# tpu_sequencer

Fig. 1: tpu_sequencer, where the registers sit
(3 px per um) Other sequential cells in the stronger gray, the rest of the logic in the fainter gray.
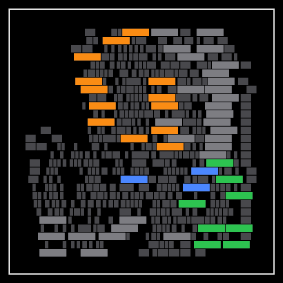

==> config.mk <==
export PLATFORM = sky130hd
export DESIGN_NAME = tpu_sequencer
export DESIGN_NICKNAME = d
export VERILOG_FILES = /design/src/rtl/tpu_pkg.sv /design/src/rtl/tpu_instr_decode.sv /design/src/rtl/tpu_sequencer.sv
export SDC_FILE = /design/constraint.sdc
export NUM_CORES = 1
export LEC_CHECK = 0
export ABC_AREA = 1
export CORE_MARGIN = 5
export CORE_UTILIZATION = 55
export CTS_CLUSTER_SIZE = 14
export DETAILED_ROUTE_END_ITERATION = 8
export PLACE_DENSITY = 0.91
export RECOVER_POWER = 50
export SLEW_MARGIN = 20
export SYNTH_ARGS = -nofsm -noshare
export SYNTH_HDL_FRONTEND = slang
export SYNTH_HIERARCHICAL = 1
export SYNTH_SLANG_ARGS = --single-unit
==> constraint.sdc <==
create_clock -name clk -period 2.7 [get_ports clk]
set_clock_uncertainty 0.15 [all_clocks]
set_input_delay 0.27 -clock clk [delete_from_list [all_inputs] [get_ports clk]]
set_output_delay 0.27 -clock clk [all_outputs]
set_load 0.02 [all_outputs]
==> src/rtl/tpu_pkg.sv <==
// Shared types and field constants for the tiny-TPU program sequencer.
package tpu_pkg;

    localparam int OPC_HI = 15;
    localparam int OPC_LO = 13;
    localparam int IMM_W  = 13;
    localparam int CNT_W  = 8;

    typedef enum logic [2:0] {
        OP_NOP         = 3'b000,
        OP_LOAD_ADDR   = 3'b001,
        OP_LOAD_WEIGHT = 3'b010,
        OP_LOAD_INPUT  = 3'b011,
        OP_COMPUTE     = 3'b100,
        OP_HALT        = 3'b111
    } opcode_t;

    typedef enum logic [2:0] {
        IDLE,
        FETCH,
        DECODE,
        LOAD_W,
        LOAD_I,
        COMP,
        DONE
    } state_t;

endpackage

==> src/rtl/tpu_instr_decode.sv <==
// Pure combinational split of a 16-bit instruction into opcode, immediate and count.
module tpu_instr_decode
    import tpu_pkg::*;
(
    input  logic [15:0]      instr,
    output opcode_t          opcode,
    output logic [IMM_W-1:0] imm,
    output logic [CNT_W-1:0] count,
    output logic             is_illegal
);

    logic [2:0] opc;

    assign opc        = instr[OPC_HI:OPC_LO];
    assign is_illegal = (opc == 3'b101) || (opc == 3'b110);
    // Undefined encodings are mapped to NOP so the enum never holds a stray value.
    assign opcode     = is_illegal ? OP_NOP : opcode_t'(opc);
    assign imm        = instr[IMM_W-1:0];
    assign count      = instr[CNT_W-1:0];

endmodule

==> src/rtl/tpu_sequencer.sv <==
// Fetch/decode FSM that sequences unified-buffer loads and array compute for the tiny TPU.
// Handshake: start is a one-cycle request honoured only in IDLE; done is a one-cycle completion pulse.
module tpu_sequencer
    import tpu_pkg::*;
#(
    parameter int ADDR_W  = 13,
    parameter int ARRAY_N = 2,
    parameter int PC_W    = 8
) (
    input  logic                       clk,
    input  logic                       reset,
    input  logic                       start,
    output logic [PC_W-1:0]            instr_addr,
    input  logic [15:0]                instr_data,
    output logic [ADDR_W-1:0]          mem_addr,
    output logic                       load_weight,
    output logic                       load_input,
    output logic [$clog2(ARRAY_N)-1:0] row_idx,
    output logic                       compute_en,
    output logic                       busy,
    output logic                       done,
    output logic                       illegal,
    output state_t                     dbg_state
);

    localparam int ROW_W = $clog2(ARRAY_N);

    state_t            state, state_nx;
    logic [PC_W-1:0]   pc, pc_nx;
    logic [ADDR_W-1:0] base, base_nx;
    logic [ROW_W-1:0]  row, row_nx;
    logic [CNT_W-1:0]  cnt, cnt_nx;
    logic              illegal_nx;
    logic              is_load_nx;

    opcode_t           opcode;
    logic [IMM_W-1:0]  imm;
    logic [CNT_W-1:0]  count;
    logic              is_illegal;

    tpu_instr_decode u_decode (
        .instr      (instr_data),
        .opcode     (opcode),
        .imm        (imm),
        .count      (count),
        .is_illegal (is_illegal)
    );

    assign instr_addr = pc;
    assign dbg_state  = state;

    always_comb begin
        state_nx   = state;
        pc_nx      = pc;
        base_nx    = base;
        row_nx     = row;
        cnt_nx     = cnt;
        illegal_nx = illegal;
        case (state)
            IDLE: begin
                if (start) begin
                    state_nx   = FETCH;
                    pc_nx      = '0;
                    illegal_nx = 1'b0;
                end
            end
            FETCH: state_nx = DECODE;
            DECODE: begin
                pc_nx  = pc + PC_W'(1);
                row_nx = '0;
                case (opcode)
                    OP_LOAD_ADDR: begin
                        base_nx  = ADDR_W'(imm);
                        state_nx = FETCH;
                    end
                    OP_LOAD_WEIGHT: state_nx = LOAD_W;
                    OP_LOAD_INPUT:  state_nx = LOAD_I;
                    OP_COMPUTE: begin
                        if (count != '0) begin
                            state_nx = COMP;
                            cnt_nx   = count - CNT_W'(1);
                        end else begin
                            state_nx = FETCH;
                        end
                    end
                    OP_HALT: state_nx = DONE;
                    default: state_nx = FETCH;
                endcase
                if (is_illegal) begin
                    state_nx   = DONE;
                    illegal_nx = 1'b1;
                end
            end
            LOAD_W, LOAD_I: begin
                if (row == ROW_W'(ARRAY_N - 1)) begin
                    state_nx = FETCH;
                    base_nx  = base + ADDR_W'(ARRAY_N);
                end else begin
                    row_nx = row + ROW_W'(1);
                end
            end
            COMP: begin
                // cnt holds the beats remaining after the current one.
                if (cnt == '0) state_nx = FETCH;
                else           cnt_nx   = cnt - CNT_W'(1);
            end
            DONE:    state_nx = IDLE;
            default: state_nx = IDLE;
        endcase
    end

    assign is_load_nx = (state_nx == LOAD_W) || (state_nx == LOAD_I);

    // Outputs are registered from the next state so they line up with the state they describe.
    always_ff @(posedge clk or posedge reset) begin
        if (reset) begin
            state       <= IDLE;
            pc          <= '0;
            base        <= '0;
            row         <= '0;
            cnt         <= '0;
            illegal     <= 1'b0;
            load_weight <= 1'b0;
            load_input  <= 1'b0;
            compute_en  <= 1'b0;
            mem_addr    <= '0;
            row_idx     <= '0;
            busy        <= 1'b0;
            done        <= 1'b0;
        end else begin
            state       <= state_nx;
            pc          <= pc_nx;
            base        <= base_nx;
            row         <= row_nx;
            cnt         <= cnt_nx;
            illegal     <= illegal_nx;
            load_weight <= (state_nx == LOAD_W);
            load_input  <= (state_nx == LOAD_I);
            compute_en  <= (state_nx == COMP);
            mem_addr    <= is_load_nx ? (base + ADDR_W'(row_nx)) : '0;
            row_idx     <= is_load_nx ? row_nx : '0;
            busy        <= (state_nx == FETCH) || (state_nx == DECODE) || (state_nx == LOAD_W) ||
                           (state_nx == LOAD_I) || (state_nx == COMP);
            done        <= (state_nx == DONE);
        end
    end

endmodule
# io_timer

### config.mk
export PLATFORM = sky130hd
export DESIGN_NAME = io_timer
export DESIGN_NICKNAME = d
export VERILOG_FILES = /design/src/rtl/io_timer_pkg.sv /design/src/rtl/io_timer_prescale.sv /design/src/rtl/io_timer.sv
export SDC_FILE = /design/constraint.sdc
export NUM_CORES = 1
export LEC_CHECK = 0
export CAP_MARGIN = 20
export CELL_PAD_IN_SITES_DETAIL_PLACEMENT = 1
export CELL_PAD_IN_SITES_GLOBAL_PLACEMENT = 2
export CORE_MARGIN = 5
export CORE_UTILIZATION = 36
export CTS_BUF_LIST = sky130_fd_sc_hd__clkbuf_4
export DETAILED_ROUTE_END_ITERATION = 10
export PLACE_DENSITY = 0.95
export SETUP_SLACK_MARGIN = 0.15
export SLEW_MARGIN = 20
export SYNTH_ARGS = -nofsm -noshare
export SYNTH_HDL_FRONTEND = slang
export SYNTH_HIERARCHICAL = 1
export SYNTH_SLANG_ARGS = --single-unit
export TNS_END_PERCENT = 1
### constraint.sdc
create_clock -name clk -period 8.4 [get_ports clk]
set_clock_uncertainty 0.15 [all_clocks]
set_input_delay 1.68 -clock clk [delete_from_list [all_inputs] [get_ports clk]]
set_output_delay 1.68 -clock clk [all_outputs]
set_load 0.01 [all_outputs]
### src/rtl/io_timer_pkg.sv
// -----------------------------------------------------------------------------
// io_timer_pkg
// Shared definitions for the io_timer block: register word indices, CTRL/STATUS
// bit positions, the IO slot number the system decoder places this block at,
// and the prescaler mask helper.
// -----------------------------------------------------------------------------
package io_timer_pkg;

  // Word register indices (io_addr = addr[4:1])
  localparam logic [3:0] REG_CTRL   = 4'd0;
  localparam logic [3:0] REG_STATUS = 4'd1;
  localparam logic [3:0] REG_LOAD   = 4'd2;
  localparam logic [3:0] REG_COUNT  = 4'd3;
  localparam logic [3:0] REG_WDOG   = 4'd4;

  // Register index enumeration, handy for debug views
  typedef enum logic [3:0] {
    IDX_CTRL   = 4'd0,
    IDX_STATUS = 4'd1,
    IDX_LOAD   = 4'd2,
    IDX_COUNT  = 4'd3,
    IDX_WDOG   = 4'd4
  } reg_idx_e;

  // CTRL bit positions
  localparam int CTRL_EN_BIT = 0;
  localparam int CTRL_AR_BIT = 1;
  localparam int CTRL_IE_BIT = 2;
  localparam int CTRL_PS_LSB = 4;
  localparam int CTRL_PS_W   = 4;

  // STATUS bit positions
  localparam int STATUS_EXP_BIT = 0;

  // IO slot decoded from addr[8:5] by the system top
  localparam logic [3:0] IO_SLOT = 4'd3;

  // Low-bit mask for a 2^ps period: ps=0 -> 0 (every cycle), ps=15 -> 0x7FFF
  function automatic logic [15:0] ps_mask(input logic [3:0] ps);
    return (16'd1 << ps) - 16'd1;
  endfunction

endpackage

### src/rtl/io_timer_prescale.sv
// -----------------------------------------------------------------------------
// timer_prescale
// Free-running 16-bit prescale counter that produces a one-cycle tick every
// 2^ps clock cycles while run is high.
//   clk   : clock
//   reset : synchronous active-high reset
//   run   : advance the counter (hold when low)
//   clear : restart the period from zero (takes priority over run)
//   ps    : prescale exponent, period = 2^ps cycles
//   tick  : high in the last cycle of each period
// -----------------------------------------------------------------------------
module timer_prescale
  import io_timer_pkg::*;
(
  input  logic       clk,
  input  logic       reset,
  input  logic       run,
  input  logic       clear,
  input  logic [3:0] ps,
  output logic       tick
);

  logic [15:0] cnt_r;
  logic [15:0] mask_s;
  logic        match_s;

  // Period mask and end-of-period detect
  always_comb begin
    mask_s  = ps_mask(ps);
    match_s = ((cnt_r & mask_s) == mask_s);
  end

  // Prescale counter: a 2^16 wrap is a multiple of every 2^ps period, so the
  // counter never needs to be reset at the end of a period
  always_ff @(posedge clk) begin
    if (reset) begin
      cnt_r <= 16'd0;
    end else if (clear) begin
      cnt_r <= 16'd0;
    end else if (run) begin
      cnt_r <= cnt_r + 16'd1;
    end else begin
      cnt_r <= cnt_r;
    end
  end

  // A clear restarts the period, so no tick escapes in the clearing cycle
  assign tick = run & ~clear & match_s;

endmodule

### src/rtl/io_timer.sv
// -----------------------------------------------------------------------------
// io_timer
// Memory-mapped down-counting timer with prescaler, auto-reload, sticky expiry
// flag and interrupt, plus an optional watchdog.
// Optional feature macro: TIMER_WDOG_EN (adds register 4, WDOG, and drives
// wdog_reset; without it index 4 is unmapped and wdog_reset is tied low).
//   clk        : clock
//   reset      : synchronous active-high reset
//   io_addr    : word register index
//   io_write   : one-cycle write strobe (already decoded for this slot)
//   io_read    : read strobe, no side effects
//   io_wdata   : write data
//   io_rdata   : combinational read data for io_addr
//   interrupt  : registered EXP & IE
//   wdog_reset : one-cycle watchdog expiry pulse
// Registers: 0 CTRL {PS[7:4], IE[2], AR[1], EN[0]}, 1 STATUS {EXP[0], W1C},
//            2 LOAD, 3 COUNT (live), 4 WDOG (live, optional)
// -----------------------------------------------------------------------------
module io_timer
  import io_timer_pkg::*;
(
  input  logic        clk,
  input  logic        reset,
  input  logic [3:0]  io_addr,
  input  logic        io_write,
  input  logic        io_read,
  input  logic [15:0] io_wdata,
  output logic [15:0] io_rdata,
  output logic        interrupt,
  output logic        wdog_reset
);

  // Architectural state
  logic        en_r;
  logic        ar_r;
  logic        ie_r;
  logic [3:0]  ps_r;
  logic        exp_r;
  logic [15:0] load_r;
  logic [15:0] count_r;
  logic        int_r;

  // Next-state values
  logic        en_nxt_s;
  logic        ar_nxt_s;
  logic        ie_nxt_s;
  logic [3:0]  ps_nxt_s;
  logic        exp_nxt_s;
  logic [15:0] load_nxt_s;
  logic [15:0] count_nxt_s;

  // Decode and event signals
  logic        wr_ctrl_s;
  logic        wr_status_s;
  logic        wr_load_s;
  logic        wr_count_s;
  logic        tick_s;
  logic        run_s;
  logic        pre_clear_s;
  logic        timer_tick_s;
  logic        expire_s;
  logic [15:0] rdata_s;

  // Reads have no side effects, so the strobe is not needed internally
  logic        unused_s;
  assign unused_s = io_read;

  // Register write decode
  always_comb begin
    wr_ctrl_s   = io_write & (io_addr == REG_CTRL);
    wr_status_s = io_write & (io_addr == REG_STATUS);
    wr_load_s   = io_write & (io_addr == REG_LOAD);
    wr_count_s  = io_write & (io_addr == REG_COUNT);
  end

  // Only an EN 0->1 transition restarts the prescale period
  assign pre_clear_s  = wr_ctrl_s & ~en_r & io_wdata[CTRL_EN_BIT];
  assign timer_tick_s = tick_s & en_r;
  assign expire_s     = timer_tick_s & (count_r == 16'd0);

`ifdef TIMER_WDOG_EN
  logic [15:0] wdog_cnt_r;
  logic        wdog_armed_r;
  logic        wdog_pulse_r;
  logic [15:0] wdog_cnt_nxt_s;
  logic        wdog_armed_nxt_s;
  logic        wdog_pulse_nxt_s;
  logic        wr_wdog_s;
  logic        wdog_tick_s;

  assign wr_wdog_s   = io_write & (io_addr == REG_WDOG);
  assign wdog_tick_s = tick_s & wdog_armed_r;

  // An armed watchdog keeps the prescaler running even with EN low
  assign run_s = en_r | wdog_armed_r;

  // Watchdog next state: a write (kick) beats an expiry in the same cycle
  always_comb begin
    wdog_cnt_nxt_s   = wdog_cnt_r;
    wdog_armed_nxt_s = wdog_armed_r;
    wdog_pulse_nxt_s = 1'b0;
    if (wr_wdog_s) begin
      wdog_cnt_nxt_s   = io_wdata;
      wdog_armed_nxt_s = 1'b1;
    end else if (wdog_tick_s) begin
      if (wdog_cnt_r == 16'd0) begin
        wdog_pulse_nxt_s = 1'b1;
        wdog_armed_nxt_s = 1'b0;
      end else begin
        wdog_cnt_nxt_s = wdog_cnt_r - 16'd1;
      end
    end else begin
      wdog_cnt_nxt_s = wdog_cnt_r;
    end
  end

  // Watchdog state register
  always_ff @(posedge clk) begin
    if (reset) begin
      wdog_cnt_r   <= 16'd0;
      wdog_armed_r <= 1'b0;
      wdog_pulse_r <= 1'b0;
    end else begin
      wdog_cnt_r   <= wdog_cnt_nxt_s;
      wdog_armed_r <= wdog_armed_nxt_s;
      wdog_pulse_r <= wdog_pulse_nxt_s;
    end
  end

  assign wdog_reset = wdog_pulse_r;
`else
  assign run_s      = en_r;
  assign wdog_reset = 1'b0;
`endif

  timer_prescale u_prescale (
    .clk   (clk),
    .reset (reset),
    .run   (run_s),
    .clear (pre_clear_s),
    .ps    (ps_r),
    .tick  (tick_s)
  );

  // CTRL next state: a one-shot expiry drops EN unless CTRL is written now
  always_comb begin
    en_nxt_s = en_r;
    ar_nxt_s = ar_r;
    ie_nxt_s = ie_r;
    ps_nxt_s = ps_r;
    if (wr_ctrl_s) begin
      en_nxt_s = io_wdata[CTRL_EN_BIT];
      ar_nxt_s = io_wdata[CTRL_AR_BIT];
      ie_nxt_s = io_wdata[CTRL_IE_BIT];
      ps_nxt_s = io_wdata[CTRL_PS_LSB +: CTRL_PS_W];
    end else if (expire_s && !ar_r) begin
      en_nxt_s = 1'b0;
    end else begin
      en_nxt_s = en_r;
    end
  end

  // EXP next state: a set beats a write-1-to-clear in the same cycle
  always_comb begin
    exp_nxt_s = exp_r;
    if (expire_s) begin
      exp_nxt_s = 1'b1;
    end else if (wr_status_s && io_wdata[STATUS_EXP_BIT]) begin
      exp_nxt_s = 1'b0;
    end else begin
      exp_nxt_s = exp_r;
    end
  end

  // LOAD next state
  always_comb begin
    load_nxt_s = load_r;
    if (wr_load_s) begin
      load_nxt_s = io_wdata;
    end else begin
      load_nxt_s = load_r;
    end
  end

  // COUNT next state: a direct write beats the tick; the counter stops at 0
  always_comb begin
    count_nxt_s = count_r;
    if (wr_count_s) begin
      count_nxt_s = io_wdata;
    end else if (timer_tick_s) begin
      if (count_r != 16'd0) begin
        count_nxt_s = count_r - 16'd1;
      end else if (ar_r) begin
        count_nxt_s = load_r;
      end else begin
        count_nxt_s = count_r;
      end
    end else begin
      count_nxt_s = count_r;
    end
  end

  // Timer state and interrupt registers
  always_ff @(posedge clk) begin
    if (reset) begin
      en_r    <= 1'b0;
      ar_r    <= 1'b0;
      ie_r    <= 1'b0;
      ps_r    <= 4'd0;
      exp_r   <= 1'b0;
      load_r  <= 16'd0;
      count_r <= 16'd0;
      int_r   <= 1'b0;
    end else begin
      en_r    <= en_nxt_s;
      ar_r    <= ar_nxt_s;
      ie_r    <= ie_nxt_s;
      ps_r    <= ps_nxt_s;
      exp_r   <= exp_nxt_s;
      load_r  <= load_nxt_s;
      count_r <= count_nxt_s;
      int_r   <= exp_r & ie_r;
    end
  end

  assign interrupt = int_r;

  // Read mux; unmapped indices return 0
  always_comb begin
    rdata_s = 16'd0;
    case (io_addr)
      REG_CTRL: begin
        rdata_s[CTRL_EN_BIT] = en_r;
        rdata_s[CTRL_AR_BIT] = ar_r;
        rdata_s[CTRL_IE_BIT] = ie_r;
        rdata_s[CTRL_PS_LSB +: CTRL_PS_W] = ps_r;
      end
      REG_STATUS: rdata_s[STATUS_EXP_BIT] = exp_r;
      REG_LOAD:   rdata_s = load_r;
      REG_COUNT:  rdata_s = count_r;
`ifdef TIMER_WDOG_EN
      REG_WDOG:   rdata_s = wdog_cnt_r;
`endif
      default:    rdata_s = 16'd0;
    endcase
  end

  assign io_rdata = rdata_s;

endmodule

# multiplier_taint_track_nbit

[src/rtl/multiplier_taint_pkg.sv]
// Shared types and helpers for the per-bit taint-tracking shift-add multiplier.
// Latency: none (types, constants and combinational helper only).
// Backpressure: none.
package multiplier_taint_pkg;

  localparam int STATE_W = 2;

  typedef enum logic [STATE_W-1:0] {
    IDLE  = 2'd0,
    RUN   = 2'd1,
    FIXUP = 2'd2,
    DONE  = 2'd3
  } state_t;

  // Widest vector smear() handles. Callers zero-extend into it and keep the
  // low w bits, so products up to SMEAR_W-1 bits wide (WIDTH <= 127) work.
  localparam int SMEAR_W = 256;

  // Carry-propagation taint: every bit at or above the lowest set bit of v,
  // limited to the low w bits. For v == 0 the isolated lsb is 0, 0-1 is all
  // ones, and the inversion yields 0, so no special case is needed.
  function automatic logic [SMEAR_W-1:0] smear(input logic [SMEAR_W-1:0] v,
                                               input int w);
    logic [SMEAR_W-1:0] lsb;
    logic [SMEAR_W-1:0] one;
    logic [SMEAR_W-1:0] mask;
    one  = {{(SMEAR_W-1){1'b0}}, 1'b1};
    lsb  = v & (-v);
    mask = {SMEAR_W{1'b1}} >> (SMEAR_W - w);
    return ~(lsb - one) & mask;
  endfunction

endpackage

[src/rtl/multiplier_taint_step.sv]
// One shift-add iteration with per-bit taint propagation (combinational).
// Ports: acc/acc_t running sum and taint, b/b_t operand B and taint, k bit
//   index, a_bit/a_bit_t = A[k] and its taint; acc_next/acc_t_next results.
// Latency: 0 cycles. Backpressure: none.
module multiplier_taint_step
  import multiplier_taint_pkg::*;
#(
  parameter int WIDTH = 32,
  parameter int CNT_W = 5
) (
  input  logic [2*WIDTH-1:0] acc,
  input  logic [2*WIDTH-1:0] acc_t,
  input  logic [WIDTH-1:0]   b,
  input  logic [WIDTH-1:0]   b_t,
  input  logic [CNT_W-1:0]   k,
  input  logic               a_bit,
  input  logic               a_bit_t,
  output logic [2*WIDTH-1:0] acc_next,
  output logic [2*WIDTH-1:0] acc_t_next
);

  logic [2*WIDTH-1:0] addend;
  logic [2*WIDTH-1:0] addend_t;
  logic [SMEAR_W-1:0] smeared;
  logic               smear_unused;

  always_comb begin
    addend   = {{WIDTH{1'b0}}, b} << k;
    addend_t = '0;
    // A tainted selector bit means the add may or may not have happened, so
    // every bit from k upward is influenced regardless of B's taint.
    if (a_bit_t) begin
      addend_t = {(2*WIDTH){1'b1}} << k;
    end else if (a_bit) begin
      addend_t = {{WIDTH{1'b0}}, b_t} << k;
    end
    smeared    = smear(SMEAR_W'(acc_t | addend_t), 2*WIDTH);
    acc_next   = a_bit ? acc + addend : acc;
    acc_t_next = (a_bit | a_bit_t) ? smeared[2*WIDTH-1:0] : acc_t;
  end

  // Upper smear bits are always zero by construction.
  assign smear_unused = ^smeared[SMEAR_W-1:2*WIDTH];

endmodule

[src/rtl/multiplier_taint_track_nbit.sv]
// Sequential signed/unsigned shift-add multiplier with per-bit and control-flow taint.
// Latency: WIDTH+2 cycles start-to-done (data dependent with MULT_EARLY_TERM_EN).
// Backpressure: start ignored while busy; accepted in IDLE or the productDone cycle.
// Ports: start/start_t request, signed_mode(+_t), multiplier/multiplicand with
//   per-bit taints in; product/product_t, busy/busy_t, productDone/productDone_t out.
// Optional macro MULT_EARLY_TERM_EN: stop RUN once the remaining A bits are
//   zero and untainted; done timing then carries A's taint onto busy_t/productDone_t.
module multiplier_taint_track_nbit
  import multiplier_taint_pkg::*;
#(
  parameter int WIDTH = 32
) (
  input  logic                 clk,
  input  logic                 rst,
  input  logic                 start,
  input  logic                 start_t,
  input  logic                 signed_mode,
  input  logic                 signed_mode_t,
  input  logic [WIDTH-1:0]     multiplier,
  input  logic [WIDTH-1:0]     multiplier_t,
  input  logic [WIDTH-1:0]     multiplicand,
  input  logic [WIDTH-1:0]     multiplicand_t,
  output logic [2*WIDTH-1:0]   product,
  output logic [2*WIDTH-1:0]   product_t,
  output logic                 busy,
  output logic                 busy_t,
  output logic                 productDone,
  output logic                 productDone_t
);

  localparam int PW    = 2*WIDTH;
  localparam int CNT_W = (WIDTH > 1) ? $clog2(WIDTH) : 1;
  localparam logic [CNT_W-1:0] LAST_K = CNT_W'(WIDTH-1);

  state_t           state;
  logic [CNT_W-1:0] cnt;
  logic [WIDTH-1:0] a_mag, a_mag_t, b_mag, b_mag_t;
  logic [PW-1:0]    acc, acc_t, acc_nx, acc_t_nx;
  logic             neg, neg_t, ctl_t, flow_t;

  // Operand capture: magnitudes in signed mode, sign taint widens to the whole operand.
  logic             a_neg, b_neg, a_sign_t, b_sign_t, cap_neg_t, cap_flow_t;
  logic [WIDTH-1:0] cap_a, cap_a_t, cap_b, cap_b_t;

  always_comb begin
    a_neg     = signed_mode & multiplier[WIDTH-1];
    b_neg     = signed_mode & multiplicand[WIDTH-1];
    a_sign_t  = signed_mode_t | (signed_mode & multiplier_t[WIDTH-1]);
    b_sign_t  = signed_mode_t | (signed_mode & multiplicand_t[WIDTH-1]);
    cap_neg_t = a_sign_t | b_sign_t;
    cap_a     = a_neg ? -multiplier : multiplier;
    cap_b     = b_neg ? -multiplicand : multiplicand;
    cap_a_t   = a_sign_t ? {WIDTH{1'b1}} : multiplier_t;
    cap_b_t   = b_sign_t ? {WIDTH{1'b1}} : multiplicand_t;
  end

  logic early_stop;
`ifdef MULT_EARLY_TERM_EN
  // Remaining selector bits all zero and untainted: later iterations are no-ops.
  assign early_stop = ((a_mag >> cnt) == '0) && ((a_mag_t >> cnt) == '0);
  // Done timing now depends on A, so any A taint reaches the control outputs.
  assign cap_flow_t = start_t | (|cap_a_t);
`else
  assign early_stop = 1'b0;
  assign cap_flow_t = start_t;
`endif

  multiplier_taint_step #(.WIDTH(WIDTH), .CNT_W(CNT_W)) u_step (
    .acc        (acc),
    .acc_t      (acc_t),
    .b          (b_mag),
    .b_t        (b_mag_t),
    .k          (cnt),
    .a_bit      (a_mag[cnt]),
    .a_bit_t    (a_mag_t[cnt]),
    .acc_next   (acc_nx),
    .acc_t_next (acc_t_nx)
  );

  // Sign fixup: negation is a carry chain from bit 0, hence the smear.
  logic [PW-1:0]      fix_val, fix_t;
  logic [SMEAR_W-1:0] fix_smear;
  logic               fix_smear_unused;

  always_comb begin
    fix_smear = smear(SMEAR_W'(acc_t), PW);
    fix_val   = neg ? -acc : acc;
    fix_t     = neg ? fix_smear[PW-1:0] : acc_t;
    if (neg_t | ctl_t) begin
      fix_t = {PW{1'b1}};
    end
  end

  assign fix_smear_unused = ^fix_smear[SMEAR_W-1:PW];

  assign busy_t        = flow_t;
  assign productDone_t = flow_t;

  always_ff @(posedge clk or posedge rst) begin
    if (rst) begin
      state       <= IDLE;
      cnt         <= '0;
      a_mag       <= '0;
      a_mag_t     <= '0;
      b_mag       <= '0;
      b_mag_t     <= '0;
      acc         <= '0;
      acc_t       <= '0;
      neg         <= 1'b0;
      neg_t       <= 1'b0;
      ctl_t       <= 1'b0;
      flow_t      <= 1'b0;
      product     <= '0;
      product_t   <= '0;
      busy        <= 1'b0;
      productDone <= 1'b0;
    end else begin
      case (state)
        IDLE, DONE: begin
          productDone <= 1'b0;
          if (start) begin
            a_mag   <= cap_a;
            a_mag_t <= cap_a_t;
            b_mag   <= cap_b;
            b_mag_t <= cap_b_t;
            neg     <= a_neg ^ b_neg;
            neg_t   <= cap_neg_t;
            ctl_t   <= start_t;
            flow_t  <= cap_flow_t;
            acc     <= '0;
            acc_t   <= '0;
            cnt     <= '0;
            busy    <= 1'b1;
            state   <= RUN;
          end else begin
            state <= IDLE;
          end
        end
        RUN: begin
          if (early_stop) begin
            state <= FIXUP;
          end else begin
            acc   <= acc_nx;
            acc_t <= acc_t_nx;
            if (cnt == LAST_K) begin
              state <= FIXUP;
            end else begin
              cnt <= cnt + CNT_W'(1);
            end
          end
        end
        FIXUP: begin
          product     <= fix_val;
          product_t   <= fix_t;
          busy        <= 1'b0;
          productDone <= 1'b1;
          state       <= DONE;
        end
        default: state <= IDLE;
      endcase
    end
  end

endmodule
[config.mk]
export PLATFORM = sky130hd
export DESIGN_NAME = multiplier_taint_track_nbit
export DESIGN_NICKNAME = d
export VERILOG_FILES = /design/src/rtl/multiplier_taint_pkg.sv /design/src/rtl/multiplier_taint_step.sv /design/src/rtl/multiplier_taint_track_nbit.sv
export SDC_FILE = /design/constraint.sdc
export NUM_CORES = 2
export LEC_CHECK = 0
export ABC_AREA = 1
export CORE_MARGIN = 3
export CORE_UTILIZATION = 30
export CTS_BUF_LIST = sky130_fd_sc_hd__clkbuf_4 sky130_fd_sc_hd__clkbuf_8
export DETAILED_ROUTE_END_ITERATION = 7
export GPL_ROUTABILITY_DRIVEN = 0
export PLACE_DENSITY_LB_ADDON = 0.2
export SLEW_MARGIN = 40
export SYNTH_ARGS = -nofsm -noshare
export SYNTH_HDL_FRONTEND = slang
export SYNTH_HIERARCHICAL = 1
export SYNTH_SLANG_ARGS = --single-unit
export TNS_END_PERCENT = 20
[constraint.sdc]
create_clock -name clk -period 14.4 [get_ports clk]
set_input_delay 2.88 -clock clk [delete_from_list [all_inputs] [get_ports clk]]
set_output_delay 2.88 -clock clk [all_outputs]
set_load 0.01 [all_outputs]

==> notes/layouts.md <==
Pictures saved along the way, in no particular order.

The clock network.
Plate I
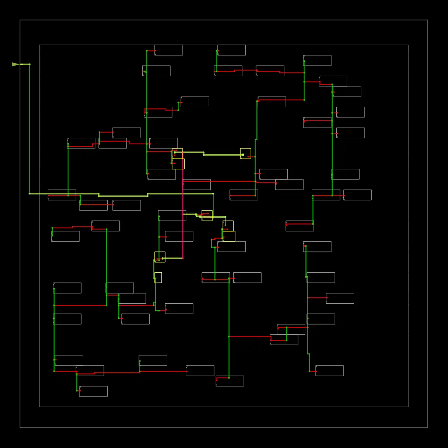
Plate II
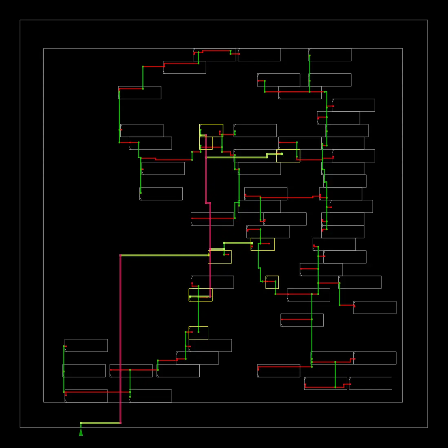
Plate III
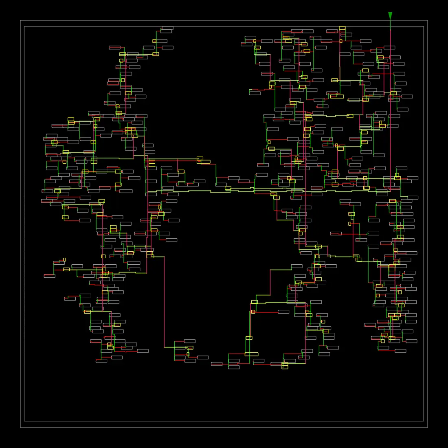
For io_timer, see Plate I.
For tpu_sequencer, see Plate II.
For multiplier_taint_track_nbit, see Plate III.

Fig. 2: io_timer, signal wires by layer
(3 px per um)
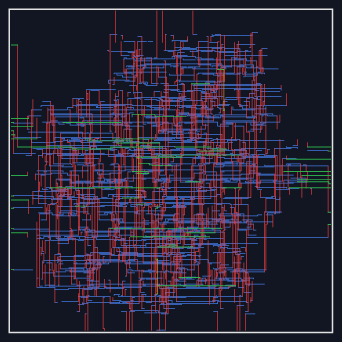
[M4] orange | wire length: 53.0 um
[M3] green | wire length: 543 um
[M2] red | wire length: 4750 um
[M1] blue | wire length: 5010 um

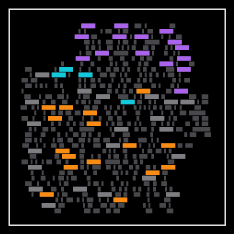
Fig. 3. Where the registers sit (io_timer).
(2 px per um) Other sequential cells in the stronger gray, the rest of the logic in the fainter gray.
[u_prescale/cnt_r] purple | sequential cells: 15
[ps_r] cyan | sequential cells: 4
[count_r] orange | sequential cells: 16
not colored: 21

==> impl_metrics.yaml, io_timer <==
# physical design summary
min_path:
  hp-class: "reg2reg"
finish:
  reg.largest.list: "count_r: 16 flops, load_r: 16 flops, u_prescale/cnt_r: 15 flops"
  instances_no_fill: 586
  postLayoutCellArea_sq_um: 3920
  sh_seq_area: 0.286
setup_path:
  cp_data_required_time_ns: 6.57
  criticalPathCategory: "in2out"
  path_delay_family: "simple AND/OR/NAND/NOR gates"
  cp_max_fo: 14
  cp.arrival_ns: 4.37
grt:
  grt_use_met1: 0.254
  grt_pass1_wl_um: 17200
  grt_max_degree: 46
clocking:
  hold_buffers: 0
  post-cts-setup-buffers: 0
  htree_levels: 2
  cts_made_buffers: 5
  cts_tree: "built"
floorplanning:
  fp_util: 0.368
  io_pins: 42
routing:
  drc: 0
logic_synthesis:
  edf_count: 0
  yosys-stat-area_sq_um: 3400
  avgSynthCellArea_sq_um: 7.75
  syn_inst: 439
outcome:
  outcome: "complete, no violations"
timing:
  worst_pin_slew_ns: 0.984
  fin_crit_sh: 0.738
  drv_slew: 0
==> io_timer: placed cells by master (no fill, tap or decap), types with 5 or more instances in the layout <==
| master | instances |
|---|---|
| a211o_1 | 7 |
| a211oi_1 | 10 |
| a21oi_1 | 42 |
| a222oi_1 | 6 |
| a22o_1 | 9 |
| clkbuf_4 | 5 |
| clkdlybuf4s50_1 | 39 |
| dfxtp_1 | 56 |
| inv_1 | 13 |
| nand2_1 | 58 |
| nand2b_1 | 7 |
| nand3_1 | 19 |
| nand4_1 | 8 |
| nor2_1 | 44 |
| nor3_1 | 13 |
| o211ai_1 | 10 |
| o21ai_0 | 15 |
| xnor2_1 | 10 |
| xor2_1 | 12 |
==> io_timer: where the power goes <==
group          switching (mW)  leakage, nW  internal (mW)
registers             0.00556        0.452          0.269
logic                  0.0436        0.848         0.0291
clock network          0.0968       0.0356         0.0341
==> io_timer: kinds of logic after synthesis <==
logic type	share of synthesized area
adders and majority gates	0.0147
other	0.00110
DFF	0.330
muxes	0.00588
and+or+nand+nor	0.296
AOI/OAI and AO/OA	0.238
xor gates and xnor gates	0.0566
buffers and inverters	0.0585
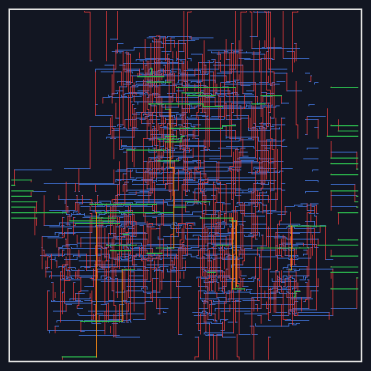
Fig. 4. Signal wires by layer (tpu_sequencer).
(4 px per um)
[M2] red | wire length: 3650 um
[M4] orange | wire length: 129 um
[M3] green | wire length: 422 um
[M1] blue | wire length: 3290 um

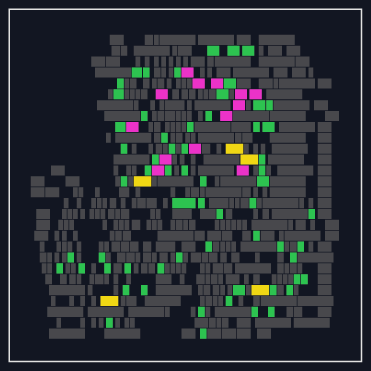
Fig. 5. Gate-type map (tpu_sequencer).
(4 px per um)
[fa/ha/maj cells] yellow | cells: 5 | most used: ha_1
[aoi and oai cells] green | cells: 62 | most used: o21ai_0
[xor and xnor cells] magenta | cells: 13 | most used: xor2_1 | where: top center
Non-Filler Instances: 554
Top cell excl fill/tap: nand2_1
logic share of the area: 0.402

## Picture notes: Fig. 1
[base] orange | sequential cells: 13
[dbg_state] blue | sequential cells: 3
[instr_addr] green | sequential cells: 8 | where: lower right
sequential share of cell area: 0.348
P_seq: 1.38 mW

==> impl_metrics.yaml, tpu_sequencer <==
# physical design summary
outcome:
  outcome: "complete, no violations"
clocking:
  cts_sinks: 53
routing:
  drc: 0
  postRouteAntennaNets: 0
power:
  powerClk_mw: 0.466
  power-top-group: "combinational logic"
  powerComb_mw: 2.13
  power.total_mw: 3.98
  intPower_mw: 2.07
setup_path:
  critPathLaunchType: "register"
floorplanning:
  rows: 28
logic_synthesis:
  syn_inst: 447
  simple_gate_share: 0.301
  ys_top_cells_by_area: "dfrtp_1 (40%), nand2_1 (13%), nand3_1 (6.2%), inv_1 (5.9%), buf_4 (5.4%)"
  synth_cell_type_count: 33
  common_cells: "nand2_1 (117), dfrtp_1 (53), inv_1 (52)"
  yosys-stat-area_sq_um: 3320
  edf_count: 0
grt:
  grtUsageTotal: 0.208
finish:
  logic_gates: 303
timing:
  final.setup.tns_ns: 0
-- tpu_sequencer: metrics by stage --
step                      instances  setup slack [ns]
after floorplan                 447             0.390
after global placement          546             0.407
after detailed placement        546             0.225
after CTS                       554             0.192
after global routing            554            0.0875
final                           554             0.307
-- tpu_sequencer: registers in the layout, indices dropped and copies added (netlist names) --
name         flops
cnt              8
row              1
done             1
dbg_state        3
busy             1
illegal          1
instr_addr       8
compute_en       1
mem_addr        13
load_input       1
base            13
load_weight      1
row_idx          1
-- tpu_sequencer: worst max-delay path: stages (launching register included) --
cell and delay (ns):
dfrtp_1 0.47, inv_2 0.21, nand3_2 0.15, nand2_1 0.08, o21ai_0 0.07, inv_1 0.09
ha_1 0.16, ha_1 0.19, inv_1 0.06, nor2_2 0.23, nand3_1 0.13, xor2_1 0.24
a21oi_2 0.05
-- tpu_sequencer: timing repair --
action,in CTS,in global routing
gates resized,0,1
endpoints found under the setup margin,0,1
hold endpoints to repair,0,0
-- tpu_sequencer: layer usage --
metal / wire length [um] / vias up / GRT usage
li1: - / 1480 / -
met5: 0 / - / 0
met1: 3290 / 1414 / 0.273
met2: 3650 / 98 / 0.355
met3: 421 / 14 / 0.0310
met4: 129 / 0 / 0.0628
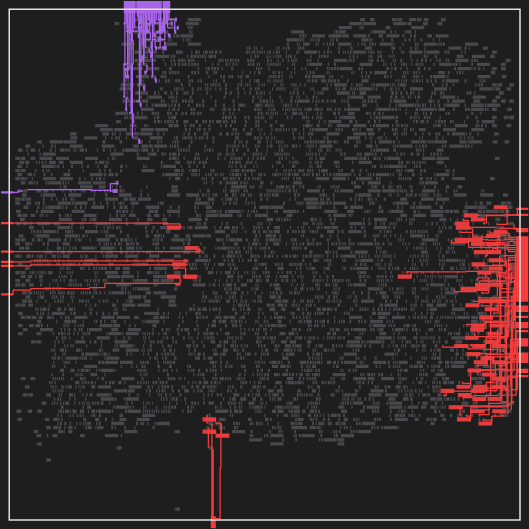
Fig. 6. Port wiring (multiplier_taint_track_nbit).
(1.5 px per um)
[product] red | bits: 64 | direction: output | edge: 56 right, 5 left, 3 bottom | end cells: 64 | wire: 3430 um
[multiplicand_t] purple | bits: 32 | direction: input | edge: 31 top, 1 left | end cells: 33 | wire: 1070 um

==> impl_metrics.yaml, multiplier_taint_track_nbit <==
# physical design summary
floorplanning:
  die_y_um: 340
  die_area_sq_um: 115000
setup_path:
  critPathBufInv: 3
  criticalPathCategory: "reg2reg"
  path_delay_family: "AND-OR/OR-AND gates"
outcome:
  outcome: "complete, no violations"
power:
  power_frac_comb: 0.654
place:
  hpwl_um: 110000
min_path:
  worstHoldStart: "a_mag[18]"
routing:
  drt-pass1-iter-count: 8
  avgRoutedWirePerCell_um: 20.1
  vias_per_cell: 5.29
finish:
  postLayoutCellArea_sq_um: 38900
  final_cell_mix: "nand2_1 (1415), nor2_1 (808), nand3_1 (659)"
logic_synthesis:
  simple_gate_share: 0.408
  common_cells: "nand2_1 (1416), nor2_1 (810), nand3_1 (659)"
  yosys-stat-area_sq_um: 33400
  synthAoiAreaFrac: 0.149
timing:
  drv_slew: 0
==> multiplier_taint_track_nbit: sequential cells by signal (all words and copies together), names as in the netlist, 32 cells and up <==
name and cells:
product_t 64, acc_t 64, b_mag 32, product 64
b_mag_t 32, acc 64, a_mag_t 32, a_mag 32
==> multiplier_taint_track_nbit: routing by layer <==
metal | share of wire | routed length, um | GRT usage
met1 | 0.49 | 69500 | 0.370
met2 | 0.39 | 54900 | 0.324
met3 | 0.091 | 12900 | 0.0466
met4 | 0.029 | 4140 | 0.0686
met5 | 0.000049 | 7 | 0
==> multiplier_taint_track_nbit: power groups by stage <==
stage          combinational (mW)  clock [mW]  sequential [mW]
2_1_floorplan                4.21           0             1.90
3_3_place_gp                 6.18           0             2.07
3_5_place_dp                 6.23           0             2.07
4_1_cts                      6.25        1.32             2.05
5_1_grt                      7.03        1.37             2.12
6_report                     6.35        1.29             2.07
==> multiplier_taint_track_nbit: cell type report <==
class,count,area (sq um)
diodes,1,2.50
well taps,1476,1850
flip-flops and latches,396,9920
fillers,12200,70700
repair buffers,296,3000
inverters,440,1680
clock buffers,118,1520
clock inverters,21,213
multi-input cells,4283,20700

# dmem_arbiter

Fig. 7: dmem_arbiter, cell sizes after repair
(3 px per um)
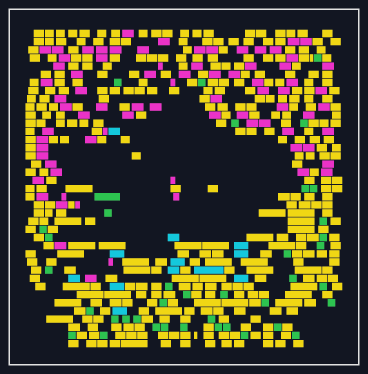

`src/rtl/dmem_arb_pkg.sv`:
```
// ---------------------------------------------------------------------------
// dmem_arb_pkg
// Shared types and default widths for the data-memory arbiter slice.
//   arb_state_e  : host-transaction FSM state (IDLE, ACK)
//   DEF_ADDR_W   : default address width of all arbiter ports
//   DEF_DATA_W   : default data width of all arbiter ports
// ---------------------------------------------------------------------------
package dmem_arb_pkg;

   localparam int DEF_ADDR_W = 32;
   localparam int DEF_DATA_W = 32;

   typedef enum logic [0:0] {
      IDLE = 1'b0,
      ACK  = 1'b1
   } arb_state_e;

endpackage

```
`src/rtl/dmem_arb_starve_cnt.sv`:
```
// ---------------------------------------------------------------------------
// dmem_arb_starve_cnt
// Saturating wait counter for the host starvation guard. It counts the
// cycles a host request has been refused and flags when the limit is met.
// Ports:
//   clk        in   clock, rising edge
//   reset      in   asynchronous active-high reset, clears the count
//   inc        in   host refused this cycle: count up (saturates at LIMIT)
//   clr        in   host granted or no request: clear (wins over inc)
//   limit_hit  out  count has reached LIMIT; host must be forced in
// ---------------------------------------------------------------------------
module dmem_arb_starve_cnt #(
   parameter int LIMIT = 4
) (
   input  logic clk,
   input  logic reset,
   input  logic inc,
   input  logic clr,
   output logic limit_hit
);

   localparam int CNT_W = $clog2(LIMIT + 1);
   localparam logic [CNT_W-1:0] LIMIT_V = CNT_W'(LIMIT);
   localparam logic [CNT_W-1:0] ONE_V   = CNT_W'(1);

   logic [CNT_W-1:0] cnt_r;
   logic [CNT_W-1:0] cnt_nxt_s;

   // Next count: clear has priority, increment stops at the limit.
   always_comb begin
      cnt_nxt_s = cnt_r;
      if (clr) begin
         cnt_nxt_s = {CNT_W{1'b0}};
      end else if (inc && (cnt_r < LIMIT_V)) begin
         cnt_nxt_s = cnt_r + ONE_V;
      end else begin
         cnt_nxt_s = cnt_r;
      end
   end

   // Count register.
   always_ff @(posedge clk or posedge reset) begin
      if (reset) begin
         cnt_r <= {CNT_W{1'b0}};
      end else begin
         cnt_r <= cnt_nxt_s;
      end
   end

   assign limit_hit = (cnt_r >= LIMIT_V);

endmodule

```
`src/rtl/dmem_arbiter.sv`:
```
// ---------------------------------------------------------------------------
// dmem_arbiter
// Shares a single-ported data memory between the CPU load/store port and a
// host/debug port. The CPU has priority; a refused CPU access is signalled
// with cpu_stall and is re-presented by the CPU on the next cycle.
//
// Build option: define DMEM_ARB_STARVE_GUARD_EN to add the starvation
// guard, which forces a host slot once the host has waited STARVE_LIMIT
// cycles. Without it the host is served only in CPU-idle cycles and
// cpu_stall never rises.
//
// Ports:
//   clk, reset                  clock; async active-high reset
//   cpu_mem_read/_write         CPU access strobes
//   cpu_addr, cpu_wdata         CPU address / store data
//   cpu_rdata                   load data (mem_rdata passed straight through)
//   cpu_stall                   CPU access refused this cycle
//   host_req, host_we           host request (held until ack), 1 = write
//   host_addr, host_wdata       host address / write data
//   host_ack                    registered one-cycle completion pulse
//   host_rdata                  registered read data, held after the ack
//   mem_read, mem_write         memory strobes
//   mem_addr, mem_wdata         memory address / write data
//   mem_rdata                   combinational memory read data
// ---------------------------------------------------------------------------
module dmem_arbiter
   import dmem_arb_pkg::*;
#(
   parameter int ADDR_W       = DEF_ADDR_W,
   parameter int DATA_W       = DEF_DATA_W,
   parameter int STARVE_LIMIT = 4
) (
   input  logic              clk,
   input  logic              reset,
   input  logic              cpu_mem_read,
   input  logic              cpu_mem_write,
   input  logic [ADDR_W-1:0] cpu_addr,
   input  logic [DATA_W-1:0] cpu_wdata,
   output logic [DATA_W-1:0] cpu_rdata,
   output logic              cpu_stall,
   input  logic              host_req,
   input  logic              host_we,
   input  logic [ADDR_W-1:0] host_addr,
   input  logic [DATA_W-1:0] host_wdata,
   output logic              host_ack,
   output logic [DATA_W-1:0] host_rdata,
   output logic              mem_read,
   output logic              mem_write,
   output logic [ADDR_W-1:0] mem_addr,
   output logic [DATA_W-1:0] mem_wdata,
   input  logic [DATA_W-1:0] mem_rdata
);

   if (STARVE_LIMIT < 1) begin : g_bad_limit
      $error("dmem_arbiter: STARVE_LIMIT must be at least 1");
   end

   arb_state_e        state_r;
   arb_state_e        state_nxt_s;
   logic [DATA_W-1:0] host_rdata_r;

   logic cpu_act_s;
   logic ack_pend_s;
   logic host_ok_s;
   logic force_s;
   logic grant_host_s;

   // Request qualification. A request seen during its own ack cycle is the
   // tail of the previous transaction and must not start a new one.
   always_comb begin
      cpu_act_s    = cpu_mem_read | cpu_mem_write;
      ack_pend_s   = host_ack;
      host_ok_s    = host_req & ~ack_pend_s;
      grant_host_s = host_ok_s & (~cpu_act_s | force_s);
   end

`ifdef DMEM_ARB_STARVE_GUARD_EN
   logic wait_inc_s;
   logic wait_clr_s;
   logic limit_hit_s;

   // The count holds (neither inc nor clr) during the ack cycle.
   assign wait_inc_s = host_ok_s & ~grant_host_s;
   assign wait_clr_s = grant_host_s | ~host_req;
   assign force_s    = host_ok_s & limit_hit_s;

   dmem_arb_starve_cnt #(
      .LIMIT (STARVE_LIMIT)
   ) u_starve_cnt (
      .clk       (clk),
      .reset     (reset),
      .inc       (wait_inc_s),
      .clr       (wait_clr_s),
      .limit_hit (limit_hit_s)
   );
`else
   assign force_s = 1'b0;
`endif

   // Memory port steering; a refused CPU store is simply not forwarded.
   always_comb begin
      mem_read  = 1'b0;
      mem_write = 1'b0;
      mem_addr  = cpu_addr;
      mem_wdata = cpu_wdata;
      cpu_stall = 1'b0;
      if (grant_host_s) begin
         mem_read  = ~host_we;
         mem_write = host_we;
         mem_addr  = host_addr;
         mem_wdata = host_wdata;
         cpu_stall = cpu_act_s;
      end else begin
         mem_read  = cpu_mem_read;
         mem_write = cpu_mem_write;
         mem_addr  = cpu_addr;
         mem_wdata = cpu_wdata;
         cpu_stall = 1'b0;
      end
   end

   assign cpu_rdata = mem_rdata;

   // FSM state register.
   always_ff @(posedge clk or posedge reset) begin
      if (reset) begin
         state_r <= IDLE;
      end else begin
         state_r <= state_nxt_s;
      end
   end

   // FSM next state: a grant is always followed by exactly one ack cycle.
   always_comb begin
      state_nxt_s = state_r;
      case (state_r)
         IDLE: begin
            if (grant_host_s) begin
               state_nxt_s = ACK;
            end else begin
               state_nxt_s = IDLE;
            end
         end
         ACK:     state_nxt_s = IDLE;
         default: state_nxt_s = IDLE;
      endcase
   end

   // FSM outputs: ack is a pure decode of the state flop.
   always_comb begin
      host_ack = 1'b0;
      case (state_r)
         IDLE:    host_ack = 1'b0;
         ACK:     host_ack = 1'b1;
         default: host_ack = 1'b0;
      endcase
   end

   // Host read data capture at the end of a read grant cycle.
   always_ff @(posedge clk or posedge reset) begin
      if (reset) begin
         host_rdata_r <= {DATA_W{1'b0}};
      end else if (grant_host_s && !host_we) begin
         host_rdata_r <= mem_rdata;
      end else begin
         host_rdata_r <= host_rdata_r;
      end
   end

   assign host_rdata = host_rdata_r;

endmodule

```
`config.mk`:
```
export PLATFORM = sky130hd
export DESIGN_NAME = dmem_arbiter
export DESIGN_NICKNAME = d
export VERILOG_FILES = /design/src/rtl/dmem_arb_pkg.sv /design/src/rtl/dmem_arb_starve_cnt.sv /design/src/rtl/dmem_arbiter.sv
export SDC_FILE = /design/constraint.sdc
export NUM_CORES = 1
export LEC_CHECK = 0
export CAP_MARGIN = 20
export CORE_AREA = 5 5 111 113
export CTS_BUF_LIST = sky130_fd_sc_hd__clkbuf_2 sky130_fd_sc_hd__clkbuf_4 sky130_fd_sc_hd__clkbuf_8
export CTS_CLUSTER_DIAMETER = 200
export DETAILED_ROUTE_END_ITERATION = 6
export DIE_AREA = 0 0 116 118
export GPL_TIMING_DRIVEN = 0
export MAX_ROUTING_LAYER = met4
export PLACE_DENSITY = 0.7
export SYNTH_ARGS = -nofsm -noshare
export SYNTH_HDL_FRONTEND = slang
export SYNTH_SLANG_ARGS = --single-unit
export TNS_END_PERCENT = 5
```
`constraint.sdc`:
```
create_clock -name clk -period 3.5 [get_ports clk]
set_input_delay 0.7 -clock clk [delete_from_list [all_inputs] [get_ports clk]]
set_output_delay 0.7 -clock clk [all_outputs]
set_load 0.05 [all_outputs]
```
# disp_bcd_mux

==> config.mk <==
export PLATFORM = sky130hd
export DESIGN_NAME = disp_bcd_mux
export DESIGN_NICKNAME = d
export VERILOG_FILES = /design/src/rtl/disp_pkg.sv /design/src/rtl/seg7_decode.sv /design/src/rtl/disp_bcd_mux.sv
export SDC_FILE = /design/constraint.sdc
export NUM_CORES = 1
export LEC_CHECK = 0
export CAP_MARGIN = 20
export CORE_UTILIZATION = 59
export DETAILED_ROUTE_END_ITERATION = 8
export PLACE_DENSITY = 0.88
export SLEW_MARGIN = 20
export SYNTH_ARGS = -nofsm -noshare
export SYNTH_HDL_FRONTEND = slang
export SYNTH_SLANG_ARGS = --single-unit
==> constraint.sdc <==
create_clock -name clk -period 2.3 [get_ports clk]
set_input_delay 0.46 -clock clk [delete_from_list [all_inputs] [get_ports clk]]
set_output_delay 0.46 -clock clk [all_outputs]
set_load 0.01 [all_outputs]
==> src/rtl/disp_pkg.sv <==
// Shared digit codes, active-low seven-segment patterns and conversion FSM
// states for the display blocks.
package disp_pkg;

  localparam logic [3:0] DIG_BLANK = 4'hA;
  localparam logic [3:0] DIG_DASH  = 4'hB;

  // Segment order {CA,CB,CC,CD,CE,CF,CG}; a 0 lights the segment.
  localparam logic [6:0] SEG_0     = 7'b0000001;
  localparam logic [6:0] SEG_1     = 7'b1001111;
  localparam logic [6:0] SEG_2     = 7'b0010010;
  localparam logic [6:0] SEG_3     = 7'b0000110;
  localparam logic [6:0] SEG_4     = 7'b1001100;
  localparam logic [6:0] SEG_5     = 7'b0100100;
  localparam logic [6:0] SEG_6     = 7'b0100000;
  localparam logic [6:0] SEG_7     = 7'b0001111;
  localparam logic [6:0] SEG_8     = 7'b0000000;
  localparam logic [6:0] SEG_9     = 7'b0000100;
  localparam logic [6:0] SEG_BLANK = 7'b1111111;
  localparam logic [6:0] SEG_DASH  = 7'b1111110;

  typedef enum logic [1:0] {
    IDLE,
    SHIFT,
    COMMIT
  } disp_state_t;

  function automatic logic [3:0] add3(input logic [3:0] d);
    return (d >= 4'd5) ? d + 4'd3 : d;
  endfunction

endpackage

==> src/rtl/seg7_decode.sv <==
// Combinational digit-code to active-low seven-segment pattern decoder,
// shared with the other display blocks.
module seg7_decode
  import disp_pkg::*;
(
  input  logic [3:0] code,
  output logic [6:0] seg
);

  always_comb begin
    seg = SEG_BLANK;
    case (code)
      4'd0:     seg = SEG_0;
      4'd1:     seg = SEG_1;
      4'd2:     seg = SEG_2;
      4'd3:     seg = SEG_3;
      4'd4:     seg = SEG_4;
      4'd5:     seg = SEG_5;
      4'd6:     seg = SEG_6;
      4'd7:     seg = SEG_7;
      4'd8:     seg = SEG_8;
      4'd9:     seg = SEG_9;
      DIG_DASH: seg = SEG_DASH;
      default:  seg = SEG_BLANK;
    endcase
  end

endmodule

==> src/rtl/disp_bcd_mux.sv <==
// Binary result to BCD (fixed-latency double dabble) driving a multiplexed
// common-anode seven-segment array. Define DISP_LZB_EN for leading-zero blanking.
module disp_bcd_mux
  import disp_pkg::*;
#(
  parameter int IN_W        = 19,
  parameter int N_DIGITS    = 8,
  parameter int REFRESH_DIV = 100000
) (
  input  logic                clk,
  input  logic                rst_n,
  input  logic                load,
  input  logic [IN_W-1:0]     value,
  input  logic                clear,
  output logic                ready,
  output logic                busy,
  output logic                ovf,
  output logic [6:0]          seg,
  output logic [N_DIGITS-1:0] an
);

  localparam int BCD_W = 4 * N_DIGITS;
  localparam int BIT_W = (IN_W > 1) ? $clog2(IN_W) : 1;
  localparam int CNT_W = $clog2(REFRESH_DIV);
  localparam int IDX_W = (N_DIGITS > 1) ? $clog2(N_DIGITS) : 1;

  disp_state_t       state, state_nxt;
  logic [IN_W-1:0]   bin_sr;
  logic [BCD_W-1:0]  bcd, bcd_adj, commit_digits;
  logic [BIT_W-1:0]  bit_cnt;
  logic              ovf_flag;
  logic [BCD_W-1:0]  digits;
  logic [CNT_W-1:0]  refresh_cnt;
  logic [IDX_W-1:0]  digit_idx;
  logic [3:0]        digit_sel;
  logic [6:0]        seg_next;

  assign ready = (state == IDLE);
  assign busy  = (state == SHIFT);

  always_ff @(posedge clk or negedge rst_n) begin
    if (!rst_n) state <= IDLE;
    else        state <= state_nxt;
  end

  always_comb begin
    state_nxt = state;
    if (clear) begin
      state_nxt = IDLE;
    end else begin
      case (state)
        IDLE:    if (load) state_nxt = SHIFT;
        SHIFT:   if (bit_cnt == '0) state_nxt = COMMIT;
        COMMIT:  state_nxt = IDLE;
        default: state_nxt = IDLE;
      endcase
    end
  end

  always_comb begin
    bcd_adj = bcd;
    for (int i = 0; i < N_DIGITS; i++)
      bcd_adj[4*i +: 4] = add3(bcd[4*i +: 4]);
  end

`ifdef DISP_LZB_EN
  logic seen_nz;
  // Blank zeros above the most significant non-zero digit; digit 0 always shows.
  always_comb begin
    commit_digits = bcd;
    seen_nz       = 1'b0;
    for (int i = N_DIGITS - 1; i > 0; i--) begin
      if (bcd[4*i +: 4] != 4'd0) seen_nz = 1'b1;
      if (!seen_nz) commit_digits[4*i +: 4] = DIG_BLANK;
    end
  end
`else
  assign commit_digits = bcd;
`endif

  // A 1 leaving the top nibble means the value needs more digits than we have.
  always_ff @(posedge clk or negedge rst_n) begin
    if (!rst_n) begin
      bin_sr   <= '0;
      bcd      <= '0;
      bit_cnt  <= '0;
      ovf_flag <= 1'b0;
      digits   <= {N_DIGITS{DIG_BLANK}};
      ovf      <= 1'b0;
    end else if (clear) begin
      digits   <= {N_DIGITS{DIG_BLANK}};
      ovf      <= 1'b0;
      ovf_flag <= 1'b0;
    end else begin
      case (state)
        IDLE: begin
          if (load) begin
            bin_sr   <= value;
            bcd      <= '0;
            ovf_flag <= 1'b0;
            bit_cnt  <= BIT_W'(IN_W - 1);
          end
        end
        SHIFT: begin
          bcd      <= {bcd_adj[BCD_W-2:0], bin_sr[IN_W-1]};
          bin_sr   <= bin_sr << 1;
          ovf_flag <= ovf_flag | bcd_adj[BCD_W-1];
          bit_cnt  <= bit_cnt - BIT_W'(1);
        end
        COMMIT: begin
          if (ovf_flag) begin
            digits <= {N_DIGITS{DIG_DASH}};
            ovf    <= 1'b1;
          end else begin
            digits <= commit_digits;
            ovf    <= 1'b0;
          end
        end
        default: ;
      endcase
    end
  end

  assign digit_sel = digits[4*digit_idx +: 4];

  seg7_decode u_decode (
    .code (digit_sel),
    .seg  (seg_next)
  );

  // Scan runs independently of the conversion FSM.
  always_ff @(posedge clk or negedge rst_n) begin
    if (!rst_n) begin
      refresh_cnt <= '0;
      digit_idx   <= '0;
      an          <= '1;
      seg         <= '1;
    end else begin
      if (refresh_cnt == CNT_W'(REFRESH_DIV - 1)) begin
        refresh_cnt <= '0;
        digit_idx   <= (digit_idx == IDX_W'(N_DIGITS - 1)) ? '0 : digit_idx + IDX_W'(1);
      end else begin
        refresh_cnt <= refresh_cnt + CNT_W'(1);
      end
      an  <= ~(N_DIGITS'(1) << digit_idx);
      seg <= seg_next;
    end
  end

endmodule

Fig. 8: disp_bcd_mux, port wiring
(4 px per um)
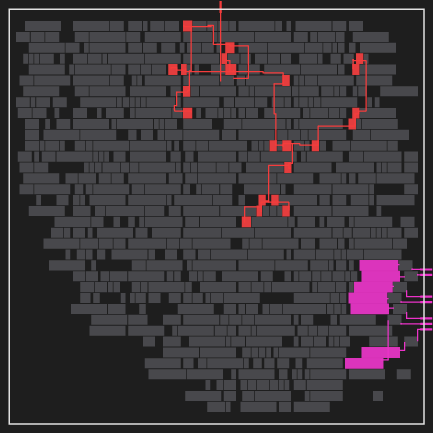
[clear] red | bits: 1 | direction: input | edge: top | end cells: 22 | wire: 230 um
[seg] magenta | bits: 7 | direction: output | edge: right | end cells: 7 | wire: 45.9 um

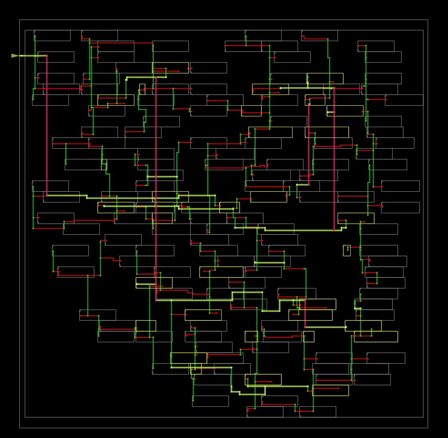
Fig. 9. The clock network (disp_bcd_mux).
Sink Count: 127
Clock net power: 2.97 mW
total CTS buffers: 17
clock buffers: 23
skew final: 0.00872 ns

==> impl_metrics.yaml, disp_bcd_mux <==
# physical design summary
outcome:
  outcome: "complete, no violations"
finish:
  postLayoutCellArea_sq_um: 7400
  final_cell_mix: "dfrtp_1 (95), inv_1 (41), nor2_1 (40)"
  fill_cells: 550
power:
  p_seq_frac: 0.415
  power.total_mw: 6.05
  p_leak_nw: 3.26
  power-top-group: "clock"
  power.density_nw_per_um2: 817
timing:
  max_freq_mhz: 448
logic_synthesis:
  ys_top_cells_by_area: "dfrtp_1 (40%), dfstp_2 (13%), ha_1 (6.2%), a222oi_1 (2.8%), mux4_1 (2.6%)"
  syn_inst: 540
  syn-num-nets: 593
  ys_cells: 540
grt:
  grt_pass1_vias: 4680
setup_path:
  reg2reg_slack_ns: 0.09
  critPathLaunchType: "register"
  r2r_cells: 7
floorplanning:
  die_area_sq_um: 10700
  die_w_um: 103
## disp_bcd_mux: area by class of cell
cell class	count	area [sq um]	area share
flip-flops and latches	127	3220	0.435
multi-input cells	342	2560	0.346
repair buffers	61	633	0.0856
clock buffers	23	477	0.0644
clock inverters	9	179	0.0242
inverters	44	169	0.0228
well taps	133	166	0.0225
## disp_bcd_mux: routing by layer
metal  GRT usage  share of wire  up-vias
met5           0              0        -
met4       0.170          0.041        0
met2       0.483           0.51      238
met3      0.0901          0.076       53
met1       0.369           0.37     2385
li1            -              -     2047
## disp_bcd_mux: cell families (layout without fill, tap and decap cells)
| family | Yosys count | after routing | share of synthesized area |
|---|---|---|---|
| XOR/XNOR | 33 | 33 | 0.0477 |
| buffers and inverters | 71 | 137 | 0.0471 |
| AND/OR/NAND/NOR | 136 | 136 | 0.109 |
| multiplexers | 15 | 15 | 0.0488 |
| adder cells (fa/ha/maj) | 30 | 30 | 0.0620 |
| AND-OR/OR-AND | 128 | 128 | 0.154 |
| flip-flops | 127 | 127 | 0.531 |
## disp_bcd_mux: critical path, delay by kind of cell (launching register included)
family	cells	cell delay [ns]
buffers and inverters	2	0.61
DFF	1	0.39
and+or+nand+nor	1	0.23
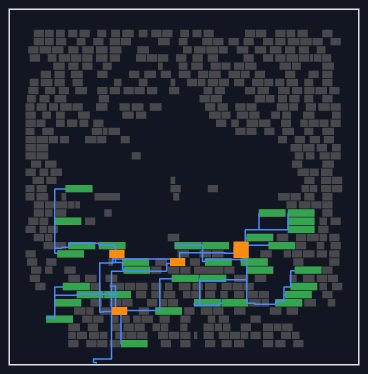
Fig. 10. Clock wires, drivers and flops (dmem_arbiter).
(3 px per um)
[flip-flops] green | count: 33
[clock-net drivers] orange | count: 5
[clock wires] blue | length: 439 um
routed clock nets: 6
flops lie: a band across the bottom
Clock net power: 0.309 mW
Clk pwr share: 0.148
skew final: 0.00406 ns

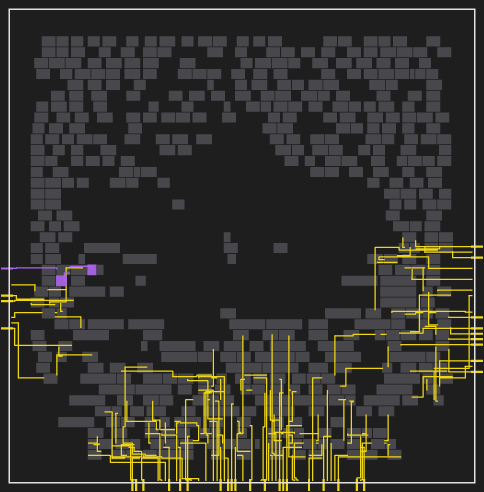
Fig. 11. Port wiring (dmem_arbiter).
(4 px per um)
[cpu_rdata] yellow | bits: 32 | direction: output | edge: 20 bottom, 9 right, 3 left | end cells: 0 | wire: 1680 um
[host_we] purple | bits: 1 | direction: input | edge: left | end cells: 2 | wire: 21.4 um

Notes on Fig. 7 above:
[x6 and larger] cyan | cells: 12
[x1 and smaller] yellow | cells: 357
[x3 and x4] green | cells: 39
[x2] magenta | cells: 77
fin area: 5490 sq um
Layout area overhead: 140%
Buffers excl. clock: 342

==> impl_metrics.yaml, dmem_arbiter <==
# physical design summary
outcome:
  outcome: "complete, no violations"
min_path:
  hp-class: "reg2reg"
  whs_endpoint: "host_rdata[31]"
  worstHoldStart: "host_rdata[31]"
grt:
  globalRouteMet2Util: 0.295
  top_usage_layer: "met2"
  grt_max_degree: 18
  use_met3: 0.0380
timing:
  max_freq_mhz: 286
  fin_crit_sh: 0.998
  worst_pin_slew_ns: 0.755
  slew_headroom: 0.496
  setup_ws_ns: 0.00862
finish:
  post-route-util: 0.489
  sh_seq_area: 0.150
  top_area_cell_class: "buffers"
  final-comb-area_sq_um: 1130
clocking:
  cts_buffer_depth: 2
  post-cts-setup-buffers: 0
logic_synthesis:
  synthXorXnorAreaFrac: 0
  adder_share: 0
  yosys-stat-area_sq_um: 2290
  syn-num-nets: 345
  syn_area_sq_um: 2290
routing:
  vias: 2508
  drt-pass1-iter-count: 4
  vias_per_cell: 3.99
setup_path:
  critPathLaunchType: "input pin"
  r2r-end: "host_rdata[8]"
flow_run:
  openroad.warnings: 28
-- dmem_arbiter: per-layer routing --
| layer | vias to the layer above | routed length [um] |
|---|---|---|
| li1 | 1214 | - |
| met1 | 1165 | 4310 |
| met2 | 125 | 6310 |
| met3 | 4 | 966 |
| met4 | 0 | 44 |
| met5 | - | 0 |
-- dmem_arbiter: power breakdown --
part	switching (mW)	internal (mW)	leakage [nW]
registers	0.0407	0.469	0.399
clock network	0.131	0.178	0.0542
logic	0.765	0.509	1.88
total	0.937	1.16	2.33
-- dmem_arbiter: worst max-delay path: stages --
cell and delay (ns):
clkdlybuf4s50_1 0.49, nor4b_4 0.38, buf_6 0.21, buf_4 0.20, mux2_2 0.35, dlygate4sd2_1 0.44
-- dmem_arbiter: layout by cell type, fill, tap and decap left out --
master / n
a21o_1: 1
buf_16: 1
buf_2: 4
buf_4: 38
buf_6: 4
clkbuf_2: 2
clkbuf_8: 7
clkdlybuf4s15_2: 2
clkdlybuf4s50_1: 230
clkinv_2: 1
conb_1: 1
dfrtp_1: 33
diode_2: 1
dlygate4sd2_1: 61
inv_1: 1
mux2_1: 29
mux2_2: 67
nor2b_1: 1
nor4b_4: 1
or2_2: 1

# receptor_alineador

Fig. 12: receptor_alineador, gate-type map
(4 px per um)
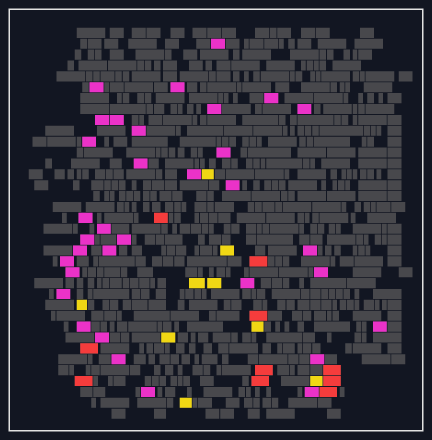
### src/rtl/receptor_alineador_pkg.sv
// Shared 8b/10b line constants, thresholds and encodings for the receive aligner
// and the matching transmitter.
package receptor_alineador_pkg;

  // Symbols are held with the first received bit (a) in bit 0.
  localparam logic [9:0] K28_5_RDN  = 10'b0101111100;
  localparam logic [9:0] K28_5_RDP  = 10'b1010000011;
  localparam logic [5:0] K28_6B_RDN = 6'b001111;

  localparam logic [1:0] LOCK_TH   = 2'd3;
  localparam logic [2:0] UNLOCK_TH = 3'd4;

  localparam logic [1:0] DS_8  = 2'b00;
  localparam logic [1:0] DS_16 = 2'b01;
  localparam logic [1:0] DS_32 = 2'b10;

  typedef enum logic [1:0] {
    ST_UNLOCKED = 2'd0,
    ST_ALIGNING = 2'd1,
    ST_LOCKED   = 2'd2
  } state_t;

  // 5b/6b code for RD-, written abcdei with a in the MSB.
  function automatic logic [5:0] enc6_rdn(input logic [4:0] x);
    case (x)
      5'd0:  enc6_rdn = 6'b100111;  5'd1:  enc6_rdn = 6'b011101;
      5'd2:  enc6_rdn = 6'b101101;  5'd3:  enc6_rdn = 6'b110001;
      5'd4:  enc6_rdn = 6'b110101;  5'd5:  enc6_rdn = 6'b101001;
      5'd6:  enc6_rdn = 6'b011001;  5'd7:  enc6_rdn = 6'b111000;
      5'd8:  enc6_rdn = 6'b111001;  5'd9:  enc6_rdn = 6'b100101;
      5'd10: enc6_rdn = 6'b010101;  5'd11: enc6_rdn = 6'b110100;
      5'd12: enc6_rdn = 6'b001101;  5'd13: enc6_rdn = 6'b101100;
      5'd14: enc6_rdn = 6'b011100;  5'd15: enc6_rdn = 6'b010111;
      5'd16: enc6_rdn = 6'b011011;  5'd17: enc6_rdn = 6'b100011;
      5'd18: enc6_rdn = 6'b010011;  5'd19: enc6_rdn = 6'b110010;
      5'd20: enc6_rdn = 6'b001011;  5'd21: enc6_rdn = 6'b101010;
      5'd22: enc6_rdn = 6'b011010;  5'd23: enc6_rdn = 6'b111010;
      5'd24: enc6_rdn = 6'b110011;  5'd25: enc6_rdn = 6'b100110;
      5'd26: enc6_rdn = 6'b010110;  5'd27: enc6_rdn = 6'b110110;
      5'd28: enc6_rdn = 6'b001110;  5'd29: enc6_rdn = 6'b101110;
      5'd30: enc6_rdn = 6'b011110;  default: enc6_rdn = 6'b101011;
    endcase
  endfunction

  // 3b/4b code for RD-, written fghj with f in the MSB.
  function automatic logic [3:0] enc4_rdn(input logic [2:0] y);
    case (y)
      3'd0: enc4_rdn = 4'b1011;  3'd1: enc4_rdn = 4'b1001;
      3'd2: enc4_rdn = 4'b0101;  3'd3: enc4_rdn = 4'b1100;
      3'd4: enc4_rdn = 4'b1101;  3'd5: enc4_rdn = 4'b1010;
      3'd6: enc4_rdn = 4'b0110;  default: enc4_rdn = 4'b1110;
    endcase
  endfunction

endpackage

### src/rtl/receptor_alineador_decoder.sv
// Combinational 10b-to-8b decode; accepts either running-disparity form and
// flags anything outside the code table as invalid.
module decoder_10b8b
  import receptor_alineador_pkg::*;
(
  input  logic [9:0] sym_i,
  output logic [7:0] byte_o,
  output logic       k_o,
  output logic       inv_o
);

  logic [5:0] abcdei, c6;
  logic [3:0] fghj, c4;
  logic [4:0] x5;
  logic [2:0] y3;
  logic       hit6, hit4;

  always_comb begin
    abcdei = {sym_i[0], sym_i[1], sym_i[2], sym_i[3], sym_i[4], sym_i[5]};
    fghj   = {sym_i[6], sym_i[7], sym_i[8], sym_i[9]};
    c6 = '0; c4 = '0; x5 = '0; y3 = '0;
    hit6 = 1'b0; hit4 = 1'b0; k_o = 1'b0;
    if (abcdei == K28_6B_RDN || abcdei == ~K28_6B_RDN) begin
      hit6 = 1'b1; x5 = 5'd28; k_o = 1'b1;
      // K28 flips the neutral 4b codes on RD+, so undo that before lookup.
      if (abcdei != K28_6B_RDN) fghj = ~fghj;
    end else begin
      for (int i = 0; i < 32; i++) begin
        c6 = enc6_rdn(5'(i));
        if (abcdei == c6 || (abcdei == ~c6 && (i == 7 || $countones(c6) != 3))) begin
          hit6 = 1'b1; x5 = 5'(i);
        end
      end
    end
    if (fghj == 4'b0111 || fghj == 4'b1000) begin
      hit4 = 1'b1; y3 = 3'd7;
    end
    for (int j = 0; j < 8; j++) begin
      c4 = enc4_rdn(3'(j));
      if (fghj == c4 || (fghj == ~c4 && (j == 3 || $countones(c4) != 2))) begin
        hit4 = 1'b1; y3 = 3'(j);
      end
    end
    byte_o = {y3, x5};
    inv_o  = ~(hit6 & hit4);
  end

endmodule

### src/rtl/receptor_alineador.sv
// Serial 8b/10b receiver: comma alignment, symbol decode and 8/16/32-bit word gather.
//   state    | meaning
//   UNLOCKED | hunting for a comma at any bit phase
//   ALIGNING | counting commas on the chosen boundary
//   LOCKED   | decoding boundary symbols and gathering bytes
module receptor_alineador
  import receptor_alineador_pkg::*;
(
  input  logic        clk,
  input  logic        rst,
  input  logic        enb,
  input  logic        serialIn,
  input  logic        RxElecIdle,
  input  logic [1:0]  dataS,
  output logic [7:0]  dataOut8,
  output logic [15:0] dataOut16,
  output logic [31:0] dataOut32,
  output logic [3:0]  kOut,
  output logic        valid,
  output logic        locked,
  output logic        symErr
);

  state_t      state_q, state_d;
  logic [9:0]  sh_q, sh_d;
  logic [3:0]  phase_q, phase_d;
  logic [1:0]  comma_cnt_q, comma_cnt_d;
  logic [2:0]  err_cnt_q, err_cnt_d;
  logic [1:0]  ptr_q, ptr_d, ptr_eff;
  logic [1:0]  ds_q, ds_d;
  logic [23:0] acc_q, acc_d;
  logic [2:0]  kacc_q, kacc_d;
  logic [7:0]  d8_q, d8_d;
  logic [15:0] d16_q, d16_d;
  logic [31:0] d32_q, d32_d;
  logic [3:0]  k_q, k_d;
  logic        valid_q, valid_d, symerr_q, symerr_d;

  logic [7:0] dec_byte;
  logic       dec_k, dec_inv, comma, at_bnd;
  logic [1:0] ds_sel, last_idx;

  decoder_10b8b u_dec (
    .sym_i  (sh_q),
    .byte_o (dec_byte),
    .k_o    (dec_k),
    .inv_o  (dec_inv)
  );

  assign comma    = (sh_q == K28_5_RDN) || (sh_q == K28_5_RDP);
  assign at_bnd   = (phase_q == 4'd9);
  assign ds_sel   = (dataS == DS_16 || dataS == DS_32) ? dataS : DS_8;
  assign last_idx = (ds_sel == DS_32) ? 2'd3 : (ds_sel == DS_16) ? 2'd1 : 2'd0;

  always_comb begin
    state_d = state_q; sh_d = sh_q; phase_d = phase_q;
    comma_cnt_d = comma_cnt_q; err_cnt_d = err_cnt_q; ptr_d = ptr_q; ds_d = ds_q;
    acc_d = acc_q; kacc_d = kacc_q;
    d8_d = d8_q; d16_d = d16_q; d32_d = d32_q; k_d = k_q;
    valid_d = 1'b0; symerr_d = 1'b0;
    ptr_eff = (ds_sel != ds_q) ? 2'd0 : ptr_q;
    if (enb) begin
      sh_d    = {serialIn, sh_q[9:1]};
      phase_d = at_bnd ? 4'd0 : phase_q + 4'd1;
      ds_d    = ds_sel;
      ptr_d   = ptr_eff;
      if (RxElecIdle) begin
        state_d = ST_UNLOCKED; comma_cnt_d = '0; err_cnt_d = '0;
      end else begin
        case (state_q)
          ST_UNLOCKED: begin
            if (comma) begin
              phase_d = 4'd0; comma_cnt_d = 2'd1; state_d = ST_ALIGNING;
            end
          end
          ST_ALIGNING: begin
            if (comma && at_bnd) begin
              comma_cnt_d = comma_cnt_q + 2'd1;
              if (comma_cnt_q + 2'd1 == LOCK_TH) begin
                state_d = ST_LOCKED; comma_cnt_d = '0; err_cnt_d = '0;
              end
            end else if (comma) begin
              phase_d = 4'd0; comma_cnt_d = 2'd1;
            end else if (at_bnd) begin
              state_d = ST_UNLOCKED; comma_cnt_d = '0;
            end
          end
          ST_LOCKED: begin
            if (at_bnd && dec_inv) begin
              symerr_d = 1'b1; ptr_d = 2'd0;
              err_cnt_d = err_cnt_q + 3'd1;
              if (err_cnt_q + 3'd1 == UNLOCK_TH) begin
                state_d = ST_UNLOCKED; err_cnt_d = '0;
              end
            end else if (at_bnd) begin
              err_cnt_d = '0;
              // K28.5 in lock is idle fill; everything else is payload.
              if (!comma) begin
                if (ptr_eff == last_idx) begin
                  valid_d = 1'b1; ptr_d = 2'd0;
                  case (ds_sel)
                    DS_16: begin
                      d16_d = {dec_byte, acc_q[7:0]}; k_d = {2'b00, dec_k, kacc_q[0]};
                    end
                    DS_32: begin
                      d32_d = {dec_byte, acc_q}; k_d = {dec_k, kacc_q};
                    end
                    default: begin
                      d8_d = dec_byte; k_d = {3'b000, dec_k};
                    end
                  endcase
                end else begin
                  ptr_d = ptr_eff + 2'd1;
                  case (ptr_eff)
                    2'd0:    begin acc_d[7:0]   = dec_byte; kacc_d[0] = dec_k; end
                    2'd1:    begin acc_d[15:8]  = dec_byte; kacc_d[1] = dec_k; end
                    default: begin acc_d[23:16] = dec_byte; kacc_d[2] = dec_k; end
                  endcase
                end
              end
            end
          end
          default: state_d = ST_UNLOCKED;
        endcase
      end
      if (state_d != ST_LOCKED) ptr_d = 2'd0;
    end
  end

  always_ff @(posedge clk) begin
    if (rst) begin
      state_q <= ST_UNLOCKED; sh_q <= '0; phase_q <= '0;
      comma_cnt_q <= '0; err_cnt_q <= '0; ptr_q <= '0; ds_q <= '0;
      acc_q <= '0; kacc_q <= '0; d8_q <= '0; d16_q <= '0; d32_q <= '0;
      k_q <= '0; valid_q <= 1'b0; symerr_q <= 1'b0;
    end else begin
      state_q <= state_d; sh_q <= sh_d; phase_q <= phase_d;
      comma_cnt_q <= comma_cnt_d; err_cnt_q <= err_cnt_d; ptr_q <= ptr_d; ds_q <= ds_d;
      acc_q <= acc_d; kacc_q <= kacc_d; d8_q <= d8_d; d16_q <= d16_d; d32_q <= d32_d;
      k_q <= k_d; valid_q <= valid_d; symerr_q <= symerr_d;
    end
  end

  assign dataOut8  = d8_q;
  assign dataOut16 = d16_q;
  assign dataOut32 = d32_q;
  assign kOut      = k_q;
  assign valid     = valid_q;
  assign symErr    = symerr_q;
  assign locked    = (state_q == ST_LOCKED);

endmodule

### config.mk
export PLATFORM = sky130hd
export DESIGN_NAME = receptor_alineador
export DESIGN_NICKNAME = d
export VERILOG_FILES = /design/src/rtl/receptor_alineador_pkg.sv /design/src/rtl/receptor_alineador_decoder.sv /design/src/rtl/receptor_alineador.sv
export SDC_FILE = /design/constraint.sdc
export NUM_CORES = 1
export LEC_CHECK = 0
export CORE_AREA = 2 2 101 103
export DETAILED_ROUTE_END_ITERATION = 7
export DIE_AREA = 0 0 103 105
export PLACE_DENSITY = 0.79
export SLEW_MARGIN = 10
export SYNTH_ARGS = -nofsm -noshare
export SYNTH_HDL_FRONTEND = slang
export SYNTH_SLANG_ARGS = --single-unit
### constraint.sdc
create_clock -name clk -period 3.8 [get_ports clk]
set_clock_uncertainty 0.15 [all_clocks]
set_input_delay 0.57 -clock clk [delete_from_list [all_inputs] [get_ports clk]]
set_output_delay 0.57 -clock clk [all_outputs]
set_load 0.02 [all_outputs]
==> impl_metrics.yaml <==
# physical design summary
logic_synthesis:
  syn_area_sq_um: 5270
  syn_inst: 638
  syn-num-nets: 654
  common_cells: "dfxtp_1 (114), nand2_1 (90), o21ai_0 (61)"
  synth_cell_type_count: 60
  numSynthFlops: 114
routing:
  drc: 0
  dr.max_layer_used: "met4"
power:
  power.density_nw_per_um2: 433
grt:
  grt_use_met1: 0.332
  top_usage_layer: "met2"
setup_path:
  crit_path_start: "dataS[1]"
  reg2reg_slack_ns: 0.87
  cp_max_fo: 17
  cp_slowest_cell: "or4_1"
  cp.arrival_ns: 3.35
  cp_common_cell: "or4_1"
floorplanning:
  die_y_um: 105
  die_area_sq_um: 10800
timing:
  hold_viol_final: 0
  rsz0062_at_grt: "no"
clocking:
  cts_tree: "built"
finish:
  final_common_cell: "dfxtp_1"
  final-comb-area_sq_um: 2720
place:
  gp_congestion: 0.831
outcome:
  outcome: "complete, no violations"
min_path:
  hp-class: "reg2reg"
Notes on Fig. 12 above:
[mux cells] magenta | cells: 33 | most used: mux2i_1
[non-inverting ao/oa cells] yellow | cells: 9 | most used: a32o_1
[fa/ha/maj cells] red | cells: 10 | most used: ha_1

-- through the flow --
| step | instance area [sq um] | setup slack [ns] | std cells |
|---|---|---|---|
| floorplan | 5270 | 0.935 | 638 |
| global placement | 6020 | 0.295 | 804 |
| detailed placement | 6020 | 0.210 | 804 |
| CTS | 6610 | 0.683 | 836 |
| global route | 6610 | 0.523 | 836 |
| finish | 6610 | 0.669 | 836 |
-- logic make-up after synthesis --
| family | synth area share |
|---|---|
| buf+inv | 0.0517 |
| simple gates | 0.223 |
| flops | 0.433 |
| mux | 0.0626 |
| xor+xnor | 0.0166 |
| compound gates | 0.190 |
| fa+ha+maj | 0.0233 |
-- where the power goes --
part	internal, mW	total, mW	leakage [nW]	switching, mW
combinational	0.0294	0.0903	1.20	0.0610
sequential	1.20	1.21	0.919	0.00745
clock	0.951	1.56	0.284	0.613
total	2.18	2.86	2.40	0.682
-- final cells by class --
class	instances	share of cell area
Clock inverter	15	0.0261
Tap cell	133	0.0252
Multi-Input combinational cell	458	0.411
Timing Repair Buffer	85	0.122
Sequential cell	114	0.345
Clock buffer	17	0.0626
Inverter	14	0.00795


==> gallery <==
Port wiring.
image #1
(4 px per um)
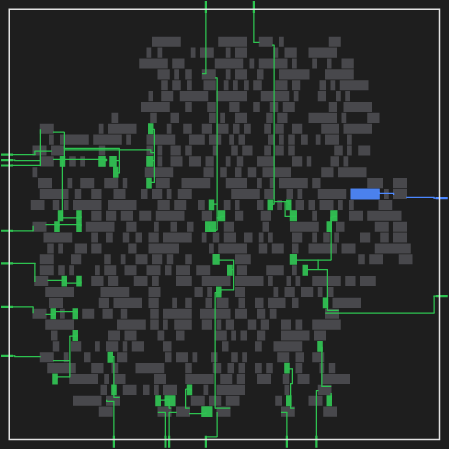
image #2
(6 px per um)
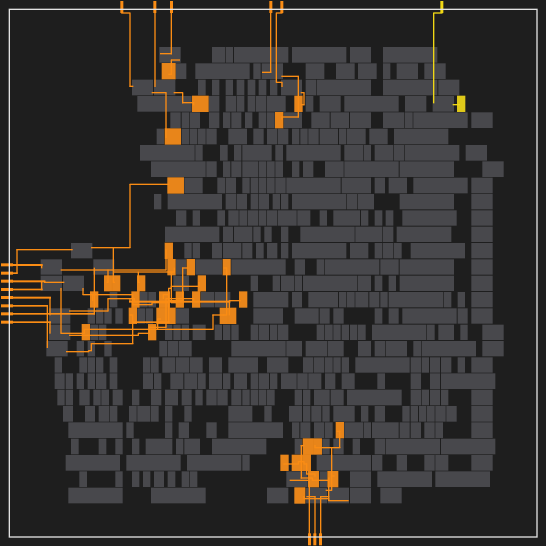
image #3
(4 px per um)
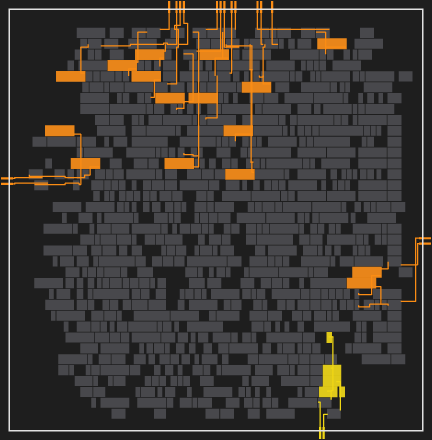
The one with the most cells is image #3.
The one with the smallest die is image #2.
tpu_sequencer -> image #2
io_timer -> image #1
receptor_alineador -> image #3


==> layout pictures side by side <==
Signal wires by layer.
picture 1
(3 px per um)
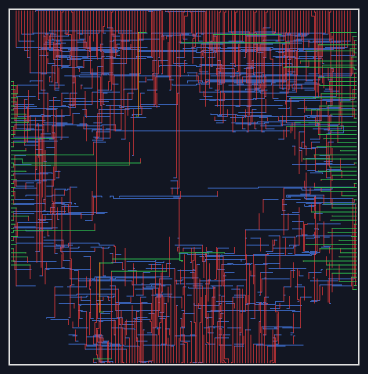
picture 2
(4 px per um)
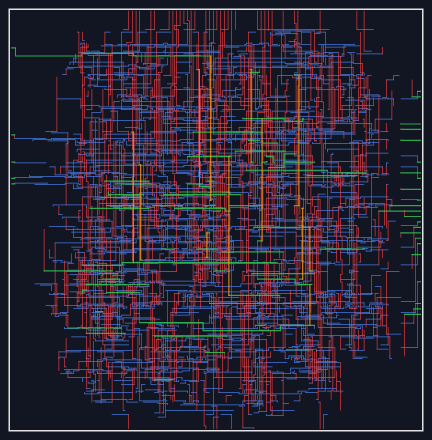
picture 3
(1 px per um)
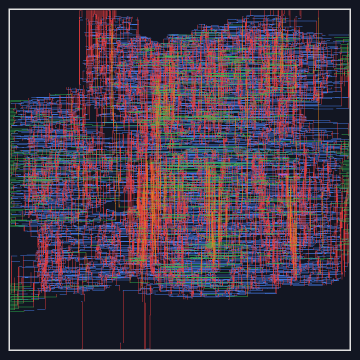
picture 4
(4 px per um)
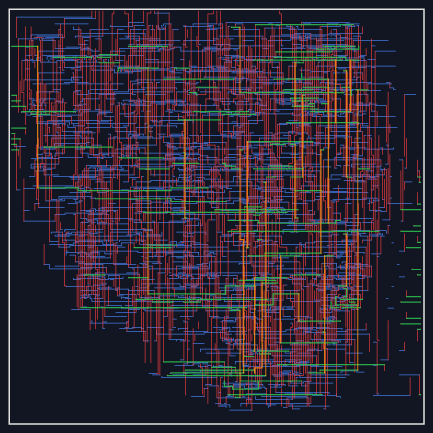
Picture 4 comes from disp_bcd_mux.
Picture 1 comes from dmem_arbiter.
Picture 3 comes from multiplier_taint_track_nbit.
Picture 2 comes from receptor_alineador.

Power is estimated from default activity; no workload was simulated.
